# design 1

Design 1, cell area per tile:
Scale: 2 px per um. The die is cut into 16 by 16 equal tiles; dark blue is low, red is high, 0 to 100% covered.
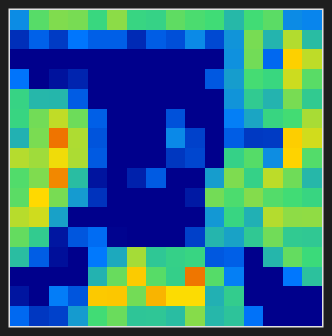

===== config.mk =====
export PLATFORM = sky130hd
export DESIGN_NAME = cache_line_controller_flat
export DESIGN_NICKNAME = d
export VERILOG_FILES = /design/src/rtl/cache_line_controller_if.sv /design/src/rtl/cache_line_controller.sv /design/src/flat_wrapper.sv
export SDC_FILE = /design/constraint.sdc
export NUM_CORES = 1
export LEC_CHECK = 0
export CORE_AREA = 2 2 154 156
export DETAILED_ROUTE_END_ITERATION = 6
export DIE_AREA = 0 0 156 158
export DONT_BUFFER_PORTS = 1
export SLEW_MARGIN = 20
export SYNTH_ARGS = -nofsm -noshare
export SYNTH_HDL_FRONTEND = slang
export SYNTH_SLANG_ARGS = --single-unit

===== constraint.sdc =====
create_clock -name clk -period 3.6 [get_ports clk]
set_input_delay 0.54 -clock clk [delete_from_list [all_inputs] [get_ports clk]]
set_output_delay 0.54 -clock clk [all_outputs]
set_load 0.1 [all_outputs]

===== src/rtl/cache_line_controller_if.sv =====
// Request, SRAM and cache-array signals of the line controller.
// slave = the controller, master = everything around it.
interface cache_line_controller_if #(
  parameter int ADDR_W         = 32,
  parameter int DATA_W         = 32,
  parameter int WORDS_PER_LINE = 2
);
  logic [ADDR_W-1:0]                address;
  logic [DATA_W-1:0]                write_data;
  logic                             mem_r_en;
  logic                             mem_w_en;
  logic [DATA_W-1:0]                rdata;
  logic                             ready;
  logic [ADDR_W-1:0]                sram_address;
  logic [DATA_W-1:0]                sram_write_data;
  logic                             sram_write_en;
  logic                             sram_read_en;
  logic [DATA_W-1:0]                sram_read_data;
  logic                             sram_ready;
  logic [ADDR_W-3:0]                cache_address;
  logic                             cache_read_en;
  logic [DATA_W-1:0]                cache_read_data;
  logic                             cache_hit;
  logic                             cache_write_en;
  logic [DATA_W*WORDS_PER_LINE-1:0] cache_line_data;
  logic                             cache_word_write_en;
  logic [DATA_W-1:0]                cache_word_data;
  logic                             cache_invalidate;

  modport slave (
    input  address, write_data, mem_r_en, mem_w_en,
           sram_read_data, sram_ready, cache_read_data, cache_hit,
    output rdata, ready, sram_address, sram_write_data, sram_write_en, sram_read_en,
           cache_address, cache_read_en, cache_write_en, cache_line_data,
           cache_word_write_en, cache_word_data, cache_invalidate
  );

  modport master (
    output address, write_data, mem_r_en, mem_w_en,
           sram_read_data, sram_ready, cache_read_data, cache_hit,
    input  rdata, ready, sram_address, sram_write_data, sram_write_en, sram_read_en,
           cache_address, cache_read_en, cache_write_en, cache_line_data,
           cache_word_write_en, cache_word_data, cache_invalidate
  );
endinterface


===== src/rtl/cache_line_controller.sv =====
// Read-allocate, write-through cache controller: N-word line fill by beat counter,
// selectable write-hit policy and saturating hit/miss counters.
module cache_line_controller #(
  parameter int                ADDR_W           = 32,
  parameter int                DATA_W           = 32,
  parameter int                WORDS_PER_LINE   = 2,
  parameter logic [ADDR_W-1:0] BASE_ADDR        = 1024,
  parameter bit                WRITE_HIT_UPDATE = 1'b0,
  parameter int                CNT_W            = 16
) (
  input  logic             clk,
  input  logic             rst,
  cache_line_controller_if.slave bus,
  output logic [CNT_W-1:0] hit_count,
  output logic [CNT_W-1:0] miss_count
);
  localparam int LB = $clog2(WORDS_PER_LINE);

  typedef enum logic [2:0] {IDLE, LOOKUP, FILL, LINE_WRITE, SRAM_WRITE} state_t;

  state_t                                 state, state_nxt;
  logic [LB-1:0]                          beat;
  logic                                   refill;
  logic                                   wr_first;
  logic [WORDS_PER_LINE-1:0][DATA_W-1:0]  line_buf;
  logic [ADDR_W-1:0]                      offs_addr;
  logic                                   unused_offs;

  assign offs_addr           = bus.address - BASE_ADDR;
  assign bus.cache_address   = offs_addr[ADDR_W-1:2];
  assign unused_offs         = ^offs_addr[1:0];
  assign bus.cache_word_data = bus.write_data;
  assign bus.cache_line_data = line_buf;

  always_comb begin
    state_nxt               = state;
    bus.ready               = 1'b0;
    bus.rdata               = '0;
    bus.sram_address        = '0;
    bus.sram_write_data     = '0;
    bus.sram_write_en       = 1'b0;
    bus.sram_read_en        = 1'b0;
    bus.cache_read_en       = 1'b0;
    bus.cache_write_en      = 1'b0;
    bus.cache_word_write_en = 1'b0;
    bus.cache_invalidate    = 1'b0;
    case (state)
      IDLE: begin
        if (bus.mem_r_en)      state_nxt = LOOKUP;
        else if (bus.mem_w_en) state_nxt = SRAM_WRITE;
        else                   bus.ready = 1'b1;
      end
      LOOKUP: begin
        bus.cache_read_en = 1'b1;
        if (bus.cache_hit) begin
          state_nxt = IDLE;
          bus.ready = 1'b1;
          bus.rdata = bus.cache_read_data;
        end else begin
          state_nxt = FILL;
        end
      end
      FILL: begin
        // Line-aligned, ascending beats
        bus.sram_read_en = 1'b1;
        bus.sram_address = {bus.address[ADDR_W-1:LB+2], beat, 2'b00};
        if (bus.sram_ready && (&beat)) state_nxt = LINE_WRITE;
      end
      LINE_WRITE: begin
        bus.cache_write_en = 1'b1;
        state_nxt          = LOOKUP;
      end
      SRAM_WRITE: begin
        bus.sram_write_en       = 1'b1;
        bus.sram_address        = bus.address;
        bus.sram_write_data     = bus.write_data;
        bus.cache_invalidate    = wr_first && !WRITE_HIT_UPDATE;
        bus.cache_word_write_en = wr_first && WRITE_HIT_UPDATE;
        if (bus.sram_ready) begin
          state_nxt = IDLE;
          bus.ready = 1'b1;
        end
      end
      default: state_nxt = IDLE;
    endcase
  end

  always_ff @(posedge clk or negedge rst) begin
    if (!rst) begin
      state      <= IDLE;
      beat       <= '0;
      refill     <= 1'b0;
      wr_first   <= 1'b0;
      line_buf   <= '0;
      hit_count  <= '0;
      miss_count <= '0;
    end else begin
      state    <= state_nxt;
      wr_first <= (state == IDLE) && !bus.mem_r_en && bus.mem_w_en;
      case (state)
        LOOKUP: begin
          // The lookup after a fill is the same request; its hit is not a new hit
          beat   <= '0;
          refill <= 1'b0;
          if (bus.cache_hit && !refill && hit_count != '1) hit_count <= hit_count + CNT_W'(1);
          if (!bus.cache_hit && miss_count != '1) miss_count <= miss_count + CNT_W'(1);
        end
        FILL: if (bus.sram_ready) begin
          line_buf[beat] <= bus.sram_read_data;
          beat           <= beat + LB'(1);
        end
        LINE_WRITE: refill <= 1'b1;
        default: ;
      endcase
    end
  end
endmodule


===== src/flat_wrapper.sv =====
// flat-port wrapper written by rule: the top's interface ports become plain ports
module cache_line_controller_flat 
#(
  parameter int                ADDR_W           = 32,
  parameter int                DATA_W           = 32,
  parameter int                WORDS_PER_LINE   = 2,
  parameter logic [ADDR_W-1:0] BASE_ADDR        = 1024,
  parameter bit                WRITE_HIT_UPDATE = 1'b0,
  parameter int                CNT_W            = 16
)
  (clk, rst, hit_count, miss_count, bus_address, bus_write_data, bus_mem_r_en, bus_mem_w_en, bus_sram_read_data, bus_sram_ready, bus_cache_read_data, bus_cache_hit, bus_rdata, bus_ready, bus_sram_address, bus_sram_write_data, bus_sram_write_en, bus_sram_read_en, bus_cache_address, bus_cache_read_en, bus_cache_write_en, bus_cache_line_data, bus_cache_word_write_en, bus_cache_word_data, bus_cache_invalidate);
  cache_line_controller_if #(.ADDR_W(ADDR_W), .DATA_W(DATA_W), .WORDS_PER_LINE(WORDS_PER_LINE)) bus_i ();
  input  logic clk;
  input  logic rst;
  output logic [CNT_W-1:0] hit_count;
  output logic [CNT_W-1:0] miss_count;
  input wire logic [$bits(bus_i.address)-1:0] bus_address;
  input wire logic [$bits(bus_i.write_data)-1:0] bus_write_data;
  input wire logic [$bits(bus_i.mem_r_en)-1:0] bus_mem_r_en;
  input wire logic [$bits(bus_i.mem_w_en)-1:0] bus_mem_w_en;
  input wire logic [$bits(bus_i.sram_read_data)-1:0] bus_sram_read_data;
  input wire logic [$bits(bus_i.sram_ready)-1:0] bus_sram_ready;
  input wire logic [$bits(bus_i.cache_read_data)-1:0] bus_cache_read_data;
  input wire logic [$bits(bus_i.cache_hit)-1:0] bus_cache_hit;
  output wire logic [$bits(bus_i.rdata)-1:0] bus_rdata;
  output wire logic [$bits(bus_i.ready)-1:0] bus_ready;
  output wire logic [$bits(bus_i.sram_address)-1:0] bus_sram_address;
  output wire logic [$bits(bus_i.sram_write_data)-1:0] bus_sram_write_data;
  output wire logic [$bits(bus_i.sram_write_en)-1:0] bus_sram_write_en;
  output wire logic [$bits(bus_i.sram_read_en)-1:0] bus_sram_read_en;
  output wire logic [$bits(bus_i.cache_address)-1:0] bus_cache_address;
  output wire logic [$bits(bus_i.cache_read_en)-1:0] bus_cache_read_en;
  output wire logic [$bits(bus_i.cache_write_en)-1:0] bus_cache_write_en;
  output wire logic [$bits(bus_i.cache_line_data)-1:0] bus_cache_line_data;
  output wire logic [$bits(bus_i.cache_word_write_en)-1:0] bus_cache_word_write_en;
  output wire logic [$bits(bus_i.cache_word_data)-1:0] bus_cache_word_data;
  output wire logic [$bits(bus_i.cache_invalidate)-1:0] bus_cache_invalidate;
  assign bus_i.address = bus_address;
  assign bus_i.write_data = bus_write_data;
  assign bus_i.mem_r_en = bus_mem_r_en;
  assign bus_i.mem_w_en = bus_mem_w_en;
  assign bus_i.sram_read_data = bus_sram_read_data;
  assign bus_i.sram_ready = bus_sram_ready;
  assign bus_i.cache_read_data = bus_cache_read_data;
  assign bus_i.cache_hit = bus_cache_hit;
  assign bus_rdata = bus_i.rdata;
  assign bus_ready = bus_i.ready;
  assign bus_sram_address = bus_i.sram_address;
  assign bus_sram_write_data = bus_i.sram_write_data;
  assign bus_sram_write_en = bus_i.sram_write_en;
  assign bus_sram_read_en = bus_i.sram_read_en;
  assign bus_cache_address = bus_i.cache_address;
  assign bus_cache_read_en = bus_i.cache_read_en;
  assign bus_cache_write_en = bus_i.cache_write_en;
  assign bus_cache_line_data = bus_i.cache_line_data;
  assign bus_cache_word_write_en = bus_i.cache_word_write_en;
  assign bus_cache_word_data = bus_i.cache_word_data;
  assign bus_cache_invalidate = bus_i.cache_invalidate;
  cache_line_controller #(.ADDR_W(ADDR_W), .DATA_W(DATA_W), .WORDS_PER_LINE(WORDS_PER_LINE), .BASE_ADDR(BASE_ADDR), .WRITE_HIT_UPDATE(WRITE_HIT_UPDATE), .CNT_W(CNT_W)) u_core (.clk(clk), .rst(rst), .bus(bus_i), .hit_count(hit_count), .miss_count(miss_count));
endmodule

# design 2

$ cat config.mk
export PLATFORM = sky130hd
export DESIGN_NAME = twos_to_signmag_serial
export DESIGN_NICKNAME = d
export VERILOG_FILES = /design/src/rtl/twos_to_signmag_serial.sv
export SDC_FILE = /design/constraint.sdc
export NUM_CORES = 1
export LEC_CHECK = 0
export ABC_AREA = 1
export CORE_MARGIN = 4
export CORE_UTILIZATION = 50
export DETAILED_ROUTE_END_ITERATION = 16
export GPL_TIMING_DRIVEN = 0
export PLACE_DENSITY = 0.8
export RECOVER_POWER = 100
export SLEW_MARGIN = 20
export SYNTH_ARGS = -nofsm -noshare
export SYNTH_HDL_FRONTEND = slang
export SYNTH_SLANG_ARGS = --single-unit
export TNS_END_PERCENT = 30
$ cat constraint.sdc
create_clock -name clk -period 1.5 [get_ports clk]
set_clock_uncertainty 0.05 [all_clocks]
set_input_delay 0.15 -clock clk [delete_from_list [all_inputs] [get_ports clk]]
set_output_delay 0.15 -clock clk [all_outputs]
set_load 0.05 [all_outputs]
$ cat src/rtl/twos_to_signmag_serial.sv
// Bit-serial two's-complement to sign-magnitude converter, LSB first.
// Negative words use copy-up-to-first-one-then-invert; no carry chain.
module twos_to_signmag_serial #(
  parameter int unsigned W = 8
) (
  input  logic         clk,
  input  logic         rst_n,
  input  logic         in_valid,
  output logic         in_ready,
  input  logic [W-1:0] in_data,
  output logic         out_valid,
  input  logic         out_ready,
  output logic [W-1:0] out_data,
  output logic         out_ovf,
  output logic         busy
);

  localparam int unsigned MagW = W - 1;
  localparam int unsigned CntW = (W > 2) ? $clog2(W) : 1;

  typedef enum logic [1:0] {
    StIdle,
    StConvert,
    StDone
  } state_e;

  state_e            state_q, state_d;
  logic [CntW-1:0]   cnt_q, cnt_d;
  logic [MagW-1:0]   sr_q, sr_d;
  logic [MagW-1:0]   mag_q, mag_d;
  logic              seen_q, seen_d;
  logic              sign_q, sign_d;
  logic [W-1:0]      out_data_q, out_data_d;
  logic              out_ovf_q, out_ovf_d;

  logic              cur_bit;
  logic              res_bit;
  logic              seen_nxt;
  logic [MagW-1:0]   mag_nxt;

  // Result bit for the current magnitude position; shared by both branches below.
  always_comb begin
    cur_bit  = sr_q[0];
    res_bit  = (sign_q && seen_q) ? ~cur_bit : cur_bit;
    seen_nxt = seen_q | (sign_q & cur_bit);
    mag_nxt  = mag_q >> 1;
    mag_nxt[MagW-1] = res_bit;
  end

  always_comb begin
    state_d    = state_q;
    cnt_d      = cnt_q;
    sr_d       = sr_q;
    mag_d      = mag_q;
    seen_d     = seen_q;
    sign_d     = sign_q;
    out_data_d = out_data_q;
    out_ovf_d  = out_ovf_q;

    unique case (state_q)
      StIdle: begin
        if (in_valid) begin
          sign_d  = in_data[W-1];
          sr_d    = in_data[W-2:0];
          mag_d   = '0;
          cnt_d   = '0;
          seen_d  = 1'b0;
          state_d = StConvert;
        end
      end

      StConvert: begin
        sr_d   = sr_q >> 1;
        mag_d  = mag_nxt;
        seen_d = seen_nxt;
        cnt_d  = cnt_q + CntW'(1);
        if (cnt_q == CntW'(W - 2)) begin
          out_data_d = {sign_q, mag_nxt};
          // No one among the magnitude bits of a negative word: most negative value.
          out_ovf_d  = sign_q & ~seen_nxt;
          state_d    = StDone;
        end
      end

      StDone: begin
        if (out_ready) begin
          state_d = StIdle;
        end
      end

      default: begin
        state_d = StIdle;
      end
    endcase
  end

  always_ff @(posedge clk or negedge rst_n) begin
    if (!rst_n) begin
      state_q    <= StIdle;
      cnt_q      <= '0;
      sr_q       <= '0;
      mag_q      <= '0;
      seen_q     <= 1'b0;
      sign_q     <= 1'b0;
      out_data_q <= '0;
      out_ovf_q  <= 1'b0;
    end else begin
      state_q    <= state_d;
      cnt_q      <= cnt_d;
      sr_q       <= sr_d;
      mag_q      <= mag_d;
      seen_q     <= seen_d;
      sign_q     <= sign_d;
      out_data_q <= out_data_d;
      out_ovf_q  <= out_ovf_d;
    end
  end

  assign in_ready  = (state_q == StIdle);
  assign out_valid = (state_q == StDone);
  assign busy      = (state_q != StIdle);
  assign out_data  = out_data_q;
  assign out_ovf   = out_ovf_q;

endmodule

# design 3

==> src/rtl/rf_bypass_8x16.sv <==
// Multi-port register file: two combinational read ports with write-through
// bypass, one write port, saturating write counter and sticky repeat-write flag.
module rf_bypass_8x16 #(
  parameter int unsigned WIDTH = 16,
  parameter int unsigned NREGS = 8
) (
  input  logic             clk,
  input  logic             rst,
  input  logic [2:0]       read1RegSel,
  input  logic [2:0]       read2RegSel,
  input  logic [2:0]       writeRegSel,
  input  logic [WIDTH-1:0] writeData,
  input  logic             writeEn,
  output logic [WIDTH-1:0] read1Data,
  output logic [WIDTH-1:0] read2Data,
  output logic [7:0]       wrCount,
  output logic             err
);

  logic [WIDTH-1:0] regs_q [NREGS];
  logic [7:0]       wr_onehot;
  logic [7:0]       wr_count_q, wr_count_d;
  logic             err_q, err_d;
  logic             hist_valid_q, hist_valid_d;
  logic [2:0]       hist_sel_q, hist_sel_d;

  always_comb begin
    wr_onehot = '0;
    if (writeEn) wr_onehot[writeRegSel] = 1'b1;
  end

  always_ff @(posedge clk or negedge rst) begin
    if (!rst) begin
      for (int unsigned i = 0; i < NREGS; i++) regs_q[i] <= '0;
    end else begin
      for (int unsigned i = 0; i < NREGS; i++)
        if (wr_onehot[3'(i)]) regs_q[i] <= writeData;
    end
  end

  always_comb begin
    wr_count_d   = wr_count_q;
    if (writeEn && (wr_count_q != 8'hFF)) wr_count_d = wr_count_q + 8'd1;
    // History only counts when the previous cycle also wrote.
    err_d        = err_q | (writeEn & hist_valid_q & (writeRegSel == hist_sel_q));
    hist_valid_d = writeEn;
    hist_sel_d   = writeEn ? writeRegSel : hist_sel_q;
  end

  always_ff @(posedge clk or negedge rst) begin
    if (!rst) begin
      wr_count_q   <= '0;
      err_q        <= 1'b0;
      hist_valid_q <= 1'b0;
      hist_sel_q   <= '0;
    end else begin
      wr_count_q   <= wr_count_d;
      err_q        <= err_d;
      hist_valid_q <= hist_valid_d;
      hist_sel_q   <= hist_sel_d;
    end
  end

  // Bypass is independent of reset: stored copies are already zero then.
  always_comb begin
    read1Data = '0;
    read2Data = '0;
    for (int unsigned i = 0; i < NREGS; i++) begin
      if (read1RegSel == 3'(i)) read1Data = regs_q[i];
      if (read2RegSel == 3'(i)) read2Data = regs_q[i];
    end
    if (writeEn && (writeRegSel == read1RegSel)) read1Data = writeData;
    if (writeEn && (writeRegSel == read2RegSel)) read2Data = writeData;
  end

  assign wrCount = wr_count_q;
  assign err     = err_q;

endmodule

==> config.mk <==
export PLATFORM = sky130hd
export DESIGN_NAME = rf_bypass_8x16
export DESIGN_NICKNAME = d
export VERILOG_FILES = /design/src/rtl/rf_bypass_8x16.sv
export SDC_FILE = /design/constraint.sdc
export NUM_CORES = 1
export LEC_CHECK = 0
export CAP_MARGIN = 5
export CORE_MARGIN = 5
export CORE_UTILIZATION = 54
export DETAILED_ROUTE_END_ITERATION = 12
export PLACE_DENSITY = 0.76
export SLEW_MARGIN = 40
export SYNTH_ARGS = -nofsm -noshare
export SYNTH_HDL_FRONTEND = slang
export SYNTH_SLANG_ARGS = --single-unit
==> constraint.sdc <==
create_clock -name clk -period 1.4 [get_ports clk]
set_clock_uncertainty 0.1 [all_clocks]
set_input_delay 0.21 -clock clk [delete_from_list [all_inputs] [get_ports clk]]
set_output_delay 0.21 -clock clk [all_outputs]
set_load 0.05 [all_outputs]

==> layout pictures side by side <==
Cells by drive strength.
Plate I
Scale: 6 px per um.
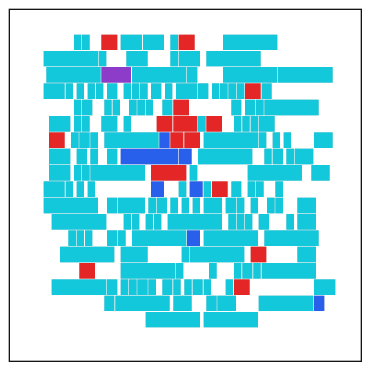
Plate II
Scale: 2 px per um.
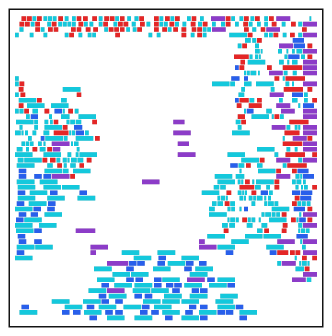
Plate III
Scale: 3 px per um.
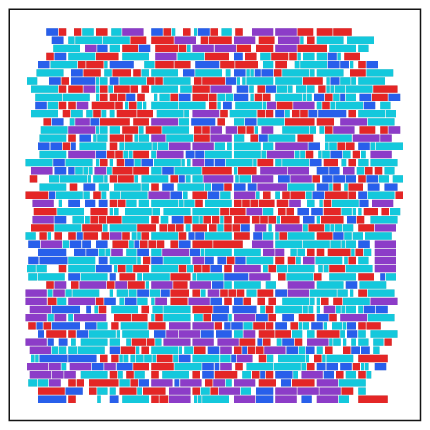
Plate II comes from design 1.
Plate III comes from design 3.
Plate I comes from design 2.

Key to Plate I:
size	colour	cells	share
drive 3 to 4	red	15	8.2%
drive 2	blue	7	3.8%
drive 1 or less	cyan	160	87%
drive 6 and up	purple	1	0.55%

Design 3, cell area per tile:
Scale: 3 px per um. The die is cut into 14 by 14 equal tiles; dark blue is low, red is high, 0 to 100% covered.
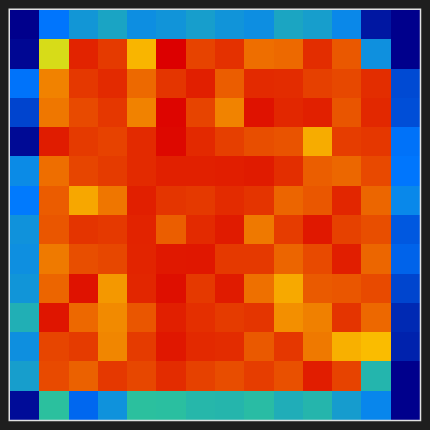
nearly empty tiles	3.1%
densest ninth of the die	middle
tiles over 75% full	72%
mean over tiles	73%
Core Region: 15800 um2
Finished Core Util: 0.885
Starting Density: 0.548

==> qor.csv, design 3 <==
stage;metric;value;unit
run_status;status;finished, violations left;
run_status;violations;setup timing;
drt;dr_wl_met2;18200;um
die;num_rows;46;
critical_path;worstSetupPathType;reg -> out;
clock_tree;cts_hold_buf;1;
clock_tree;clk_latency;430;ps
grt;grt_pass1_wl;52400;um
cells_and_area;drive_gt1_frac;0.592;
drt;vias;9285;
cells_and_area;syn2layout_area_growth;61.4;%
final_timing;rsz0062_at_grt;true;
cells_and_area;clkCellAreaFrac;0.0425;
clock_tree;cts_buffer_depth;2;
synth;netlist_area;8650;um2
critical_path;crit_fanout;2;
cells_and_area;n_fill_cell;619;
clock_tree;root_buffer;clkbuf_16;
min_path;whs_endpoint;hist_sel_q[0];
final_timing;fin_ws;-976;ps
clock_tree;cts_htree_levels;4;
clock_tree;clk_pin_slew;70;ps
drt;dr_wl_met3;4510;um
clock_tree;numCtsBuffers;17;
cells_and_area;design_area;14000;um2
final_timing;setup_viol;51;
placement;dp_slack;-890;ps
drt;routed.top_layer;met4;
critical_path;crit_buf_inv;2;
clock_tree;cts_tree;done;
grt;grt_busiest_layer;met2;
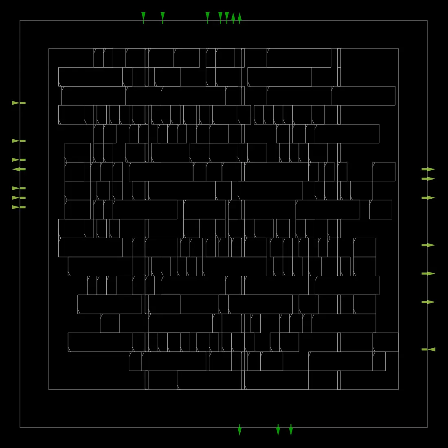
Design 2: cell placement
Core Region: 2450 um2
Finished Core Util: 0.653
filler cell count: 210
flip-flops: 29
tapcells inserted: 30

==> qor.csv, design 2 <==
stage;metric;value;unit
run_status;status;complete, no violations;
clock_tree;cts_hold_buf;1;
drt;dr.pass1.iters;4;
grt;grt_pass1_vias;1139;
synth;synthArstFlopShare;1.00;
synth;yosysUniqueCellTypes;19;
critical_path;crit_family;buffers and inverters;
critical_path;r2r_end;state_q[1];
drt;routed.top_layer;met4;
clock_tree;ctsResizeCount;28;
grt;use_met2;0.313;
drt;dr_wl_met2;1320;um
drt;routed_wl;2640;um
critical_path;crit_buf_inv;3;
critical_path;ff2ff_path_depth;7;
final_timing;setup_viol;0;
final_timing;slew_violations;0;
grt;grt_pass1_wl;4750;um
critical_path;crit_chain;buf_4 -> nor2_4 -> inv_1 -> buf_4;
synth;yosys.area.top_type;dfrtp_1;
grt;globalRouteMet3Util;0.0680;
critical_path;cp.depth;4;
cells_and_area;design_area;1600;um2
synth;synth_flop_count;29;
final_timing;fin_ws;5.86;ps
die;ios;24;
synth;ys.flop_type;dfrtp_1;
placement;place_area;1540;um2
grt;grt_use_total;0.188;
final_timing;hold_slack;333;ps
placement;port_buffers;23;
drt;drt_iter0_drc;38;
synth;ys_sh_xor;0;
grt;grt_max_degree;30;
drt;wl_per_cell;12.4;um
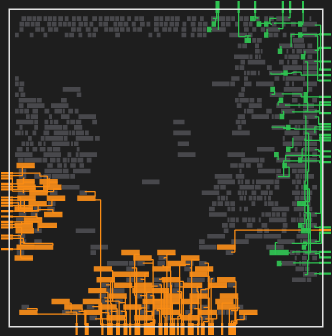
Design 1: wires at chosen ports, followed through buffers
Scale: 2 px per um.
port	colour	bits	direction	edge	end cells	buffers	wire
`bus_cache_line_data`	orange	64	output	45 bottom, 18 left, 1 right	64	0	1560 um
`bus_sram_address`	green	32	output	25 right, 7 top	32	32	801 um
I/O Buffers: 0
I/O pins: 395

About 'cell area per tile' of design 1:
emptiest ninth of the die	middle
mean over tiles	31%
fullest tile	87%
Core Region: 23100 um2
Finished Core Util: 0.342
Starting Density: 0.246

==> qor.csv, design 1 <==
stage;metric;value;unit
run_status;status;complete, no violations;
critical_path;r2r_slack;1200;ps
clock_tree;post_cts_buffers;0;
clock_tree;cts_hold_buf;1;
synth;synth-compound-area-share;0.0181;
placement;place_area;7520;um2
drt;wl_met1;6780;um
grt;antenna_found_initial;12;
critical_path;crit_chain;inv_1 -> ha_1 -> or4b_2 -> nor4_4 -> nand2_1 -> xnor2_4 -> buf_12;
final_timing;hold_slack;140;ps
synth;edf_count;0;
drt;wl_per_cell;19.4;um
cells_and_area;final_cells;935;
drt;dr.pass1.iters;4;
synth;most_common_cell;dfrtp_1;

# design 4

Design 4, cell placement:
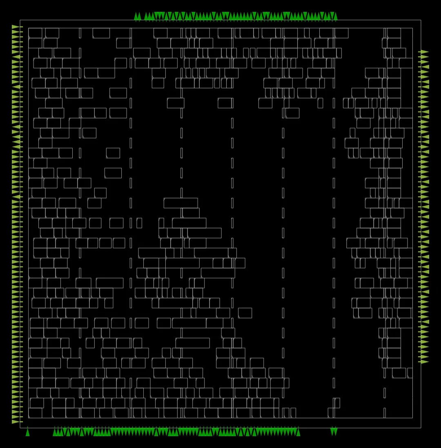

`src/rtl/vip_pkg.sv`:
```
// Shared types and constants for the VIP memory subsystem.
// Owner encoding tracks which port a pending RAM response belongs to.
package vip_pkg;

    localparam int VIP_ADDR_W = 32;

    typedef enum logic [1:0] {
        OWN_NONE,
        OWN_INSTR,
        OWN_DATA
    } mem_owner_e;

    function automatic logic in_window(
        input logic [VIP_ADDR_W-1:0] addr,
        input logic [VIP_ADDR_W-1:0] base,
        input logic [VIP_ADDR_W-1:0] mask
    );
        return (addr & mask) == base;
    endfunction

endpackage

```
`src/rtl/vip_mem_arb_prio.sv`:
```
// Fetch-priority arbiter with a starvation counter that
// hands data one grant after STARVE_MAX consecutive fetch wins.
module vip_mem_arb_prio
    import vip_pkg::*;
#(
    parameter int STARVE_MAX = 4
) (
    input  logic       clk,
    input  logic       rst_n,
    input  logic       instr_req,
    input  logic       data_req,
    output mem_owner_e winner
);

    localparam int CW = (STARVE_MAX < 1) ? 1 : $clog2(STARVE_MAX + 1);
    localparam logic [CW-1:0] CNT_MAX = CW'(STARVE_MAX);

    logic [CW-1:0] cnt_q;
    logic [CW-1:0] cnt_d;
    logic          starved;

    assign starved = data_req && (cnt_q == CNT_MAX);

    always_comb begin
        winner = OWN_NONE;
        if (rst_n) begin
            if (instr_req && !starved) begin
                winner = OWN_INSTR;
            end else if (data_req) begin
                winner = OWN_DATA;
            end
        end
    end

    always_comb begin
        cnt_d = cnt_q;
        if (!data_req || winner == OWN_DATA) begin
            cnt_d = '0;
        end else if (winner == OWN_INSTR && cnt_q != CNT_MAX) begin
            cnt_d = cnt_q + CW'(1);
        end
    end

    always_ff @(posedge clk or negedge rst_n) begin
        if (!rst_n) begin
            cnt_q <= '0;
        end else begin
            cnt_q <= cnt_d;
        end
    end

endmodule

```
`src/rtl/vip_mem_arbiter.sv`:
```
// Two-port (fetch/LSU) to single-port RAM arbiter with window decode
// and a one-deep response tracker routing rvalid back to its owner.
module vip_mem_arbiter
    import vip_pkg::*;
#(
    parameter logic [31:0] MEM_START  = 32'h0000_0000,
    parameter int          MEM_SIZE   = 64 * 1024,
    parameter int          STARVE_MAX = 4
) (
    input  logic        clk_i,
    input  logic        rst_ni,
    input  logic        instr_req_i,
    input  logic [31:0] instr_addr_i,
    output logic        instr_gnt_o,
    output logic        instr_rvalid_o,
    output logic [31:0] instr_rdata_o,
    output logic        instr_err_o,
    input  logic        data_req_i,
    input  logic        data_we_i,
    input  logic [3:0]  data_be_i,
    input  logic [31:0] data_addr_i,
    input  logic [31:0] data_wdata_i,
    output logic        data_gnt_o,
    output logic        data_rvalid_o,
    output logic [31:0] data_rdata_o,
    output logic        data_err_o,
    output logic        mem_req_o,
    output logic        mem_we_o,
    output logic [3:0]  mem_be_o,
    output logic [31:0] mem_addr_o,
    output logic [31:0] mem_wdata_o,
    input  logic        mem_rvalid_i,
    input  logic [31:0] mem_rdata_i
);

    localparam logic [VIP_ADDR_W-1:0] WIN_MASK =
        ~(VIP_ADDR_W'(MEM_SIZE) - VIP_ADDR_W'(1));

    mem_owner_e winner;
    mem_owner_e owner_q;
    logic       err_q;

    logic [31:0] win_addr;
    logic        in_win;
    logic        granted;
    logic        hit;
    logic        data_hit;
    logic [31:0] rsp_data;

    vip_mem_arb_prio #(
        .STARVE_MAX(STARVE_MAX)
    ) u_prio (
        .clk      (clk_i),
        .rst_n    (rst_ni),
        .instr_req(instr_req_i),
        .data_req (data_req_i),
        .winner   (winner)
    );

    assign win_addr = (winner == OWN_DATA) ? data_addr_i : instr_addr_i;
    assign in_win   = in_window(win_addr, MEM_START, WIN_MASK);
    assign granted  = (winner != OWN_NONE);
    assign hit      = granted && in_win;
    assign data_hit = hit && (winner == OWN_DATA);

    assign instr_gnt_o = (winner == OWN_INSTR);
    assign data_gnt_o  = (winner == OWN_DATA);

    // Fetches never write, so the write side is driven by data only.
    assign mem_req_o   = hit;
    assign mem_we_o    = data_hit && data_we_i;
    assign mem_be_o    = data_hit ? data_be_i : 4'b0000;
    assign mem_addr_o  = hit ? win_addr : 32'h0;
    assign mem_wdata_o = data_hit ? data_wdata_i : 32'h0;

    always_ff @(posedge clk_i or negedge rst_ni) begin
        if (!rst_ni) begin
            owner_q <= OWN_NONE;
            err_q   <= 1'b0;
        end else begin
            owner_q <= winner;
            err_q   <= granted && !in_win;
        end
    end

    assign rsp_data = err_q ? 32'h0 : mem_rdata_i;

    assign instr_rvalid_o = (owner_q == OWN_INSTR);
    assign instr_rdata_o  = instr_rvalid_o ? rsp_data : 32'h0;
    assign instr_err_o    = instr_rvalid_o && err_q;

    assign data_rvalid_o = (owner_q == OWN_DATA);
    assign data_rdata_o  = data_rvalid_o ? rsp_data : 32'h0;
    assign data_err_o    = data_rvalid_o && err_q;

    // RAM must answer exactly the in-window grants of the previous cycle.
    rsp_consistent: assert property (
        @(posedge clk_i) disable iff (!rst_ni)
        mem_rvalid_i == ((owner_q != OWN_NONE) && !err_q)
    );

endmodule
```
`config.mk`:
```
export PLATFORM = sky130hd
export DESIGN_NAME = vip_mem_arbiter
export DESIGN_NICKNAME = d
export VERILOG_FILES = /design/src/rtl/vip_pkg.sv /design/src/rtl/vip_mem_arb_prio.sv /design/src/rtl/vip_mem_arbiter.sv
export SDC_FILE = /design/constraint.sdc
export NUM_CORES = 1
export LEC_CHECK = 0
export CAP_MARGIN = 0
export CORE_AREA = 2 2 107 109
export DETAILED_ROUTE_END_ITERATION = 12
export DIE_AREA = 0 0 109 111
export HOLD_SLACK_MARGIN = 0.12
export PLACE_DENSITY = 0.63
export SYNTH_ARGS = -nofsm -noshare
export SYNTH_HDL_FRONTEND = slang
export SYNTH_SLANG_ARGS = --single-unit
```
`constraint.sdc`:
```
create_clock -name clk_i -period 3.2 [get_ports clk_i]
set_clock_uncertainty 0.2 [all_clocks]
set_input_delay 0.48 -clock clk_i [delete_from_list [all_inputs] [get_ports clk_i]]
set_output_delay 0.48 -clock clk_i [all_outputs]
set_load 0.005 [all_outputs]
```
# design 5

`src/rtl/pipeline_hazard_unit_pkg.sv`:
```
// hazard_pkg: forwarding-select encodings, wait FSM state encoding and the
// per-operand select priority shared by the hazard unit.
package hazard_pkg;

    localparam logic [1:0] FWD_NONE = 2'd0;  // operand from the register file
    localparam logic [1:0] FWD_MEM  = 2'd1;  // operand from the M-stage result
    localparam logic [1:0] FWD_WB   = 2'd2;  // operand from the WB-stage result

    typedef enum logic {
        ST_RUN  = 1'b0,
        ST_WAIT = 1'b1
    } wait_state_t;

    // Youngest producer wins: an E-stage match beats an M-stage match. An
    // E-stage load cannot forward (that case is handled by the bubble).
    function automatic logic [1:0] fwd_select(input logic match_e,
                                              input logic match_e_load,
                                              input logic match_m);
        if (match_e) begin
            return match_e_load ? FWD_NONE : FWD_MEM;
        end else if (match_m) begin
            return FWD_WB;
        end
        return FWD_NONE;
    endfunction

endpackage

```
`src/rtl/pipeline_hazard_unit_src_cmp.sv`:
```
// hazard_src_cmp: compares one decode-stage source register against the
// E-stage and M-stage producers. Register 0 and unused sources never match.
module hazard_src_cmp
    import hazard_pkg::*;
#(
    parameter int REG_ADDR_W = 5
) (
    input  logic                  src_used,
    input  logic [REG_ADDR_W-1:0] src_addr,
    input  logic                  e_valid,
    input  logic                  e_wr_en,
    input  logic                  e_is_load,
    input  logic [REG_ADDR_W-1:0] e_wr_addr,
    input  logic                  m_valid,
    input  logic                  m_wr_en,
    input  logic [REG_ADDR_W-1:0] m_wr_addr,
    output logic                  match_e,
    output logic                  match_e_load,
    output logic                  match_m
);

    logic src_live;

    // producer match per stage; a live source must be used and nonzero
    always_comb begin
        src_live     = src_used && (src_addr != '0);
        match_e      = src_live && e_valid && e_wr_en && (src_addr == e_wr_addr);
        match_e_load = match_e && e_is_load;
        match_m      = src_live && m_valid && m_wr_en && (src_addr == m_wr_addr);
    end

endmodule

```
`src/rtl/pipeline_hazard_unit.sv`:
```
// pipeline_hazard_unit: load-use bubble, registered forwarding selects,
// variable-latency load freeze with a sticky timeout flag, and a stall counter.
// Optional feature: define HAZARD_PERF_CNT_EN to build the stall counter;
// otherwise w_stall_cnt is tied to zero.
module pipeline_hazard_unit
    import hazard_pkg::*;
#(
    parameter int REG_ADDR_W   = 5,
    parameter int LOAD_LAT_MAX = 8,
    parameter int STALL_CNT_W  = 16
) (
    input  logic                   clock,
    input  logic                   reset_n,
    input  logic                   w_d_valid,
    input  logic                   w_d_uses_rs,
    input  logic                   w_d_uses_rt,
    input  logic [REG_ADDR_W-1:0]  w_d_rs_addr,
    input  logic [REG_ADDR_W-1:0]  w_d_rt_addr,
    input  logic                   w_e_valid,
    input  logic                   w_e_wr_en,
    input  logic                   w_e_is_load,
    input  logic [REG_ADDR_W-1:0]  w_e_wr_addr,
    input  logic                   w_m_valid,
    input  logic                   w_m_wr_en,
    input  logic                   w_m_is_load,
    input  logic [REG_ADDR_W-1:0]  w_m_wr_addr,
    input  logic                   w_m_mem_ready,
    output logic                   w_stall,
    output logic                   w_flush_e,
    output logic                   w_mem_wait,
    output logic [1:0]             w_fwd_rs_sel,
    output logic [1:0]             w_fwd_rt_sel,
    output logic                   w_mem_timeout,
    output logic [STALL_CNT_W-1:0] w_stall_cnt
);

    // Wait counter only needs to reach LOAD_LAT_MAX, where it saturates.
    localparam int                WCNT_W   = $clog2(LOAD_LAT_MAX + 1);
    localparam logic [WCNT_W-1:0] WCNT_MAX = WCNT_W'(LOAD_LAT_MAX);

    logic rs_match_e, rs_match_e_load, rs_match_m;
    logic rt_match_e, rt_match_e_load, rt_match_m;
    logic load_use;

    logic [1:0]        fwd_rs_sel_q, fwd_rs_sel_d;
    logic [1:0]        fwd_rt_sel_q, fwd_rt_sel_d;
    wait_state_t       state_q, state_d;
    logic [WCNT_W-1:0] wait_cnt_q, wait_cnt_d;
    logic              timeout_q, timeout_d;

    hazard_src_cmp #(.REG_ADDR_W(REG_ADDR_W)) u_rs_cmp (
        .src_used     (w_d_valid & w_d_uses_rs),
        .src_addr     (w_d_rs_addr),
        .e_valid      (w_e_valid),
        .e_wr_en      (w_e_wr_en),
        .e_is_load    (w_e_is_load),
        .e_wr_addr    (w_e_wr_addr),
        .m_valid      (w_m_valid),
        .m_wr_en      (w_m_wr_en),
        .m_wr_addr    (w_m_wr_addr),
        .match_e      (rs_match_e),
        .match_e_load (rs_match_e_load),
        .match_m      (rs_match_m)
    );

    hazard_src_cmp #(.REG_ADDR_W(REG_ADDR_W)) u_rt_cmp (
        .src_used     (w_d_valid & w_d_uses_rt),
        .src_addr     (w_d_rt_addr),
        .e_valid      (w_e_valid),
        .e_wr_en      (w_e_wr_en),
        .e_is_load    (w_e_is_load),
        .e_wr_addr    (w_e_wr_addr),
        .m_valid      (w_m_valid),
        .m_wr_en      (w_m_wr_en),
        .m_wr_addr    (w_m_wr_addr),
        .match_e      (rt_match_e),
        .match_e_load (rt_match_e_load),
        .match_m      (rt_match_m)
    );

    // pipeline control: a pending load wait freezes everything and defers
    // any load-use bubble until the data returns
    always_comb begin
        load_use   = rs_match_e_load | rt_match_e_load;
        w_mem_wait = w_m_valid & w_m_is_load & ~w_m_mem_ready;
        w_stall    = w_mem_wait | load_use;
        w_flush_e  = load_use & ~w_mem_wait;
    end

    // next forwarding selects: hold on wait, clear on bubble, else track D
    always_comb begin
        fwd_rs_sel_d = fwd_rs_sel_q;
        fwd_rt_sel_d = fwd_rt_sel_q;
        if (!w_mem_wait) begin
            if (load_use) begin
                fwd_rs_sel_d = FWD_NONE;
                fwd_rt_sel_d = FWD_NONE;
            end else begin
                fwd_rs_sel_d = fwd_select(rs_match_e, rs_match_e_load, rs_match_m);
                fwd_rt_sel_d = fwd_select(rt_match_e, rt_match_e_load, rt_match_m);
            end
        end
    end

    // forwarding select registers
    always_ff @(posedge clock or negedge reset_n) begin
        if (!reset_n) begin
            fwd_rs_sel_q <= FWD_NONE;
            fwd_rt_sel_q <= FWD_NONE;
        end else begin
            fwd_rs_sel_q <= fwd_rs_sel_d;
            fwd_rt_sel_q <= fwd_rt_sel_d;
        end
    end

    // wait FSM next state; the counter holds the number of wait cycles seen
    // so far, including the cycle the wait started
    always_comb begin
        state_d    = state_q;
        wait_cnt_d = wait_cnt_q;
        timeout_d  = timeout_q;
        case (state_q)
            ST_RUN: begin
                wait_cnt_d = '0;
                if (w_mem_wait) begin
                    state_d    = ST_WAIT;
                    wait_cnt_d = WCNT_W'(1);
                end
            end
            ST_WAIT: begin
                if (!w_mem_wait) begin
                    state_d    = ST_RUN;
                    wait_cnt_d = '0;
                end else if (wait_cnt_q != WCNT_MAX) begin
                    wait_cnt_d = wait_cnt_q + 1'b1;
                end
            end
            default: begin
                state_d    = ST_RUN;
                wait_cnt_d = '0;
            end
        endcase
        if (wait_cnt_d == WCNT_MAX) begin
            timeout_d = 1'b1;
        end
    end

    // wait FSM, wait counter and sticky timeout registers
    always_ff @(posedge clock or negedge reset_n) begin
        if (!reset_n) begin
            state_q    <= ST_RUN;
            wait_cnt_q <= '0;
            timeout_q  <= 1'b0;
        end else begin
            state_q    <= state_d;
            wait_cnt_q <= wait_cnt_d;
            timeout_q  <= timeout_d;
        end
    end

    assign w_fwd_rs_sel  = fwd_rs_sel_q;
    assign w_fwd_rt_sel  = fwd_rt_sel_q;
    assign w_mem_timeout = timeout_q;

`ifdef HAZARD_PERF_CNT_EN
    logic [STALL_CNT_W-1:0] stall_cnt_q, stall_cnt_d;

    // count stall cycles, holding at all-ones
    always_comb begin
        stall_cnt_d = stall_cnt_q;
        if (w_stall && (stall_cnt_q != '1)) begin
            stall_cnt_d = stall_cnt_q + 1'b1;
        end
    end

    // stall counter register
    always_ff @(posedge clock or negedge reset_n) begin
        if (!reset_n) begin
            stall_cnt_q <= '0;
        end else begin
            stall_cnt_q <= stall_cnt_d;
        end
    end

    assign w_stall_cnt = stall_cnt_q;
`else
    assign w_stall_cnt = '0;
`endif

endmodule
```
`config.mk`:
```
export PLATFORM = sky130hd
export DESIGN_NAME = pipeline_hazard_unit
export DESIGN_NICKNAME = d
export VERILOG_FILES = /design/src/rtl/pipeline_hazard_unit_pkg.sv /design/src/rtl/pipeline_hazard_unit_src_cmp.sv /design/src/rtl/pipeline_hazard_unit.sv
export SDC_FILE = /design/constraint.sdc
export NUM_CORES = 1
export LEC_CHECK = 0
export CORE_UTILIZATION = 30
export DETAILED_ROUTE_END_ITERATION = 12
export PLACE_DENSITY = 0.67
export SLEW_MARGIN = 20
export SYNTH_ARGS = -nofsm -noshare
export SYNTH_HDL_FRONTEND = slang
export SYNTH_SLANG_ARGS = --single-unit
```
`constraint.sdc`:
```
create_clock -name clock -period 1.7 [get_ports clock]
set_input_delay 0.34 -clock clock [delete_from_list [all_inputs] [get_ports clock]]
set_output_delay 0.34 -clock clock [all_outputs]
set_load 0.005 [all_outputs]
```
# design 6

<file path="config.mk">
export PLATFORM = sky130hd
export DESIGN_NAME = layer_decoder
export DESIGN_NICKNAME = d
export VERILOG_FILES = /design/src/rtl/bitstream_pkg.sv /design/src/rtl/ones_counter.sv /design/src/rtl/layer_decoder.sv
export SDC_FILE = /design/constraint.sdc
export NUM_CORES = 1
export LEC_CHECK = 0
export CAP_MARGIN = 20
export CORE_MARGIN = 2
export CORE_UTILIZATION = 35
export DETAILED_ROUTE_END_ITERATION = 8
export HOLD_SLACK_MARGIN = 0.08
export PLACE_DENSITY = 0.5
export SYNTH_ARGS = -nofsm -noshare
export SYNTH_HDL_FRONTEND = slang
export SYNTH_SLANG_ARGS = --single-unit
</file>
<file path="constraint.sdc">
create_clock -name clk -period 2.7 [get_ports clk]
set_clock_uncertainty 0.2 [all_clocks]
set_input_delay 0.675 -clock clk [delete_from_list [all_inputs] [get_ports clk]]
set_output_delay 0.675 -clock clk [all_outputs]
set_load 0.005 [all_outputs]
</file>
<file path="src/rtl/bitstream_pkg.sv">
// Shared types and helpers for the bitstream layer, neuron and decoder blocks.
package bitstream_pkg;

  typedef enum logic [1:0] {
    IDLE   = 2'd0,
    SETTLE = 2'd1,
    COUNT  = 2'd2,
    HOLD   = 2'd3
  } decoder_state_t;

  function automatic int window_len(input int bits);
    return 1 << bits;
  endfunction

endpackage

</file>
<file path="src/rtl/ones_counter.sv">
// Per-channel ones counter: synchronous clear, counts i_bit while enabled.
module ones_counter #(
  parameter int WIDTH = 9
) (
  input  logic             clk,
  input  logic             n_rst,
  input  logic             i_clear,
  input  logic             i_en,
  input  logic             i_bit,
  output logic [WIDTH-1:0] o_count
);

  logic [WIDTH-1:0] r_count;

  always_ff @(posedge clk or negedge n_rst) begin
    if (!n_rst) begin
      r_count <= '0;
    end else if (i_clear) begin
      r_count <= '0;
    end else if (i_en && i_bit) begin
      r_count <= r_count + WIDTH'(1);
    end
  end

  assign o_count = r_count;

endmodule

</file>
<file path="src/rtl/layer_decoder.sv">
// Converts CHANNEL_COUNT stochastic bitstreams into ones-counts over a fixed window,
// with a start / valid-ready handshake around each measurement.
//  state  | meaning
//  IDLE   | waiting for start, last result still on result_value
//  SETTLE | discarding SETTLE_CYCLES samples while upstream streams stabilise
//  COUNT  | accumulating 2**WINDOW_BITS samples, then one cycle to latch the result
//  HOLD   | result_valid high until result_ready
module layer_decoder
  import bitstream_pkg::*;
#(
  parameter int CHANNEL_COUNT = 2,
  parameter int WINDOW_BITS   = 8,
  parameter int SETTLE_CYCLES = 4
) (
  input  logic                                     clk,
  input  logic                                     n_rst,
  input  logic                                     start,
  input  logic [CHANNEL_COUNT-1:0]                 stream_in,
  output logic                                     busy,
  output logic                                     result_valid,
  input  logic                                     result_ready,
  output logic [CHANNEL_COUNT-1:0][WINDOW_BITS:0]  result_value
);

  localparam int SW = (SETTLE_CYCLES > 1) ? $clog2(SETTLE_CYCLES + 1) : 1;
  localparam logic [WINDOW_BITS:0] WIN_TC = (WINDOW_BITS + 1)'(window_len(WINDOW_BITS));
  localparam logic [SW-1:0] SETTLE_LOAD = SW'((SETTLE_CYCLES > 0) ? SETTLE_CYCLES - 1 : 0);

  decoder_state_t r_state;
  decoder_state_t w_next;
  logic           w_clear;
  logic           w_en;
  logic           w_done;

  logic [SW-1:0]                          r_settle_cnt;
  logic [WINDOW_BITS:0]                   r_win_cnt;
  logic [CHANNEL_COUNT-1:0][WINDOW_BITS:0] r_result;
  logic [CHANNEL_COUNT-1:0][WINDOW_BITS:0] w_cnt;

  always_ff @(posedge clk or negedge n_rst) begin
    if (!n_rst) r_state <= IDLE;
    else        r_state <= w_next;
  end

  always_comb begin
    w_next  = r_state;
    w_clear = 1'b0;
    w_en    = 1'b0;
    w_done  = 1'b0;
    case (r_state)
      IDLE: begin
        if (start) begin
          w_clear = 1'b1;
          w_next  = (SETTLE_CYCLES > 0) ? SETTLE : COUNT;
        end
      end
      SETTLE: begin
        if (r_settle_cnt == '0) w_next = COUNT;
      end
      COUNT: begin
        // the cycle after the last sample latches the counters
        if (r_win_cnt == WIN_TC) begin
          w_done = 1'b1;
          w_next = HOLD;
        end else begin
          w_en = 1'b1;
        end
      end
      HOLD: begin
        if (result_ready) w_next = IDLE;
      end
      default: w_next = IDLE;
    endcase
  end

  always_ff @(posedge clk or negedge n_rst) begin
    if (!n_rst) begin
      r_settle_cnt <= '0;
      r_win_cnt    <= '0;
      r_result     <= '0;
    end else begin
      if (w_clear) begin
        r_settle_cnt <= SETTLE_LOAD;
        r_win_cnt    <= '0;
      end else begin
        if (r_state == SETTLE && r_settle_cnt != '0) r_settle_cnt <= r_settle_cnt - SW'(1);
        if (w_en) r_win_cnt <= r_win_cnt + (WINDOW_BITS + 1)'(1);
      end
      if (w_done) r_result <= w_cnt;
    end
  end

  for (genvar g = 0; g < CHANNEL_COUNT; g++) begin : g_chan
    ones_counter #(
      .WIDTH(WINDOW_BITS + 1)
    ) u_cnt (
      .clk    (clk),
      .n_rst  (n_rst),
      .i_clear(w_clear),
      .i_en   (w_en),
      .i_bit  (stream_in[g]),
      .o_count(w_cnt[g])
    );
  end

  assign busy         = (r_state == SETTLE) || (r_state == COUNT);
  assign result_valid = (r_state == HOLD);
  assign result_value = r_result;

endmodule

</file>
# design 7

$ cat config.mk
export PLATFORM = sky130hd
export DESIGN_NAME = wb_timer
export DESIGN_NICKNAME = d
export VERILOG_FILES = /design/src/rtl/wb_timer_pkg.sv /design/src/rtl/wb_timer_core.sv /design/src/rtl/wb_timer.sv
export SDC_FILE = /design/constraint.sdc
export NUM_CORES = 1
export LEC_CHECK = 0
export CORE_ASPECT_RATIO = 0.9
export CORE_UTILIZATION = 57
export DETAILED_ROUTE_END_ITERATION = 8
export PLACE_DENSITY = 0.86
export SLEW_MARGIN = 20
export SYNTH_ARGS = -nofsm -noshare
export SYNTH_HDL_FRONTEND = slang
export SYNTH_SLANG_ARGS = --single-unit
$ cat constraint.sdc
create_clock -name wb_clk_i -period 4.9 [get_ports wb_clk_i]
set_input_delay 0.49 -clock wb_clk_i [delete_from_list [all_inputs] [get_ports wb_clk_i]]
set_output_delay 0.49 -clock wb_clk_i [all_outputs]
set_load 0.05 [all_outputs]
$ cat src/rtl/wb_timer_pkg.sv
// Shared register map, CTRL/STATUS bit positions, reset constants and the
// run-state encoding for the wishbone timer.
package wb_timer_pkg;

  localparam logic [2:0] ADR_CTRL     = 3'd0;
  localparam logic [2:0] ADR_STATUS   = 3'd1;
  localparam logic [2:0] ADR_COUNT    = 3'd2;
  localparam logic [2:0] ADR_COMPARE  = 3'd3;
  localparam logic [2:0] ADR_PRESCALE = 3'd4;

  localparam int CTRL_EN     = 0;
  localparam int CTRL_AUTO   = 1;
  localparam int CTRL_IE     = 2;
  localparam int STATUS_PEND = 0;

  localparam logic        RST_AUTO     = 1'b0;
  localparam logic        RST_IE       = 1'b0;
  localparam logic        RST_PEND     = 1'b0;
  localparam logic [31:0] RST_COUNT    = 32'h0000_0000;
  localparam logic [31:0] RST_COMPARE  = 32'hFFFF_FFFF;
  localparam logic [31:0] RST_PRESCALE = 32'h0000_0000;

  typedef enum logic {
    ST_STOPPED = 1'b0,
    ST_RUNNING = 1'b1
  } run_state_e;

  // Replace only the bytes of old_v whose select bit is set.
  function automatic logic [31:0] byte_merge(input logic [31:0] old_v,
                                             input logic [31:0] new_v,
                                             input logic [3:0]  sel);
    logic [31:0] res;
    res = old_v;
    for (int i = 0; i < 4; i++) begin
      if (sel[i]) res[8*i +: 8] = new_v[8*i +: 8];
    end
    return res;
  endfunction

endpackage

$ cat src/rtl/wb_timer_core.sv
// Prescaler, COUNT register and STOPPED/RUNNING state machine of the timer.
// state       | meaning
// ST_STOPPED  | EN=0, no tick, prescaler and COUNT frozen
// ST_RUNNING  | EN=1, prescaler counts, COUNT advances on each tick
module wb_timer_core
  import wb_timer_pkg::*;
#(
  parameter int CNT_W = 32,
  parameter int PRE_W = 16
) (
  input  logic             clk,
  input  logic             rst,
  input  logic             ctrl_wr_i,
  input  logic             en_wdata_i,
  input  logic             auto_i,
  input  logic [CNT_W-1:0] compare_i,
  input  logic [PRE_W-1:0] prescale_i,
  input  logic             cnt_wr_i,
  input  logic [CNT_W-1:0] cnt_wdata_i,
  output logic             running_o,
  output logic [CNT_W-1:0] count_o,
  output logic             match_o
);

  run_state_e       state_q, state_d;
  logic [PRE_W-1:0] pre_q, pre_d;
  logic [CNT_W-1:0] count_q, count_d;
  logic             tick;
  logic             match;

  always_comb begin
    state_d = state_q;
    pre_d   = pre_q;
    count_d = count_q;
    tick    = 1'b0;

    // >= rather than == so a PRESCALE lowered below the live count still ticks promptly.
    if (state_q == ST_RUNNING) begin
      if (pre_q >= prescale_i) begin
        tick  = 1'b1;
        pre_d = '0;
      end else begin
        pre_d = pre_q + 1'b1;
      end
    end

    match = tick && (count_q == compare_i);

    if (tick) begin
      if (match) begin
        if (auto_i) count_d = '0;
        else        state_d = ST_STOPPED;
      end else begin
        count_d = count_q + 1'b1;
      end
    end

    if (cnt_wr_i) count_d = cnt_wdata_i;

    if (ctrl_wr_i) begin
      if (en_wdata_i) begin
        state_d = ST_RUNNING;
        if (state_q == ST_STOPPED) pre_d = '0;
      end else begin
        state_d = ST_STOPPED;
      end
    end
  end

  always_ff @(posedge clk or posedge rst) begin
    if (rst) begin
      state_q <= ST_STOPPED;
      pre_q   <= '0;
      count_q <= CNT_W'(RST_COUNT);
    end else begin
      state_q <= state_d;
      pre_q   <= pre_d;
      count_q <= count_d;
    end
  end

  assign running_o = (state_q == ST_RUNNING);
  assign count_o   = count_q;
  assign match_o   = match;

endmodule

$ cat src/rtl/wb_timer.sv
// Wishbone-attached timer: bus decode, register file and interrupt output;
// the counting datapath lives in wb_timer_core.
module wb_timer
  import wb_timer_pkg::*;
#(
  parameter int CNT_W = 32,
  parameter int PRE_W = 16
) (
  input  logic        wb_clk_i,
  input  logic        wb_rst_i,
  input  logic [2:0]  wb_adr_i,
  input  logic [31:0] wb_dat_i,
  input  logic [3:0]  wb_sel_i,
  input  logic        wb_we_i,
  input  logic        wb_cyc_i,
  input  logic        wb_stb_i,
  output logic [31:0] wb_dat_o,
  output logic        wb_ack_o,
  output logic        wb_err_o,
  output logic        irq_o
);

  logic             auto_q, auto_d;
  logic             ie_q, ie_d;
  logic             pend_q, pend_d;
  logic [CNT_W-1:0] compare_q, compare_d;
  logic [PRE_W-1:0] prescale_q, prescale_d;
  logic             ack_q, ack_d;
  logic             err_q, err_d;
  logic             irq_q, irq_d;
  logic [31:0]      dat_q, dat_d;

  logic             req, mapped, wr_en;
  logic             ctrl_wr, cnt_wr, w1c;
  logic [CNT_W-1:0] cnt_wdata;
  logic [31:0]      rd_data;
  logic             running, match;
  logic [CNT_W-1:0] count;

  wb_timer_core #(
    .CNT_W(CNT_W),
    .PRE_W(PRE_W)
  ) u_core (
    .clk        (wb_clk_i),
    .rst        (wb_rst_i),
    .ctrl_wr_i  (ctrl_wr),
    .en_wdata_i (wb_dat_i[CTRL_EN]),
    .auto_i     (auto_q),
    .compare_i  (compare_q),
    .prescale_i (prescale_q),
    .cnt_wr_i   (cnt_wr),
    .cnt_wdata_i(cnt_wdata),
    .running_o  (running),
    .count_o    (count),
    .match_o    (match)
  );

  // A pending ack/err blocks sampling, so a held strobe is served every other cycle.
  always_comb begin
    req       = wb_cyc_i & wb_stb_i & ~ack_q & ~err_q;
    mapped    = (wb_adr_i <= ADR_PRESCALE);
    wr_en     = req & mapped & wb_we_i;
    ctrl_wr   = wr_en && (wb_adr_i == ADR_CTRL) && wb_sel_i[0];
    cnt_wr    = wr_en && (wb_adr_i == ADR_COUNT) && (|wb_sel_i);
    w1c       = wr_en && (wb_adr_i == ADR_STATUS) && wb_sel_i[0] && wb_dat_i[STATUS_PEND];
    cnt_wdata = CNT_W'(byte_merge(32'(count), wb_dat_i, wb_sel_i));
  end

  always_comb begin
    rd_data = '0;
    case (wb_adr_i)
      ADR_CTRL: begin
        rd_data[CTRL_EN]   = running;
        rd_data[CTRL_AUTO] = auto_q;
        rd_data[CTRL_IE]   = ie_q;
      end
      ADR_STATUS:   rd_data[STATUS_PEND] = pend_q;
      ADR_COUNT:    rd_data = 32'(count);
      ADR_COMPARE:  rd_data = 32'(compare_q);
      ADR_PRESCALE: rd_data = 32'(prescale_q);
      default:      rd_data = '0;
    endcase
  end

  always_comb begin
    auto_d     = auto_q;
    ie_d       = ie_q;
    compare_d  = compare_q;
    prescale_d = prescale_q;

    if (ctrl_wr) begin
      auto_d = wb_dat_i[CTRL_AUTO];
      ie_d   = wb_dat_i[CTRL_IE];
    end
    if (wr_en && (wb_adr_i == ADR_COMPARE)) begin
      compare_d = CNT_W'(byte_merge(32'(compare_q), wb_dat_i, wb_sel_i));
    end
    if (wr_en && (wb_adr_i == ADR_PRESCALE)) begin
      prescale_d = PRE_W'(byte_merge(32'(prescale_q), wb_dat_i, wb_sel_i));
    end

    // A match wins over a same-cycle write-1-clear.
    pend_d = pend_q;
    if (w1c)   pend_d = 1'b0;
    if (match) pend_d = 1'b1;

    irq_d = pend_d & ie_d;
    ack_d = req & mapped;
    err_d = req & ~mapped;
    dat_d = (req & mapped & ~wb_we_i) ? rd_data : 32'h0;
  end

  always_ff @(posedge wb_clk_i or posedge wb_rst_i) begin
    if (wb_rst_i) begin
      auto_q     <= RST_AUTO;
      ie_q       <= RST_IE;
      pend_q     <= RST_PEND;
      compare_q  <= CNT_W'(RST_COMPARE);
      prescale_q <= PRE_W'(RST_PRESCALE);
      ack_q      <= 1'b0;
      err_q      <= 1'b0;
      irq_q      <= 1'b0;
      dat_q      <= 32'h0;
    end else begin
      auto_q     <= auto_d;
      ie_q       <= ie_d;
      pend_q     <= pend_d;
      compare_q  <= compare_d;
      prescale_q <= prescale_d;
      ack_q      <= ack_d;
      err_q      <= err_d;
      irq_q      <= irq_d;
      dat_q      <= dat_d;
    end
  end

  assign wb_dat_o = dat_q;
  assign wb_ack_o = ack_q;
  assign wb_err_o = err_q;
  assign irq_o    = irq_q;

endmodule

Design 4, wires at chosen ports, followed through buffers:
Scale: 3 px per um.
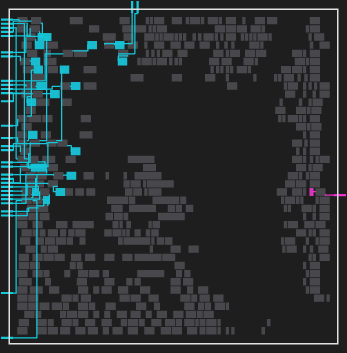
port	colour	bits	direction	edge	end cells	buffers	wire
`instr_addr_i`	cyan	32	input	30 left, 2 top	20	32	666 um
`data_rvalid_o`	magenta	1	output	right	1	1	4.80 um
I/O pins: 278
I/O Buffers: 260

Notes on 'cell placement' of design 4 above:
Core Region: 11100 um2
Finished Core Util: 0.383
Finished Layout Cells: 633
Site Rows: 39
flip-flops: 6

==> qor.csv, design 4 <==
stage;metric;value;unit
cells_and_area;regArea;150;um2
cells_and_area;diodes;0;
placement;dp_slack;-11.7;ps
run_status;status;complete, no violations;
critical_path;r2r_start;u_prio.cnt_q[0];
final_timing;max_freq;326;MHz
critical_path;crit_family;buffers and inverters;
critical_path;r2r_end;err_q;
synth;edf_count;0;
cells_and_area;lay_top_cells;243 x clkdlybuf4s50_1, 67 x nor2_1, 37 x and3_1;
synth;synthArstFlopShare;1.00;
clock_tree;cts.sinks;6;
placement;place_congestion;0.727;
power;pg_seq;80.5;uW
min_path;whs_path_depth;2;
cells_and_area;drive_gt1_frac;0.0429;
critical_path;critPathCapture;mem_wdata_o[20];
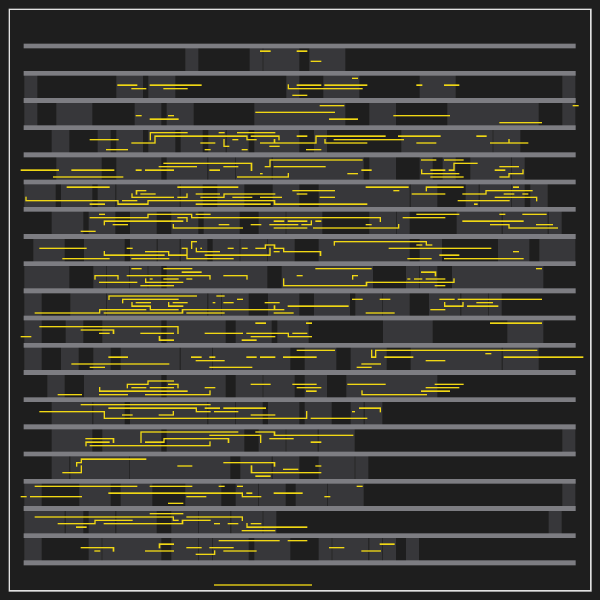
Design 5: met1 routing
Scale: 10 px per um. Supply wires on this layer in grey. Cells faint in the background.
wire length on this layer	1130 um
main direction	horizontal
longest straight run	20.2 um
share of all routed wire	42%
via count of the routed design: 970
met1 global-route usage: 0.191

==> qor.csv, design 5 <==
stage;metric;value;unit
synth;most_common_cell;xor2_1;
synth;yosys_warnings;0;
cells_and_area;regArea;250;um2
power;leakagePower;0.000787;uW
die;die_w;58.0;um
final_timing;fin_ws;-212;ps
drt;wl_per_cell;12.9;um
drt;ant_nets;0;
clock_tree;cts_buffer_depth;2;
cells_and_area;design_area;1700;um2
final_timing;slew_violations;0;
run_status;status;finished, violations left;
critical_path;critPathCapture;w_flush_e;
power;maxPowerGroup;combinational logic;
power;sw_frac_of_total;0.296;
die;num_rows;19;
critical_path;required;1360;ps
synth;syn_area_per_cell;8.96;um2
synth;synthArstFlopShare;1.00;
critical_path;crit_family;buffers and inverters;
run_status;violations;DRC, setup timing;
cells_and_area;largest_cell_class;multi-input combinational cells;
critical_path;cp.depth;8;
placement;place_congestion;0.877;
cells_and_area;top_register;wait_cnt_q;
final_timing;hold_viol;0;
drt;drc;1;
synth;netlist_area;941;um2
cells_and_area;flops;10;
final_timing;setup_viol;4;
drt;routed.top_layer;met3;
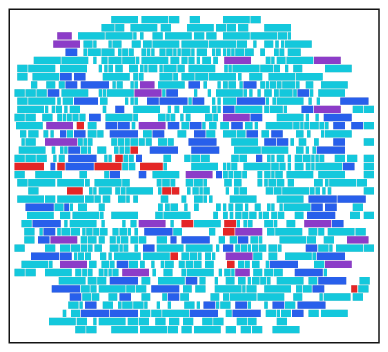
Design 7: cells by drive strength
Scale: 3 px per um.
size	colour	cells	share
drive 2	blue	96	12%
drive 3 to 4	red	16	2.0%
drive 6 and up	purple	22	2.7%
drive 1 or less	cyan	678	83%
Final Instance Area: 8810 um2
area delta synth->final: 17.8%

==> qor.csv, design 7 <==
stage;metric;value;unit
run_status;status;complete, no violations;
synth;postSynthSeqShare;0.457;
placement;dp_slack;1420;ps
cells_and_area;mi_logic_area;3630;um2
power;comb-power;750;uW
synth;ys_chip_area;7470;um2
die;num_rows;39;
cells_and_area;diodes;0;
critical_path;crit_fanout;36;
synth;synth-compound-area-share;0.136;
final_timing;fin_crit_sh;0.734;
final_timing;hold_viol;0;
placement;port_buffers;78;
power;leakagePower;0.00376;uW
die;n_tap_cell;164;
cells_and_area;utilization;0.691;
drt;vias_per_cell;6.14;
critical_path;arrival;3930;ps
power;sw_frac_of_total;0.315;
drt;dr_wl_met2;8970;um
synth;edf_count;0;
drt;drt_iter0_drc;563;
critical_path;worstSetupPathType;reg -> reg;
synth;synth.top_cell.area_share;0.345;
die;fp_util;0.587;
power;power_switching;1070;uW
final_timing;fin_crit;3600;ps
grt;grt_overflow;0;
cells_and_area;seq-cell-share;0.388;
min_path;whs_endpoint;ie_q;
synth;most_common_cell;dfrtp_1;
clock_tree;post_cts_buffers;0;
clock_tree;cts_buffer_depth;2;
critical_path;crit_path_start_kind;flip-flop;
grt;grt_max_degree;72;
clock_tree;numCtsBuffers;17;
grt;grtUsageMet1;0.394;
critical_path;crit_family;AND-OR/OR-AND gates;
placement;place_congestion;0.846;
final_timing;rsz0062_at_grt;false;
synth;ys.flop_type;dfrtp_1;
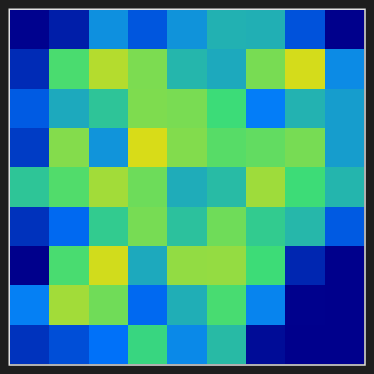
Design 6: cell area per tile
Scale: 4 px per um. The die is cut into 9 by 9 equal tiles; dark blue is low, red is high, 0 to 100% covered.
fullest tile	70%
nearly empty tiles	9.9%
mean over tiles	37%
emptiest ninth of the die	bottom right
densest ninth of the die	middle
Starting Density: 0.364
Finished Core Util: 0.439

==> qor.csv, design 6 <==
stage;metric;value;unit
run_status;status;complete, no violations;
synth;synth_flop_count;50;
cells_and_area;sh_comb_area;0.391;
cells_and_area;final_nets;260;
grt;grt_pass1_wl;8310;um
final_timing;hold_viol;0;
synth;yosys.area.top_type;dfrtp_1;
critical_path;slowest_delay;500;ps
run;tool_warnings;32;
die;dieArea;7850;um2
synth;yosysCellCount;213;
clock_tree;clk_latency;310;ps
grt;antenna_found_initial;0;
final_timing;fin_ws;196;ps
cells_and_area;num-multi-input-gates;147;
synth;ys_sh_xor;0.0840;

# design 8

[src/rtl/alu_seq_divider.sv]
// Multi-cycle restoring divider (quotient/remainder) with start/busy/done handshake.
// Optional two's-complement mode enabled by defining ALU_DIV_SIGNED_EN.
module alu_seq_divider #(
    parameter int unsigned WIDTH = 8
) (
    input  logic             clk,
    input  logic             reset,
    input  logic             start,
    input  logic [WIDTH-1:0] dividend,
    input  logic [WIDTH-1:0] divisor,
    input  logic             div_sel,
    output logic             busy,
    output logic             done,
    output logic             div_zero,
    output logic [WIDTH-1:0] quotient,
    output logic [WIDTH-1:0] remainder,
    output logic [WIDTH-1:0] bus_out
);

    localparam int unsigned CW = $clog2(WIDTH);

    typedef enum logic [1:0] {StIdle, StCalc, StDone} state_e;

    state_e           state;
    logic [WIDTH-1:0] acc;      // dividend shifting out, quotient bits shifting in
    logic [WIDTH-1:0] rem;
    logic [WIDTH-1:0] dvs;
    logic [CW-1:0]    cnt;
    logic             fin;
    logic             dz;
    logic [WIDTH-1:0] dvd_mag;
    logic [WIDTH-1:0] dvs_mag;
    logic [WIDTH:0]   shifted;
    logic [WIDTH:0]   trial;

`ifdef ALU_DIV_SIGNED_EN
    logic fix;
    logic neg_q;
    logic neg_r;

    assign dvd_mag = dividend[WIDTH-1] ? ({WIDTH{1'b0}} - dividend) : dividend;
    assign dvs_mag = divisor[WIDTH-1]  ? ({WIDTH{1'b0}} - divisor)  : divisor;
`else
    assign dvd_mag = dividend;
    assign dvs_mag = divisor;
`endif

    always_comb begin
        shifted = {rem, acc[WIDTH-1]};
        trial   = shifted - {1'b0, dvs};
    end

    assign bus_out = div_sel ? quotient : '0;

    always_ff @(posedge clk) begin
        if (reset) begin
            state     <= StIdle;
            busy      <= 1'b0;
            done      <= 1'b0;
            div_zero  <= 1'b0;
            quotient  <= '0;
            remainder <= '0;
            acc       <= '0;
            rem       <= '0;
            dvs       <= '0;
            cnt       <= '0;
            fin       <= 1'b0;
            dz        <= 1'b0;
`ifdef ALU_DIV_SIGNED_EN
            fix       <= 1'b0;
            neg_q     <= 1'b0;
            neg_r     <= 1'b0;
`endif
        end else begin
            done <= 1'b0;
            unique case (state)
                StIdle, StDone: begin
                    state <= StIdle;
                    if (start) begin
                        state <= StCalc;
                        busy  <= 1'b1;
                        acc   <= dvd_mag;
                        dvs   <= dvs_mag;
                        // Divide-by-zero skips the steps; rem carries the raw dividend out.
                        rem   <= (divisor == '0) ? dividend : '0;
                        dz    <= (divisor == '0);
                        fin   <= (divisor == '0);
                        cnt   <= CW'(WIDTH - 1);
`ifdef ALU_DIV_SIGNED_EN
                        fix   <= 1'b0;
                        neg_q <= dividend[WIDTH-1] ^ divisor[WIDTH-1];
                        neg_r <= dividend[WIDTH-1];
`endif
                    end
                end
                StCalc: begin
                    if (!fin) begin
                        acc <= {acc[WIDTH-2:0], ~trial[WIDTH]};
                        rem <= trial[WIDTH] ? shifted[WIDTH-1:0] : trial[WIDTH-1:0];
                        if (cnt == '0) begin
                            fin <= 1'b1;
                        end else begin
                            cnt <= cnt - CW'(1);
                        end
                    end
`ifdef ALU_DIV_SIGNED_EN
                    else if (!fix && !dz) begin
                        acc <= neg_q ? ({WIDTH{1'b0}} - acc) : acc;
                        rem <= neg_r ? ({WIDTH{1'b0}} - rem) : rem;
                        fix <= 1'b1;
                    end
`endif
                    else begin
                        state     <= StDone;
                        busy      <= 1'b0;
                        done      <= 1'b1;
                        div_zero  <= dz;
                        quotient  <= dz ? '1 : acc;
                        remainder <= rem;
                    end
                end
                default: state <= StIdle;
            endcase
        end
    end

endmodule

[config.mk]
export PLATFORM = sky130hd
export DESIGN_NAME = alu_seq_divider
export DESIGN_NICKNAME = d
export VERILOG_FILES = /design/src/rtl/alu_seq_divider.sv
export SDC_FILE = /design/constraint.sdc
export NUM_CORES = 1
export LEC_CHECK = 0
export CAP_MARGIN = 20
export CORE_ASPECT_RATIO = 0.8
export CORE_MARGIN = 2
export CORE_UTILIZATION = 52
export DETAILED_ROUTE_END_ITERATION = 10
export GPL_TIMING_DRIVEN = 0
export PLACE_DENSITY = 0.84
export SKIP_CTS_REPAIR_TIMING = 1
export SKIP_LAST_GASP = 1
export SLEW_MARGIN = 20
export SYNTH_ARGS = -nofsm -noshare
export SYNTH_HDL_FRONTEND = slang
export SYNTH_SLANG_ARGS = --single-unit
[constraint.sdc]
create_clock -name clk -period 2.8 [get_ports clk]
set_clock_uncertainty 0.1 [all_clocks]
set_input_delay 0.28 -clock clk [delete_from_list [all_inputs] [get_ports clk]]
set_output_delay 0.28 -clock clk [all_outputs]
set_load 0.02 [all_outputs]
# design 9

==> src/rtl/clk_div_pkg.sv <==
// ============================================================================
//  Module      : clk_div_pkg
//  Description : Shared constants, helpers and channel state type for the
//                clk_div_bank divider bank.
//  Revision    : 1.0
// ============================================================================
`default_nettype none

package clk_div_pkg;

  localparam int unsigned MIN_DIV = 2;

  // Index width for a bank of n channels; a single-channel bank still gets 1 bit.
  function automatic int unsigned ch_idx_w(input int unsigned n);
    return (n > 1) ? $clog2(n) : 1;
  endfunction

  // High-phase length ceil(div/2); widened so the all-ones divisor cannot wrap.
  function automatic longint unsigned half_of(input longint unsigned div);
    return (div + 1) >> 1;
  endfunction

  typedef enum logic [0:0] {
    ST_IDLE = 1'b0,
    ST_RUN  = 1'b1
  } chan_state_e;

endpackage

`default_nettype wire

==> src/rtl/clk_div_chan.sv <==
// ============================================================================
//  Module      : clk_div_chan
//  Description : One programmable divider channel: counter, divisor with a
//                pending-update slot, IDLE/RUN control and registered outputs.
//  Revision    : 1.0
// ============================================================================
`default_nettype none

module clk_div_chan
  import clk_div_pkg::*;
#(
  parameter int DIV_W   = 8,
  parameter int DEF_DIV = 2
) (
  input  logic             clk,
  input  logic             rst,
  input  logic             en_i,
  input  logic             sync_i,
  input  logic             wr_i,
  input  logic [DIV_W-1:0] wdiv_i,
  output logic             div_out_o,
  output logic             tick_o,
  output logic             busy_o
);

  localparam logic [DIV_W-1:0] c_ONE = DIV_W'(1);
  localparam logic [DIV_W-1:0] c_DEF = DIV_W'(DEF_DIV);

  chan_state_e      st_q, st_d;
  logic [DIV_W-1:0] cnt_q, cnt_d;
  logic [DIV_W-1:0] div_q, div_d;
  logic [DIV_W-1:0] pend_q, pend_d;
  logic             pend_vld_q, pend_vld_d;
  logic             div_out_q, div_out_d;
  logic             tick_q, tick_d;
  logic             w_last;

  always_comb begin
    st_d       = st_q;
    cnt_d      = cnt_q;
    div_d      = div_q;
    // A write landing in the same cycle as an apply point is visible to it.
    pend_d     = wr_i ? wdiv_i : pend_q;
    pend_vld_d = wr_i | pend_vld_q;
    w_last     = (cnt_q == (div_q - c_ONE));

    unique case (st_q)
      ST_IDLE: begin
        if (pend_vld_d) begin
          div_d      = pend_d;
          pend_vld_d = 1'b0;
        end
        if (en_i) begin
          st_d  = ST_RUN;
          cnt_d = '0;
        end
      end
      ST_RUN: begin
        if (w_last || sync_i) begin
          cnt_d = '0;
          if (pend_vld_d) begin
            div_d      = pend_d;
            pend_vld_d = 1'b0;
          end
          // Stop requests only take effect on a completed period.
          if (w_last && !en_i) begin
            st_d = ST_IDLE;
          end
        end else begin
          cnt_d = cnt_q + c_ONE;
        end
      end
      default: st_d = ST_IDLE;
    endcase

    div_out_d = (st_d == ST_RUN) && (64'(cnt_d) < half_of(64'(div_d)));
    tick_d    = (st_d == ST_RUN) && (cnt_d == (div_d - c_ONE));
  end

  always_ff @(posedge clk) begin
    if (rst) begin
      st_q       <= ST_IDLE;
      cnt_q      <= '0;
      div_q      <= c_DEF;
      pend_q     <= '0;
      pend_vld_q <= 1'b0;
      div_out_q  <= 1'b0;
      tick_q     <= 1'b0;
    end else begin
      st_q       <= st_d;
      cnt_q      <= cnt_d;
      div_q      <= div_d;
      pend_q     <= pend_d;
      pend_vld_q <= pend_vld_d;
      div_out_q  <= div_out_d;
      tick_q     <= tick_d;
    end
  end

  assign div_out_o = div_out_q;
  assign tick_o    = tick_q;
  assign busy_o    = (st_q == ST_RUN);

endmodule

`default_nettype wire

==> src/rtl/clk_div_bank.sv <==
// ============================================================================
//  Module      : clk_div_bank
//  Description : Bank of NUM_CH runtime-programmable clock dividers with
//                validated divisor writes and a global phase sync.
//  Revision    : 1.0
// ============================================================================
`default_nettype none

module clk_div_bank
  import clk_div_pkg::*;
#(
  parameter  int NUM_CH   = 4,
  parameter  int DIV_W    = 8,
  parameter  int DEF_DIV  = 2,
  localparam int CH_IDX_W = int'(ch_idx_w(NUM_CH))
) (
  input  logic                clk,
  input  logic                rst,
  input  logic [NUM_CH-1:0]   ch_en,
  input  logic                sync_all,
  input  logic                cfg_we,
  input  logic [CH_IDX_W-1:0] cfg_ch,
  input  logic [DIV_W-1:0]    cfg_div,
  output logic                cfg_err,
  output logic [NUM_CH-1:0]   div_out,
  output logic [NUM_CH-1:0]   tick,
  output logic [NUM_CH-1:0]   busy
);

  localparam logic [CH_IDX_W:0] c_NUM_CH = (CH_IDX_W + 1)'(NUM_CH);

  logic w_div_bad;
  logic w_ch_bad;
  logic w_cfg_ok;
  logic cfg_err_q;

  // Extra index bit lets the range check work for non-power-of-two banks.
  assign w_div_bad = (32'(cfg_div) < MIN_DIV);
  assign w_ch_bad  = ({1'b0, cfg_ch} >= c_NUM_CH);
  assign w_cfg_ok  = cfg_we && !w_div_bad && !w_ch_bad;

  always_ff @(posedge clk) begin
    if (rst) begin
      cfg_err_q <= 1'b0;
    end else begin
      cfg_err_q <= cfg_we && (w_div_bad || w_ch_bad);
    end
  end

  assign cfg_err = cfg_err_q;

  for (genvar i = 0; i < NUM_CH; i++) begin : g_ch
    logic w_wr;
    assign w_wr = w_cfg_ok && (cfg_ch == CH_IDX_W'(i));

    clk_div_chan #(
      .DIV_W   (DIV_W),
      .DEF_DIV (DEF_DIV)
    ) u_chan (
      .clk       (clk),
      .rst       (rst),
      .en_i      (ch_en[i]),
      .sync_i    (sync_all),
      .wr_i      (w_wr),
      .wdiv_i    (cfg_div),
      .div_out_o (div_out[i]),
      .tick_o    (tick[i]),
      .busy_o    (busy[i])
    );
  end

endmodule

`default_nettype wire
==> config.mk <==
export PLATFORM = sky130hd
export DESIGN_NAME = clk_div_bank
export DESIGN_NICKNAME = d
export VERILOG_FILES = /design/src/rtl/clk_div_pkg.sv /design/src/rtl/clk_div_chan.sv /design/src/rtl/clk_div_bank.sv
export SDC_FILE = /design/constraint.sdc
export NUM_CORES = 1
export LEC_CHECK = 0
export ABC_CLOCK_PERIOD_IN_PS = 4850
export CORE_MARGIN = 3
export CORE_UTILIZATION = 63
export CTS_BUF_LIST = sky130_fd_sc_hd__clkbuf_16
export CTS_CLUSTER_DIAMETER = 60
export DETAILED_ROUTE_END_ITERATION = 10
export MAX_ROUTING_LAYER = met4
export PLACE_DENSITY = 0.93
export SETUP_SLACK_MARGIN = 0.1
export SYNTH_ARGS = -nofsm -noshare
export SYNTH_HDL_FRONTEND = slang
export SYNTH_SLANG_ARGS = --single-unit
==> constraint.sdc <==
create_clock -name clk -period 4.85 [get_ports clk]
set_input_delay 0.97 -clock clk [delete_from_list [all_inputs] [get_ports clk]]
set_output_delay 0.97 -clock clk [all_outputs]
set_load 0.005 [all_outputs]
Design 8, wires at chosen ports, followed through buffers:
Scale: 4 px per um.
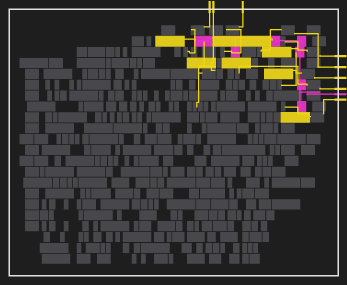
port	colour	bits	direction	edge	end cells	buffers	wire
`quotient`	yellow	8	output	5 right, 3 top	8	8	182 um
`div_sel`	magenta	1	input	right	8	1	61.8 um
I/O Buffers: 46
I/O pins: 47

==> qor.csv, design 8 <==
stage;metric;value;unit
cells_and_area;final_nets;409;
power;maxPowerGroup;sequential cells;
synth;simple_gate_share;0.258;
cells_and_area;largest_cell_class;multi-input combinational cells;
synth;fa_ha_area_frac;0.0576;
synth;yosysCellCount;321;
grt;grtUsageMet1;0.362;
drt;routed_wl;6910;um
critical_path;arrival;2760;ps
grt;globalRouteMet3Util;0.0560;
synth;syn_area_per_cell;7.85;um2
synth;synthArstFlopShare;0;
critical_path;critPathSlowestCell;fa_1;
drt;ant_nets;0;
critical_path;crit_buf_inv;2;
grt;grt_max_degree;15;
die;n_tap_cell;60;
power;leakagePower;0.00118;uW
die;num_rows;22;
clock_tree;cts_htree_levels;2;
run_status;status;complete, no violations;
grt;grt_pass1_vias;2329;
critical_path;r2r_start;acc[7];
drt;routed.top_layer;met4;
cells_and_area;num-multi-input-gates;238;
cells_and_area;lay_top_cells;54 x nand2_1, 50 x dfxtp_1, 46 x clkdlybuf4s50_1;
cells_and_area;design_area;3200;um2
critical_path;worstSetupPathType;reg -> reg;
critical_path;crit_family;adder cells;
final_timing;setup_tns;0;ps
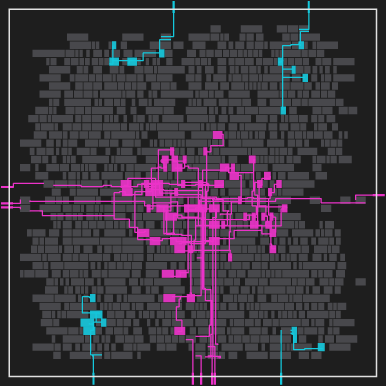
Design 9: wires at chosen ports, followed through buffers
Scale: 3 px per um.
port	colour	bits	direction	edge	end cells	buffers	wire
`ch_en`	cyan	4	input	2 bottom, 2 top	18	4	182 um
`cfg_div`	magenta	8	input	4 bottom, 3 left, 1 right	57	15	1360 um
I/O pins: 31
I/O Buffers: 30

==> qor.csv, design 9 <==
stage;metric;value;unit
run_status;status;complete, no violations;
grt;globalRouteMet3Util;0.0580;
die;chipHeight;122;um
cells_and_area;sh_comb_area;0.594;
drt;dr_wl_met2;11300;um
cells_and_area;largestRegisters;g_ch.u_chan.cnt_q (32), g_ch.u_chan.div_q (32), g_ch.u_chan.pend_q (32);
critical_path;crit_fanout;9;
final_timing;fin_crit_sh;0.930;
final_timing;max_freq;222;MHz
final_timing;setup_viol;0;
drt;dr_wl_met3;1930;um
synth;yosys_warnings;0;
cells_and_area;largest_cell_class;multi-input combinational cells;
min_path;whs_endpoint;g_ch[3].u_chan.pend_q[1];
power;ir_drop;0.291;mV
power;p_comb_frac;0.179;
synth;yosys.area.top_type;dfxtp_1;
critical_path;worstSetupPathType;reg -> reg;
cells_and_area;clkCellAreaFrac;0.0683;
power;clockPowerShare;0.481;
drt;ant_nets;0;
critical_path;cp-startpoint;g_ch[3].u_chan.div_q[0];
placement;hpwl;15700;um
clock_tree;clk_latency;430;ps
critical_path;critPathCapture;g_ch[3].u_chan.div_out_o;
power;pg_seq;999;uW
drt;routed.top_layer;met4;
run;tool_warnings;31;
synth;synth.top_cell.area_share;0.267;
clock_tree;numCtsBuffers;17;
cells_and_area;num-nonclk-buffers;68;
cells_and_area;num-multi-input-gates;832;
grt;grt_pass1_wl;37900;um

==> notes/layouts.md <==
Pictures saved along the way, in no particular order.

Met1 routing.
(a)
Scale: 4 px per um. Supply wires on this layer in grey. Cells faint in the background.
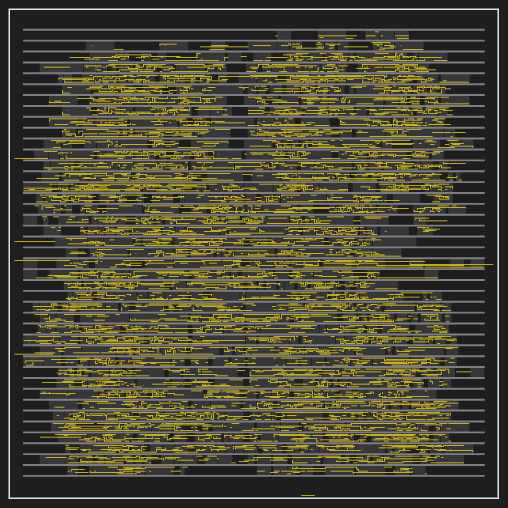
(b)
Scale: 6 px per um. Supply wires on this layer in grey. Cells faint in the background.
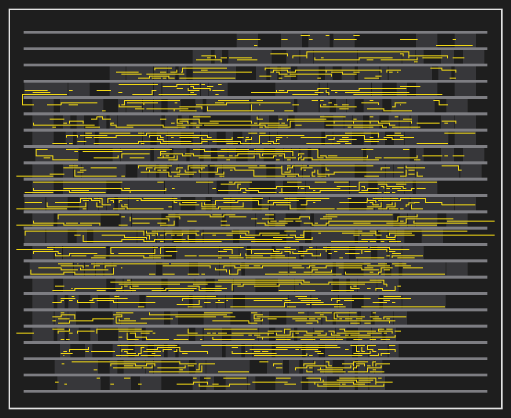
design 8: (b)
design 9: (a)
Of these, largest die: (a)


# design 10

Design 10, cell area per tile:
Scale: 2 px per um. The die is cut into 18 by 18 equal tiles; dark blue is low, red is high, 0 to 100% covered.
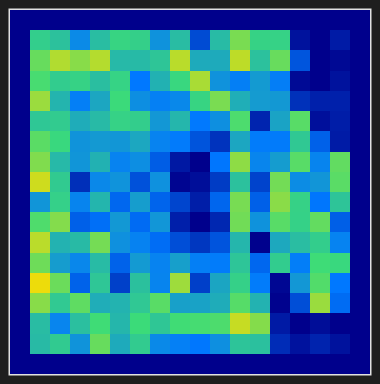

## src/rtl/serial_eval_pkg.sv

```systemverilog
// Shared types and constants for the serial sample store / player pair.
package serial_eval_pkg;

  localparam int SEQ_BITS            = 8;
  localparam int DEFAULT_NUM_SAMPLES = 16;

  typedef enum logic [2:0] {
    IDLE,
    CLEAR,
    SHIFT,
    DRAIN,
    DONE
  } PlayerState;

endpackage

```

## src/rtl/serial_compare_pipe.sv

```systemverilog
// Latency-matching delay line for expected/valid bits, masked compare against the
// returned circuit bit, and the saturating mismatch counter.
module serial_compare_pipe #(
  parameter int LATENCY = 1,
  parameter int ERR_W   = 8
) (
  input  logic             iClock,
  input  logic             iResetN,
  input  logic             iClearCount,
  input  logic             iFlush,
  input  logic             iCountEn,
  input  logic             iPush,
  input  logic             iExpected,
  input  logic             iValid,
  input  logic             iCircuitOutput,
  output logic [ERR_W-1:0] oErrorCount,
  output logic [ERR_W-1:0] oErrorNext
);

  logic [LATENCY-1:0] strobeLine;
  logic [LATENCY-1:0] expectedLine;
  logic [LATENCY-1:0] validLine;
  logic               mismatch;

  always_ff @(posedge iClock) begin
    if (!iResetN || iFlush) begin
      strobeLine   <= '0;
      expectedLine <= '0;
      validLine    <= '0;
    end else begin
      strobeLine[0]   <= iPush;
      expectedLine[0] <= iExpected;
      validLine[0]    <= iValid;
      for (int i = 1; i < LATENCY; i++) begin
        strobeLine[i]   <= strobeLine[i-1];
        expectedLine[i] <= expectedLine[i-1];
        validLine[i]    <= validLine[i-1];
      end
    end
  end

  assign mismatch = iCountEn && strobeLine[LATENCY-1] && validLine[LATENCY-1]
                    && (iCircuitOutput != expectedLine[LATENCY-1]);

  // The next count is exposed so the player can react in the same cycle it is reached.
  always_comb begin
    oErrorNext = oErrorCount;
    if (iClearCount) begin
      oErrorNext = '0;
    end else if (mismatch && (oErrorCount != '1)) begin
      oErrorNext = oErrorCount + 1'b1;
    end
  end

  always_ff @(posedge iClock) begin
    if (!iResetN) begin
      oErrorCount <= '0;
    end else begin
      oErrorCount <= oErrorNext;
    end
  end

endmodule

```

## src/rtl/serial_sample_player.sv

```systemverilog
// Plays stored samples bit-serially into the candidate circuit and counts masked mismatches.
// Optional early abort on an error limit is enabled by defining SERIAL_PLAYER_EARLY_ABORT_EN.
module serial_sample_player
  import serial_eval_pkg::*;
#(
  parameter int NUM_SAMPLES     = DEFAULT_NUM_SAMPLES,
  parameter int CIRCUIT_LATENCY = 1,
  parameter int ERR_W           = $clog2((NUM_SAMPLES + 1) * SEQ_BITS + 1)
) (
  input  logic                               iClock,
  input  logic                               iResetN,
  input  logic                               iStart,
  input  logic [NUM_SAMPLES:0][SEQ_BITS-1:0] iInputSequences,
  input  logic [NUM_SAMPLES:0][SEQ_BITS-1:0] iExpectedOutputs,
  input  logic [NUM_SAMPLES:0][SEQ_BITS-1:0] iValidOutputs,
  output logic                               oCircuitInput,
  output logic                               oCircuitReset,
  input  logic                               iCircuitOutput,
  output logic                               oBusy,
  output logic                               oDone,
  output logic [31:0]                        oSampleIndex,
`ifdef SERIAL_PLAYER_EARLY_ABORT_EN
  input  logic [ERR_W-1:0]                   iErrorLimit,
  output logic                               oAborted,
`endif
  output logic [ERR_W-1:0]                   oErrorCount
);

  localparam int IDX_W   = (NUM_SAMPLES > 0) ? $clog2(NUM_SAMPLES + 1) : 1;
  localparam int BIT_W   = $clog2(SEQ_BITS);
  localparam int DRAIN_W = 4;

  PlayerState        state;
  PlayerState        stateNext;
  logic [IDX_W-1:0]  sampleIdx;
  logic [BIT_W-1:0]  bitCount;
  logic [DRAIN_W-1:0] drainCount;
  logic              startAccept;
  logic              lastBit;
  logic              drainDone;
  logic              lastSample;
  logic              active;
  logic              abortHit;
  logic              push;
  logic [ERR_W-1:0]  errorNext;

  assign startAccept = (state == IDLE) && iStart;
  assign lastBit     = (bitCount == BIT_W'(SEQ_BITS - 1));
  assign drainDone   = (drainCount == DRAIN_W'(CIRCUIT_LATENCY - 1));
  assign lastSample  = (sampleIdx == IDX_W'(NUM_SAMPLES));
  assign active      = (state == CLEAR) || (state == SHIFT) || (state == DRAIN);

`ifdef SERIAL_PLAYER_EARLY_ABORT_EN
  assign abortHit = active && (iErrorLimit != '0) && (errorNext >= iErrorLimit);
`else
  assign abortHit = 1'b0;
`endif

  always_comb begin
    stateNext     = state;
    oCircuitInput = 1'b0;
    oCircuitReset = 1'b0;
    oBusy         = active;
    oDone         = 1'b0;
    push          = 1'b0;
    case (state)
      IDLE:  if (iStart) stateNext = CLEAR;
      CLEAR: begin
        oCircuitReset = 1'b1;
        stateNext     = SHIFT;
      end
      SHIFT: begin
        oCircuitInput = iInputSequences[sampleIdx][bitCount];
        push          = 1'b1;
        if (lastBit) stateNext = DRAIN;
      end
      DRAIN: if (drainDone) stateNext = lastSample ? DONE : CLEAR;
      DONE: begin
        oDone     = 1'b1;
        stateNext = IDLE;
      end
      default: stateNext = IDLE;
    endcase
    if (abortHit) stateNext = DONE;
  end

  always_ff @(posedge iClock) begin
    if (!iResetN) begin
      state      <= IDLE;
      sampleIdx  <= '0;
      bitCount   <= '0;
      drainCount <= '0;
    end else begin
      state      <= stateNext;
      bitCount   <= (state == SHIFT) ? bitCount + 1'b1 : '0;
      drainCount <= (state == DRAIN) ? drainCount + 1'b1 : '0;
      if (startAccept) begin
        sampleIdx <= '0;
      end else if ((state == DRAIN) && drainDone && !lastSample && !abortHit) begin
        sampleIdx <= sampleIdx + 1'b1;
      end
    end
  end

  assign oSampleIndex = 32'(sampleIdx);

`ifdef SERIAL_PLAYER_EARLY_ABORT_EN
  always_ff @(posedge iClock) begin
    if (!iResetN) begin
      oAborted <= 1'b0;
    end else if (startAccept) begin
      oAborted <= 1'b0;
    end else if (abortHit) begin
      oAborted <= 1'b1;
    end
  end
`endif

  // Counting is gated to the active states so bits still in flight at an abort are dropped.
  serial_compare_pipe #(
    .LATENCY (CIRCUIT_LATENCY),
    .ERR_W   (ERR_W)
  ) comparePipe (
    .iClock         (iClock),
    .iResetN        (iResetN),
    .iClearCount    (startAccept),
    .iFlush         ((state == CLEAR) || (state == DONE)),
    .iCountEn       (active),
    .iPush          (push),
    .iExpected      (iExpectedOutputs[sampleIdx][bitCount]),
    .iValid         (iValidOutputs[sampleIdx][bitCount]),
    .iCircuitOutput (iCircuitOutput),
    .oErrorCount    (oErrorCount),
    .oErrorNext     (errorNext)
  );

endmodule

```

## config.mk

```make
export PLATFORM = sky130hd
export DESIGN_NAME = serial_sample_player
export DESIGN_NICKNAME = d
export VERILOG_FILES = /design/src/rtl/serial_eval_pkg.sv /design/src/rtl/serial_compare_pipe.sv /design/src/rtl/serial_sample_player.sv
export SDC_FILE = /design/constraint.sdc
export NUM_CORES = 1
export LEC_CHECK = 0
export CAP_MARGIN = 20
export CELL_PAD_IN_SITES_DETAIL_PLACEMENT = 1
export CELL_PAD_IN_SITES_GLOBAL_PLACEMENT = 1
export CORE_AREA = 10 10 170 172
export CTS_CLUSTER_DIAMETER = 100
export DETAILED_ROUTE_END_ITERATION = 8
export DIE_AREA = 0 0 180 182
export PLACE_DENSITY_LB_ADDON = 0.1
export SETUP_SLACK_MARGIN = 0.02
export SYNTH_ARGS = -nofsm -noshare
export SYNTH_HDL_FRONTEND = slang
export SYNTH_SLANG_ARGS = --single-unit
```

## constraint.sdc

```tcl
create_clock -name iClock -period 7.56 [get_ports iClock]
set_clock_uncertainty 0.05 [all_clocks]
set_input_delay 1.89 -clock iClock [delete_from_list [all_inputs] [get_ports iClock]]
set_output_delay 1.89 -clock iClock [all_outputs]
set_load 0.005 [all_outputs]
```

# design 11

`src/rtl/mem_pkg.sv`:
```
// Shared definitions for the memory responder: size codes, FSM states and
// the alignment rule.
package mem_pkg;

   localparam logic [1:0] SZ_WORD = 2'b00;
   localparam logic [1:0] SZ_HALF = 2'b01;
   localparam logic [1:0] SZ_BYTE = 2'b10;

   typedef enum logic [2:0] {
      StIdle,
      StRead,
      StWait,
      StWrite,
      StResp
   } state_t;

   // Word needs offset 0, half needs an even offset, size 11 is always rejected.
   function automatic logic is_misaligned(input logic [1:0] size, input logic [1:0] off);
      case (size)
         SZ_WORD: return off != 2'b00;
         SZ_HALF: return off[0];
         SZ_BYTE: return 1'b0;
         default: return 1'b1;
      endcase
   endfunction

endpackage

```
`src/rtl/lane_mux.sv`:
```
// Little-endian byte-lane steering: extracts and extends a load lane, and
// merges store data into an old word for read-modify-write.
module lane_mux
   import mem_pkg::*;
(
   input  logic [31:0] word,
   input  logic [1:0]  offset,
   input  logic [1:0]  size,
   input  logic        sext,
   input  logic [15:0] wdata,
   output logic [31:0] ext,
   output logic [31:0] merged
);

   logic [7:0]  lane_b;
   logic [15:0] lane_h;

   assign lane_b = word[{offset, 3'b000} +: 8];
   assign lane_h = offset[1] ? word[31:16] : word[15:0];

   // Load path: pick the lane and extend it to 32 bits.
   always_comb begin
      ext = word;
      case (size)
         SZ_HALF: ext = {{16{sext & lane_h[15]}}, lane_h};
         SZ_BYTE: ext = {{24{sext & lane_b[7]}}, lane_b};
         default: ext = word;
      endcase
   end

   // Store path: replace only the addressed lane of the old word.
   always_comb begin
      merged = word;
      case (size)
         SZ_HALF: begin
            if (offset[1]) merged[31:16] = wdata;
            else           merged[15:0]  = wdata;
         end
         SZ_BYTE: merged[{offset, 3'b000} +: 8] = wdata[7:0];
         default: merged = word;
      endcase
   end

endmodule

```
`src/rtl/mem_responder.sv`:
```
// Single-outstanding load/store responder in front of a word-organised
// memory with one cycle of read latency.
module mem_responder
   import mem_pkg::*;
#(
   parameter int unsigned ADDR_W = 32
) (
   input  logic              clk,
   input  logic              reset,
   input  logic              req,
   input  logic              we,
   input  logic [1:0]        size,
   input  logic              sext,
   input  logic [ADDR_W-1:0] addr,
   input  logic [31:0]       wdata,
   output logic              ready,
   output logic              done,
   output logic [31:0]       rdata,
   output logic              err,
   output logic [ADDR_W-1:0] mem_addr,
   output logic              mem_wr,
   output logic [31:0]       mem_din,
   input  logic [31:0]       mem_dout
);

   state_t            state_q, state_d;
   logic              we_q, we_d;
   logic [1:0]        size_q, size_d;
   logic              sext_q, sext_d;
   logic [ADDR_W-1:0] addr_q, addr_d;
   logic [15:0]       wdata_q, wdata_d;
   logic [31:0]       rdata_d, mem_din_d;
   logic              err_d, done_d;
   logic [31:0]       lane_ext, lane_merged;

   lane_mux u_lane_mux (
      .word   (mem_dout),
      .offset (addr_q[1:0]),
      .size   (size_q),
      .sext   (sext_q),
      .wdata  (wdata_q),
      .ext    (lane_ext),
      .merged (lane_merged)
   );

   assign ready    = (state_q == StIdle);
   assign mem_wr   = (state_q == StWrite) && !reset;
   assign mem_addr = {addr_q[ADDR_W-1:2], 2'b00};

   // Next-state and registered-output decode.
   always_comb begin
      state_d   = state_q;
      we_d      = we_q;
      size_d    = size_q;
      sext_d    = sext_q;
      addr_d    = addr_q;
      wdata_d   = wdata_q;
      rdata_d   = rdata;
      mem_din_d = mem_din;
      err_d     = err;
      unique case (state_q)
         StIdle: begin
            if (req) begin
               we_d    = we;
               size_d  = size;
               sext_d  = sext;
               addr_d  = addr;
               wdata_d = wdata[15:0];
               err_d   = 1'b0;
               if (is_misaligned(size, addr[1:0])) begin
                  err_d   = 1'b1;
                  state_d = StResp;
               end else if (we && size == SZ_WORD) begin
                  // Full-word store skips the read; data equals the latched wdata.
                  mem_din_d = wdata;
                  state_d   = StWrite;
               end else begin
                  state_d = StRead;
               end
            end
         end
         StRead: state_d = StWait;
         StWait: begin
            if (we_q) begin
               mem_din_d = lane_merged;
               state_d   = StWrite;
            end else begin
               rdata_d = lane_ext;
               state_d = StResp;
            end
         end
         StWrite: state_d = StResp;
         StResp:  state_d = StIdle;
         default: state_d = StIdle;
      endcase
      done_d = (state_d == StResp);
   end

   // State and output registers with synchronous reset.
   always_ff @(posedge clk) begin
      if (reset) begin
         state_q <= StIdle;
         we_q    <= 1'b0;
         size_q  <= SZ_WORD;
         sext_q  <= 1'b0;
         addr_q  <= '0;
         wdata_q <= '0;
         rdata   <= '0;
         mem_din <= '0;
         err     <= 1'b0;
         done    <= 1'b0;
      end else begin
         state_q <= state_d;
         we_q    <= we_d;
         size_q  <= size_d;
         sext_q  <= sext_d;
         addr_q  <= addr_d;
         wdata_q <= wdata_d;
         rdata   <= rdata_d;
         mem_din <= mem_din_d;
         err     <= err_d;
         done    <= done_d;
      end
   end

endmodule

```
`config.mk`:
```
export PLATFORM = sky130hd
export DESIGN_NAME = mem_responder
export DESIGN_NICKNAME = d
export VERILOG_FILES = /design/src/rtl/mem_pkg.sv /design/src/rtl/lane_mux.sv /design/src/rtl/mem_responder.sv
export SDC_FILE = /design/constraint.sdc
export NUM_CORES = 1
export LEC_CHECK = 0
export CAP_MARGIN = 0
export CORE_AREA = 2 2 125 127
export CTS_BUF_LIST = sky130_fd_sc_hd__clkbuf_8
export DETAILED_ROUTE_END_ITERATION = 12
export DIE_AREA = 0 0 127 129
export GPL_TIMING_DRIVEN = 1
export PLACE_DENSITY = 0.82
export SYNTH_ARGS = -nofsm -noshare
export SYNTH_HDL_FRONTEND = slang
export SYNTH_SLANG_ARGS = --single-unit
```
`constraint.sdc`:
```
create_clock -name clk -period 2.3 [get_ports clk]
set_clock_uncertainty 0.05 [all_clocks]
set_input_delay 0.345 -clock clk [delete_from_list [all_inputs] [get_ports clk]]
set_output_delay 0.345 -clock clk [all_outputs]
set_load 0.005 [all_outputs]
```
# design 12

[config.mk]
export PLATFORM = sky130hd
export DESIGN_NAME = led_pattern_driver
export DESIGN_NICKNAME = d
export VERILOG_FILES = /design/src/rtl/led_pkg.sv /design/src/rtl/led_step_timer.sv /design/src/rtl/led_pattern_driver.sv
export SDC_FILE = /design/constraint.sdc
export NUM_CORES = 1
export LEC_CHECK = 0
export CORE_ASPECT_RATIO = 1.75
export CORE_MARGIN = 2
export CORE_UTILIZATION = 55
export DETAILED_ROUTE_END_ITERATION = 12
export PLACE_DENSITY = 0.76
export SYNTH_ARGS = -nofsm -noshare
export SYNTH_HDL_FRONTEND = slang
export SYNTH_SLANG_ARGS = --single-unit
[constraint.sdc]
create_clock -name clk -period 2.8 [get_ports clk]
set_input_delay 0.7 -clock clk [delete_from_list [all_inputs] [get_ports clk]]
set_output_delay 0.7 -clock clk [all_outputs]
set_load 0.01 [all_outputs]
[src/rtl/led_pkg.sv]
// Shared definitions for the LED pattern driver: mode encodings and the
// one-position rotate used by the chase mode.
package led_pkg;

    localparam logic [1:0] MODE_OFF   = 2'd0;
    localparam logic [1:0] MODE_BLINK = 2'd1;
    localparam logic [1:0] MODE_SOLID = 2'd2;
    localparam logic [1:0] MODE_CHASE = 2'd3;

    // Widest LED bank rot1 can handle; callers pass their real width.
    localparam int unsigned LED_MAX_W = 32;

    // dir=0 rotates toward MSB (MSB wraps to bit 0); dir=1 toward LSB.
    function automatic logic [LED_MAX_W-1:0] rot1(
        input logic [LED_MAX_W-1:0] value,
        input logic                 dir,
        input int unsigned          width
    );
        logic [LED_MAX_W-1:0] mask;
        logic [LED_MAX_W-1:0] v;
        mask = {LED_MAX_W{1'b1}} >> (LED_MAX_W - width);
        v    = value & mask;
        if (dir) begin
            rot1 = ((v >> 1) | (v << (width - 1))) & mask;
        end else begin
            rot1 = ((v << 1) | (v >> (width - 1))) & mask;
        end
    endfunction

endpackage

[src/rtl/led_step_timer.sv]
// Reloadable down-counter that strobes step_o once every HALF_PERIOD cycles
// while running; restart_i reloads the count and suppresses the strobe.
module led_step_timer #(
    parameter int unsigned HALF_PERIOD = 50_000_000,
    parameter int unsigned CNT_W       = $clog2(HALF_PERIOD)
) (
    input  logic clk,
    input  logic rst_n,
    input  logic restart_i,
    input  logic run_i,
    output logic step_o
);

    localparam logic [CNT_W-1:0] RELOAD = CNT_W'(HALF_PERIOD - 1);

    logic [CNT_W-1:0] r_cnt;
    logic             w_zero;

    assign w_zero = (r_cnt == '0);
    assign step_o = w_zero && run_i && !restart_i;

    always_ff @(posedge clk or negedge rst_n) begin
        if (!rst_n) begin
            r_cnt <= RELOAD;
        end else if (restart_i || (run_i && w_zero)) begin
            r_cnt <= RELOAD;
        end else if (run_i) begin
            r_cnt <= r_cnt - CNT_W'(1);
        end
    end

endmodule

[src/rtl/led_pattern_driver.sv]
// LED driver with OFF/BLINK/SOLID/CHASE modes; owns all LED timing and
// emits a one-cycle tick_o on every BLINK/CHASE step.
module led_pattern_driver
    import led_pkg::*;
#(
    parameter int unsigned NUM_LEDS    = 4,
    parameter int unsigned HALF_PERIOD = 50_000_000,
    parameter int unsigned CNT_W       = $clog2(HALF_PERIOD)
) (
    input  logic                clk,
    input  logic                rst_n,
    input  logic [1:0]          mode_i,
    input  logic [NUM_LEDS-1:0] pattern_i,
    input  logic                dir_i,
    output logic [NUM_LEDS-1:0] leds_o,
    output logic                tick_o
);

    logic [1:0]          r_mode;
    logic [NUM_LEDS-1:0] r_leds;
    logic                r_tick;

    logic                w_mode_chg;
    logic                w_run;
    logic                w_step;
    logic [NUM_LEDS-1:0] w_rot;
    logic [NUM_LEDS-1:0] w_chase_entry;

    assign w_mode_chg    = (mode_i != r_mode);
    assign w_run         = (r_mode == MODE_BLINK) || (r_mode == MODE_CHASE);
    assign w_rot         = NUM_LEDS'(rot1(LED_MAX_W'(r_leds), dir_i, NUM_LEDS));
    assign w_chase_entry = dir_i ? {1'b1, {(NUM_LEDS-1){1'b0}}} : NUM_LEDS'(1);

    // A mode change reloads the timer and masks any coincident step.
    led_step_timer #(
        .HALF_PERIOD (HALF_PERIOD),
        .CNT_W       (CNT_W)
    ) u_timer (
        .clk       (clk),
        .rst_n     (rst_n),
        .restart_i (w_mode_chg),
        .run_i     (w_run),
        .step_o    (w_step)
    );

    always_ff @(posedge clk or negedge rst_n) begin
        if (!rst_n) begin
            r_mode <= MODE_OFF;
            r_leds <= '0;
            r_tick <= 1'b0;
        end else if (w_mode_chg) begin
            r_mode <= mode_i;
            r_tick <= 1'b0;
            case (mode_i)
                MODE_OFF:   r_leds <= '0;
                MODE_BLINK: r_leds <= '1;
                MODE_SOLID: r_leds <= pattern_i;
                default:    r_leds <= w_chase_entry;
            endcase
        end else begin
            r_tick <= w_step;
            case (r_mode)
                MODE_OFF:   r_leds <= '0;
                MODE_SOLID: r_leds <= pattern_i;
                MODE_BLINK: if (w_step) r_leds <= ~r_leds;
                default:    if (w_step) r_leds <= w_rot;
            endcase
        end
    end

    assign leds_o = r_leds;
    assign tick_o = r_tick;

endmodule

# design 13

$ cat config.mk
export PLATFORM = sky130hd
export DESIGN_NAME = pipelined_ones_counter_flat
export DESIGN_NICKNAME = d
export VERILOG_FILES = /design/src/rtl/pipelined_ones_counter_pkg.sv /design/src/rtl/pipelined_ones_counter_if.sv /design/src/rtl/seven_bit_lane_counter.sv /design/src/rtl/pipelined_ones_counter.sv /design/src/flat_wrapper.sv
export SDC_FILE = /design/constraint.sdc
export NUM_CORES = 1
export LEC_CHECK = 0
export ABC_AREA = 1
export ABC_CLOCK_PERIOD_IN_PS = 4000
export CAP_MARGIN = 20
export CORE_ASPECT_RATIO = 1.75
export CORE_MARGIN = 2
export CORE_UTILIZATION = 52
export DETAILED_ROUTE_END_ITERATION = 6
export PLACE_DENSITY = 0.91
export SLEW_MARGIN = 25
export SYNTH_ARGS = -nofsm -noshare
export SYNTH_HDL_FRONTEND = slang
export SYNTH_SLANG_ARGS = --single-unit
$ cat constraint.sdc
create_clock -name clk -period 4 [get_ports clk]
set_input_delay 1 -clock clk [delete_from_list [all_inputs] [get_ports clk]]
set_output_delay 1 -clock clk [all_outputs]
set_load 0.02 [all_outputs]
$ cat src/rtl/pipelined_ones_counter_pkg.sv
// Shared types and sizing helpers for the pipelined ones counter.
package ones_counter_pkg;

  localparam int LANE_W  = 7;
  localparam int LANE_CW = 3;

  typedef logic [LANE_CW-1:0] lane_cnt_t;

  typedef enum logic {
    FRAME_IDLE = 1'b0,
    FRAME_OPEN = 1'b1
  } frame_state_t;

  function automatic int lanes_f(input int width);
    return (width + LANE_W - 1) / LANE_W;
  endfunction

  function automatic int cw_f(input int width);
    return $clog2(width + 1);
  endfunction

endpackage

$ cat src/rtl/pipelined_ones_counter_if.sv
// Stream bundle for the ones counter: word in, count/total out.
// count_zeros exists only when ONES_COUNTER_ZERO_MODE_EN is defined.
interface pipelined_ones_counter_if #(
  parameter int WIDTH = 21,
  parameter int ACC_W = 16
);
  localparam int CW = ones_counter_pkg::cw_f(WIDTH);

  logic             in_valid;
  logic             in_ready;
  logic [WIDTH-1:0] in_data;
  logic             in_last;
`ifdef ONES_COUNTER_ZERO_MODE_EN
  logic             count_zeros;
`endif
  logic             out_valid;
  logic             out_ready;
  logic [CW-1:0]    out_count;
  logic [ACC_W-1:0] out_total;
  logic             out_last;
  logic             out_sat;

  modport master (
`ifdef ONES_COUNTER_ZERO_MODE_EN
    output count_zeros,
`endif
    output in_valid, in_data, in_last, out_ready,
    input  in_ready, out_valid, out_count, out_total, out_last, out_sat
  );

  modport slave (
`ifdef ONES_COUNTER_ZERO_MODE_EN
    input  count_zeros,
`endif
    input  in_valid, in_data, in_last, out_ready,
    output in_ready, out_valid, out_count, out_total, out_last, out_sat
  );

endinterface

$ cat src/rtl/seven_bit_lane_counter.sv
// Purpose: population count of one 7-bit lane.
// Latency: combinational, zero cycles.
// Backpressure: none; pure function of its input.
module seven_bit_lane_counter
  import ones_counter_pkg::*;
(
  input  logic [LANE_W-1:0] bits,
  output lane_cnt_t         count
);

  always_comb begin
    count = '0;
    for (int i = 0; i < LANE_W; i++) begin
      count = count + lane_cnt_t'(bits[i]);
    end
  end

endmodule

$ cat src/rtl/pipelined_ones_counter.sv
// Purpose: per-word ones count plus saturating frame total (zero counting via ONES_COUNTER_ZERO_MODE_EN).
// Latency: 2 cycles, one word per cycle.
// Backpressure: out_valid && !out_ready freezes both stages and drops in_ready.
module pipelined_ones_counter
  import ones_counter_pkg::*;
#(
  parameter int WIDTH = 21,
  parameter int ACC_W = 16
) (
  input logic                     clk,
  input logic                     rst_n,
  pipelined_ones_counter_if.slave bus
);

  localparam int LANES = lanes_f(WIDTH);
  localparam int CW    = cw_f(WIDTH);
  localparam int PAD_W = LANES * LANE_W;

  logic             stall;
  logic [WIDTH-1:0] word;
  logic [PAD_W-1:0] padded;
  lane_cnt_t        lane_cnt [LANES];

  logic             s1_valid;
  logic             s1_last;
  lane_cnt_t        s1_lane  [LANES];

  logic [CW-1:0]    lane_sum;
  logic [ACC_W-1:0] base;
  logic [ACC_W:0]   sum;
  logic [ACC_W-1:0] total_nxt;
  logic             sat_nxt;
  logic [ACC_W-1:0] acc;

  frame_state_t     frame_q;
  frame_state_t     frame_nxt;
  logic             frame_open;

  assign stall        = bus.out_valid && !bus.out_ready;
  assign bus.in_ready = !stall;

  // Inversion happens before padding so pad bits never count as zeros.
`ifdef ONES_COUNTER_ZERO_MODE_EN
  assign word = bus.count_zeros ? ~bus.in_data : bus.in_data;
`else
  assign word = bus.in_data;
`endif
  assign padded = PAD_W'(word);

  for (genvar g = 0; g < LANES; g++) begin : g_lane
    seven_bit_lane_counter u_lane (
      .bits  (padded[g*LANE_W +: LANE_W]),
      .count (lane_cnt[g])
    );
  end

  always_ff @(posedge clk) begin
    if (!rst_n) begin
      s1_valid <= 1'b0;
      s1_last  <= 1'b0;
      for (int i = 0; i < LANES; i++) s1_lane[i] <= '0;
    end else if (!stall) begin
      s1_valid <= bus.in_valid;
      s1_last  <= bus.in_last;
      s1_lane  <= lane_cnt;
    end
  end

  always_comb begin
    lane_sum = '0;
    for (int i = 0; i < LANES; i++) begin
      lane_sum = lane_sum + CW'(s1_lane[i]);
    end
  end

  // The extra sum bit is the overflow flag; ACC_W >= CW keeps it exact.
  assign base      = frame_open ? acc : '0;
  assign sum       = {1'b0, base} + (ACC_W+1)'(lane_sum);
  assign total_nxt = sum[ACC_W] ? '1 : sum[ACC_W-1:0];
  assign sat_nxt   = sum[ACC_W] || (frame_open && bus.out_sat);

  always_ff @(posedge clk) begin
    if (!rst_n) begin
      bus.out_valid <= 1'b0;
      bus.out_count <= '0;
      bus.out_last  <= 1'b0;
      bus.out_sat   <= 1'b0;
      acc           <= '0;
    end else if (!stall) begin
      bus.out_valid <= s1_valid;
      if (s1_valid) begin
        bus.out_count <= lane_sum;
        bus.out_last  <= s1_last;
        bus.out_sat   <= sat_nxt;
        acc           <= total_nxt;
      end
    end
  end

  assign bus.out_total = acc;

  always_ff @(posedge clk) begin
    if (!rst_n) frame_q <= FRAME_IDLE;
    else        frame_q <= frame_nxt;
  end

  always_comb begin
    frame_nxt = frame_q;
    if (!stall && s1_valid) begin
      frame_nxt = s1_last ? FRAME_IDLE : FRAME_OPEN;
    end
  end

  always_comb begin
    frame_open = (frame_q == FRAME_OPEN);
  end

endmodule

$ cat src/flat_wrapper.sv
// flat-port wrapper written by rule: the top's interface ports become plain ports
module pipelined_ones_counter_flat import ones_counter_pkg::*;
#(
  parameter int WIDTH = 21,
  parameter int ACC_W = 16
)
  (clk, rst_n, bus_in_valid, bus_in_data, bus_in_last, bus_out_ready, bus_in_ready, bus_out_valid, bus_out_count, bus_out_total, bus_out_last, bus_out_sat);
  pipelined_ones_counter_if #(.WIDTH(WIDTH), .ACC_W(ACC_W)) bus_i ();
  input logic clk;
  input logic rst_n;
  input wire logic [$bits(bus_i.in_valid)-1:0] bus_in_valid;
  input wire logic [$bits(bus_i.in_data)-1:0] bus_in_data;
  input wire logic [$bits(bus_i.in_last)-1:0] bus_in_last;
  input wire logic [$bits(bus_i.out_ready)-1:0] bus_out_ready;
  output wire logic [$bits(bus_i.in_ready)-1:0] bus_in_ready;
  output wire logic [$bits(bus_i.out_valid)-1:0] bus_out_valid;
  output wire logic [$bits(bus_i.out_count)-1:0] bus_out_count;
  output wire logic [$bits(bus_i.out_total)-1:0] bus_out_total;
  output wire logic [$bits(bus_i.out_last)-1:0] bus_out_last;
  output wire logic [$bits(bus_i.out_sat)-1:0] bus_out_sat;
  assign bus_i.in_valid = bus_in_valid;
  assign bus_i.in_data = bus_in_data;
  assign bus_i.in_last = bus_in_last;
  assign bus_i.out_ready = bus_out_ready;
  assign bus_in_ready = bus_i.in_ready;
  assign bus_out_valid = bus_i.out_valid;
  assign bus_out_count = bus_i.out_count;
  assign bus_out_total = bus_i.out_total;
  assign bus_out_last = bus_i.out_last;
  assign bus_out_sat = bus_i.out_sat;
  pipelined_ones_counter #(.WIDTH(WIDTH), .ACC_W(ACC_W)) u_core (.clk(clk), .rst_n(rst_n), .bus(bus_i));
endmodule
Design 11, cells by drive strength:
Scale: 3 px per um.
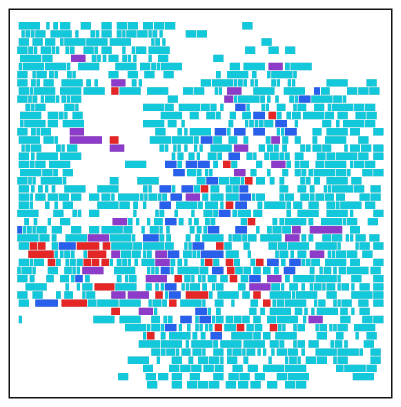
size	colour	cells	share
drive 3 to 4	red	37	3.8%
drive 2	blue	48	4.9%
drive 1 or less	cyan	855	88%
drive 6 and up	purple	30	3.1%
Final Instance Area: 8860 um2
Plain + repair buffers: 230
area delta synth->final: 36.2%
final setup margin: 182 ps

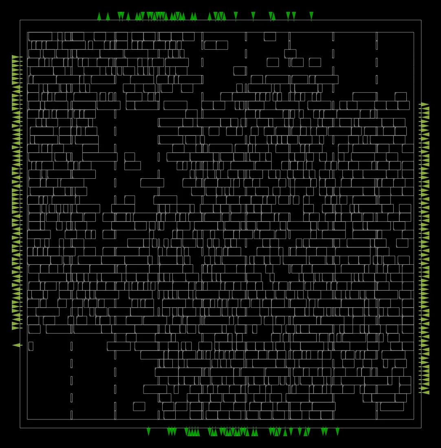
Design 11: cell placement
tapcells inserted: 188
Finished Core Util: 0.591
Site Rows: 45
flop share of the area: 0.274
filler cell count: 1314

==> qor.csv, design 11 <==
stage;metric;value;unit
synth;fa_ha_area_frac;0.0135;
synth;synthTopCellsByArea;dfxtp_1 37%, nand2_1 10%, mux2_2 6.6%;
min_path;whs_path_depth;3;
power;ir_drop;0.466;mV
grt;grt_pass1_vias;6222;
final_timing;slew_headroom;0.610;
critical_path;r2r_start;size_q[0];
die;dieArea;16400;um2
final_timing;hold_slack;373;ps
die;chipHeight;129;um
synth;ys_chip_area;6500;um2
die;coreArea;15000;um2
synth;most_common_cell;nand2_1;
synth;edf_count;0;
synth;yosysUniqueCellTypes;51;
cells_and_area;layout.nonclk_buf_frac;0.258;
synth;yosys.area.top_type;dfxtp_1;
drt;dr_wl_met2;9660;um
run_status;status;complete, no violations;
cells_and_area;final_cells;1158;
final_timing;hold_viol;0;
critical_path;cp.depth;2;
power;power_switching;1620;uW
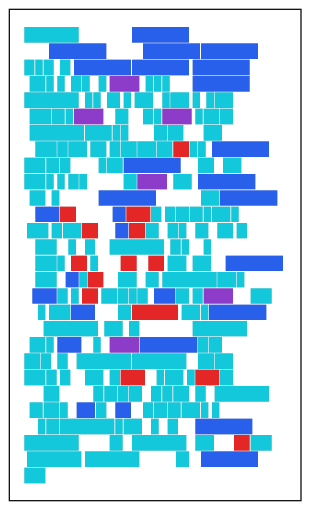
Design 12: cells by drive strength
Scale: 6 px per um.
size	colour	cells	share
drive 2	blue	28	12%
drive 1 or less	cyan	178	79%
drive 3 to 4	red	14	6.2%
drive 6 and up	purple	6	2.7%
final setup margin: 159 ps
Plain + repair buffers: 23
area delta synth->final: 15.6%
Final Instance Area: 2190 um2

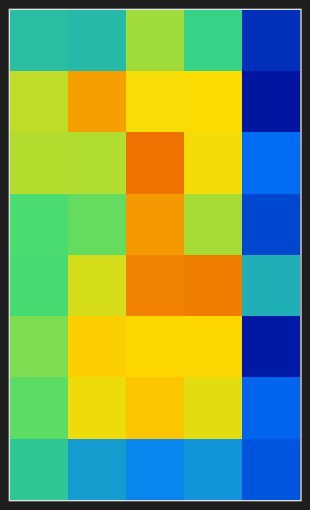
Design 12: cell area per tile
Scale: 6 px per um. The die is cut into 5 by 8 equal tiles; dark blue is low, red is high, 0 to 100% covered.
mean over tiles	54%
densest ninth of the die	middle
fullest tile	87%
Core Region: 3330 um2
Finished Core Util: 0.659

==> qor.csv, design 12 <==
stage;metric;value;unit
final_timing;rsz0062_at_grt;false;
critical_path;cp-startpoint;u_timer.r_cnt[8];
cells_and_area;lay_top_cells;29 x nand2_1, 18 x dfstp_2, 15 x nor2_1, 15 x dfrtp_1;
synth;edf_count;0;
synth;fa_ha_area_frac;0.00660;
cells_and_area;largest_register_ffs;26;
power;p_per_area;458;nW/um2
drt;routed.top_layer;met4;
clock_tree;post_cts_buffers;0;
critical_path;r2r_end;u_timer.r_cnt[3];
synth;yosys_warnings;0;
synth;synthCells;207;
final_timing;fin_crit;2640;ps
power;clk-power;369;uW
min_path;whs_path_depth;2;
synth;postSynthSeqShare;0.448;
synth;ys_sh_xor;0.0832;
drt;vias_per_cell;6.02;
drt;wl_per_cell;15.4;um
drt;drc;0;
power;power_switching;251;uW
cells_and_area;diodes;0;
critical_path;cp.depth;6;
drt;drt_iter0_drc;34;
critical_path;r2r_slack;160;ps
synth;ys_sh_mux;0.0238;
grt;globalRouteMet3Util;0.0345;
die;fp_util;0.570;
synth;netlist_area;1900;um2
final_timing;slew_violations;0;
grt;grt_pass1_wl;7310;um
critical_path;critPathSlowestCell;or4_4;
run_status;status;complete, no violations;
synth;synthTopCellsByArea;dfstp_2 25%, dfrtp_1 20%, nand2_1 5.7%;
cells_and_area;clkCellAreaFrac;0.0411;
cells_and_area;regArea;848;um2
grt;grt_overflow;0;
critical_path;crit_chain;or4_4 -> or4_4 -> nor3_1 -> a21boi_1 -> buf_4 -> nand2_1;
clock_tree;cts_buffer_depth;2;
final_timing;max_freq;379;MHz
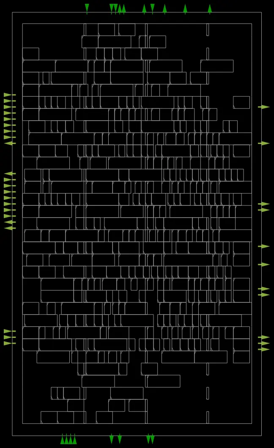
Design 13: cell placement
Site Rows: 33
tapcells inserted: 52
Finished Core Util: 0.674
Finished Layout Cells: 453
flop share of the area: 0.231

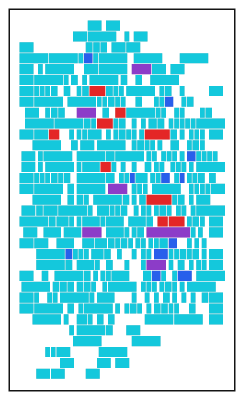
Design 13: cells by drive strength
Scale: 4 px per um.
size	colour	cells	share
drive 1 or less	cyan	375	94%
drive 2	blue	11	2.7%
drive 6 and up	purple	6	1.5%
drive 3 to 4	red	9	2.2%
final setup margin: 575 ps
Plain + repair buffers: 54

==> qor.csv, design 13 <==
stage;metric;value;unit
run_status;status;complete, no violations;
critical_path;crit_fanout;9;
critical_path;crit_buf_inv;3;
critical_path;crit_path_start_kind;primary input;
min_path;hold_class;reg -> reg;
cells_and_area;largest_register_ffs;16;
cells_and_area;design_area;3120;um2
final_timing;hold_slack;486;ps
critical_path;critPathSlowestCell;clkdlybuf4s50_1;
drt;wl_met1;2100;um
final_timing;setup_viol;0;
clock_tree;cts_hold_buf;0;
power;clk-power;327;uW
clock_tree;numCtsBuffers;5;
critical_path;r2r_slack;580;ps
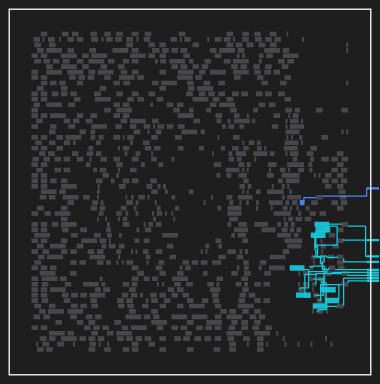
Design 10: wires at chosen ports, followed through buffers
Scale: 2 px per um.
port	colour	bits	direction	edge	end cells	buffers	wire
`oDone`	blue	1	output	right	1	1	35.0 um
`oErrorCount`	cyan	8	output	right	8	8	404 um
I/O pins: 456
I/O Buffers: 428

Notes on 'cell area per tile' of design 10 above:
mean over tiles	27%
nearly empty tiles	25%
fullest tile	73%
emptiest ninth of the die	top right
Core Region: 25600 um2
Starting Density: 0.189
Finished Core Util: 0.363

==> qor.csv, design 10 <==
stage;metric;value;unit
synth;netlist_area;4840;um2
run_status;status;complete, no violations;
clock_tree;cts_buffer_depth;2;
critical_path;worstSetupPathType;in -> out;
synth;yosys_warnings;0;
cells_and_area;drive_gt1_frac;0.107;
synth;yosysUniqueCellTypes;56;
final_timing;slew_headroom;0.296;
synth;ys_sh_mux;0.458;
synth;ys.flop_type;dfxtp_1;
critical_path;slowest_delay;550;ps
die;dieArea;32800;um2
synth;simple_gate_share;0.131;
power;ir_drop;0.0664;mV
placement;place_congestion;0.807;
synth;netlist_top_cells_count;69 x mux4_2, 64 x mux2i_1, 41 x buf_4;
critical_path;r2r_slack;4480;ps
min_path;hold_class;reg -> reg;
die;die_w;180;um

==> notes/layouts.md <==
Pictures saved along the way, in no particular order.

Met1 routing.
picture 1
Scale: 4 px per um. Supply wires on this layer in grey. Cells faint in the background.
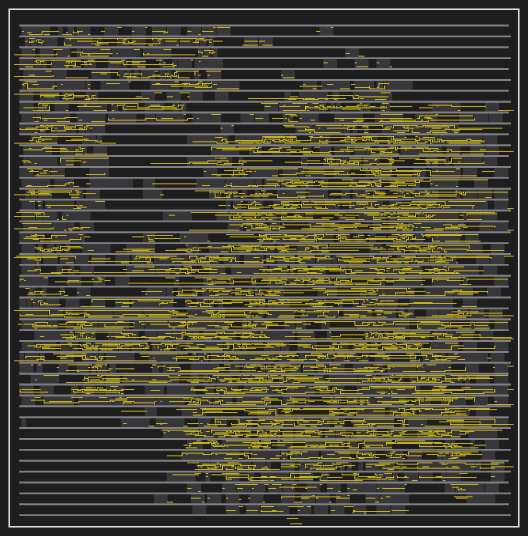
picture 2
Scale: 8 px per um. Supply wires on this layer in grey. Cells faint in the background.
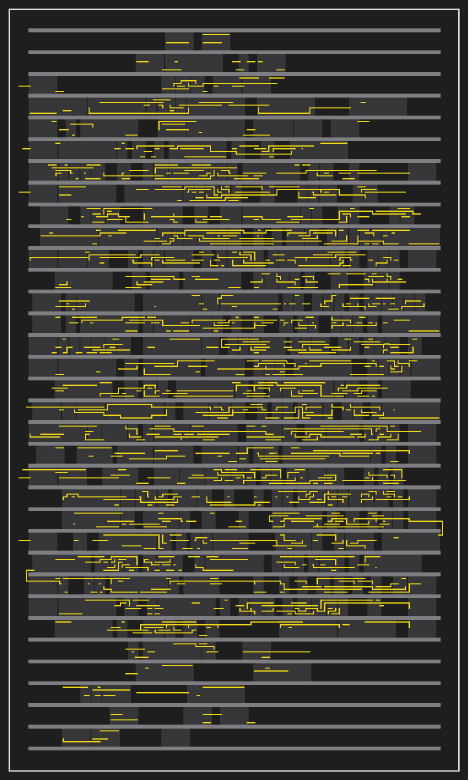
picture 3
Scale: 3 px per um. Supply wires on this layer in grey. Cells faint in the background.
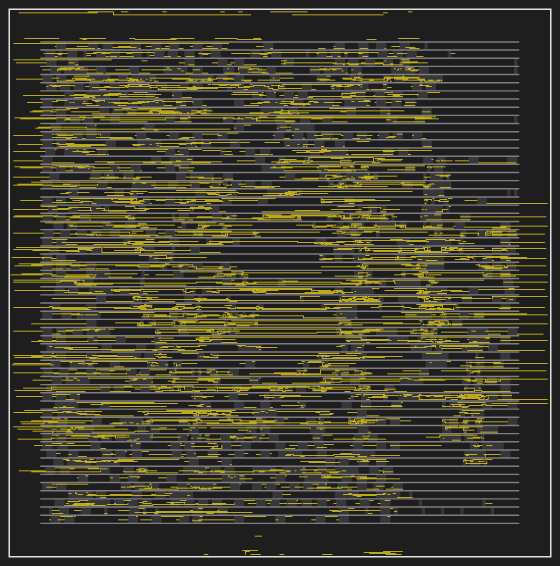
picture 4
Scale: 10 px per um. Supply wires on this layer in grey. Cells faint in the background.
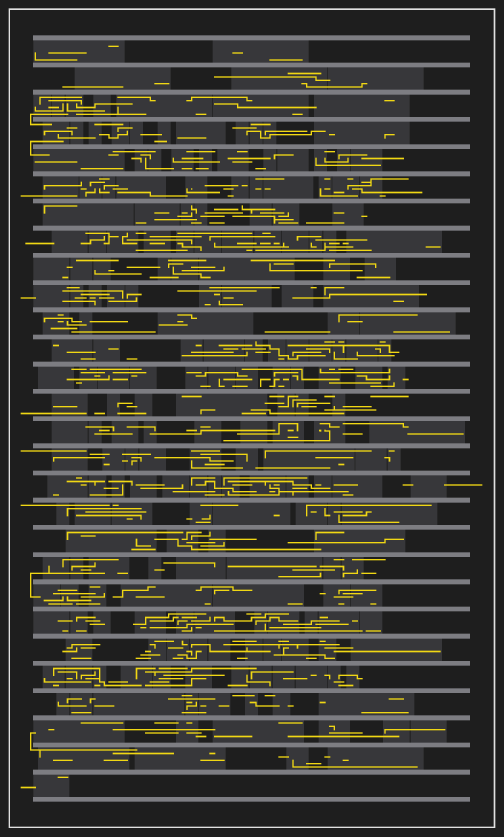
picture 4: design 12
picture 2: design 13
picture 1: design 11
picture 3: design 10
Of these, smallest die: picture 4
Of these, largest die: picture 3



==> gallery <==
Wires at chosen ports, followed through buffers.
panel A
Scale: 6 px per um.
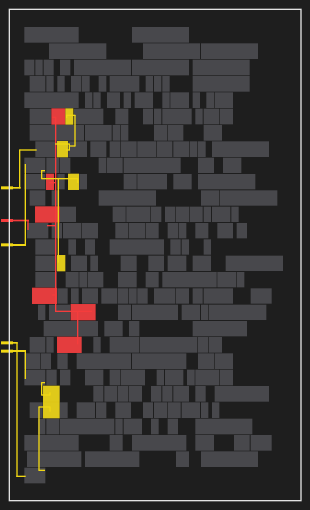
panel B
Scale: 4 px per um.
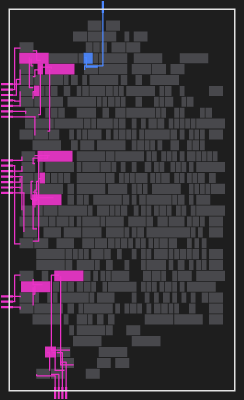
panel C
Scale: 3 px per um.
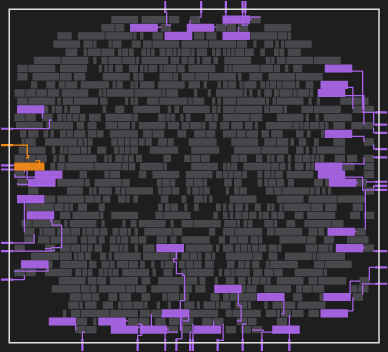
panel D
Scale: 3 px per um.
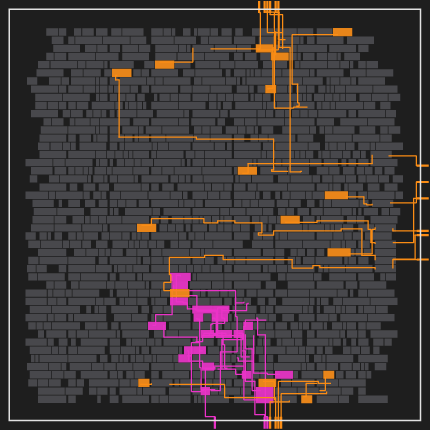
panel E
Scale: 6 px per um.
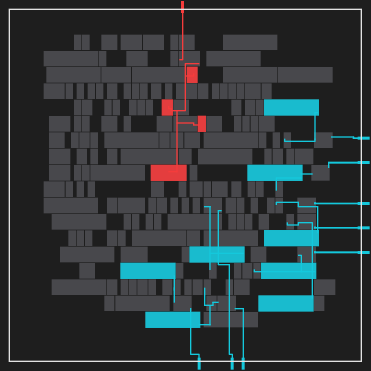
panel F
Scale: 4 px per um.
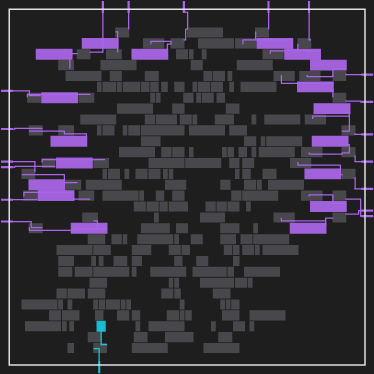
design 12: panel A
design 6: panel F
design 13: panel B
design 3: panel D
design 2: panel E
design 7: panel C
The one with the fewest cells is panel E.
The one with the smallest die is panel E.


## Gallery

Met1 routing.
image #1
Scale: 4 px per um. Supply wires on this layer in grey. Cells faint in the background.
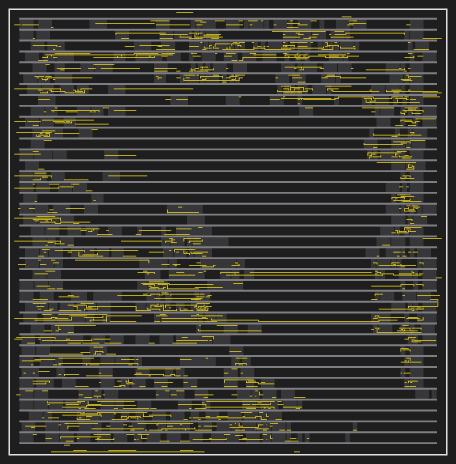
image #2
Scale: 6 px per um. Supply wires on this layer in grey. Cells faint in the background.
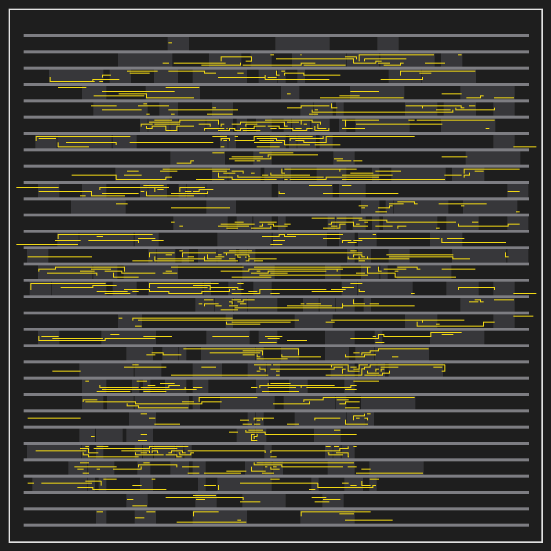
image #3
Scale: 4 px per um. Supply wires on this layer in grey. Cells faint in the background.
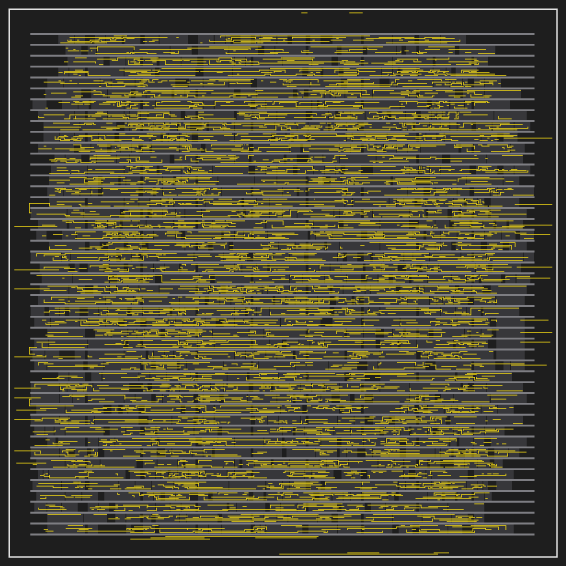
image #4
Scale: 4 px per um. Supply wires on this layer in grey. Cells faint in the background.
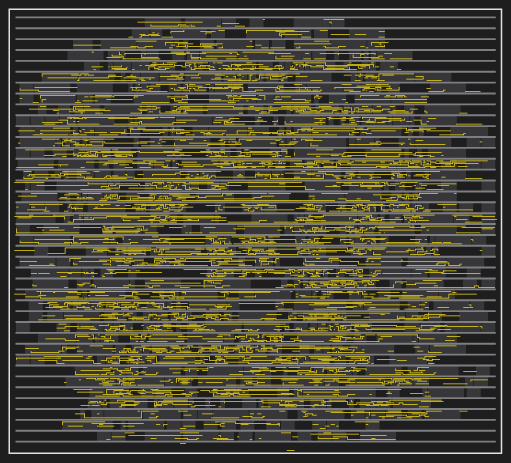
image #5
Scale: 10 px per um. Supply wires on this layer in grey. Cells faint in the background.
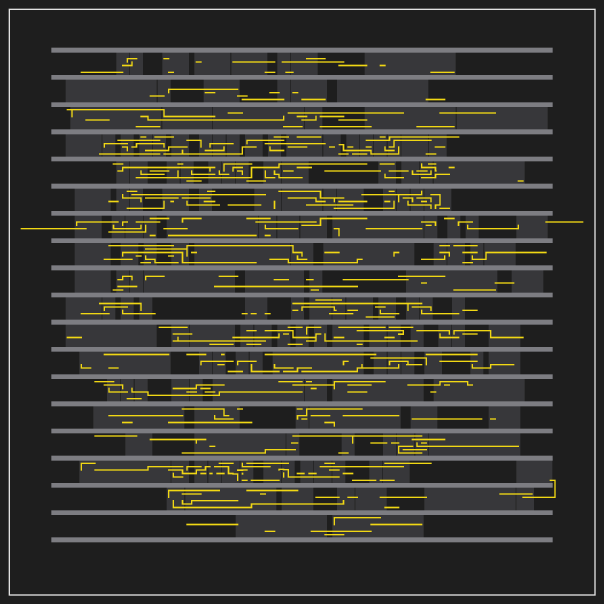
image #6
Scale: 4 px per um. Supply wires on this layer in grey. Cells faint in the background.
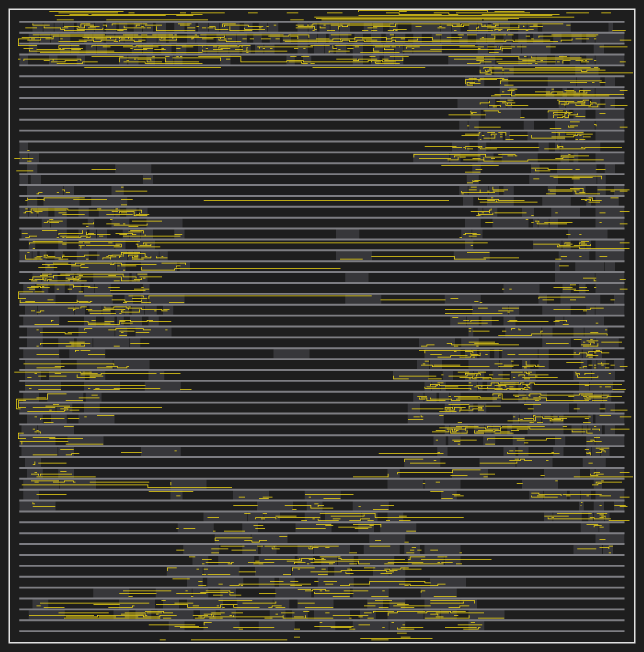
design 7 -> image #4
design 4 -> image #1
design 6 -> image #2
design 2 -> image #5
design 1 -> image #6
design 3 -> image #3
The one with the largest die is image #6.

Power is estimated from default activity; no workload was simulated.
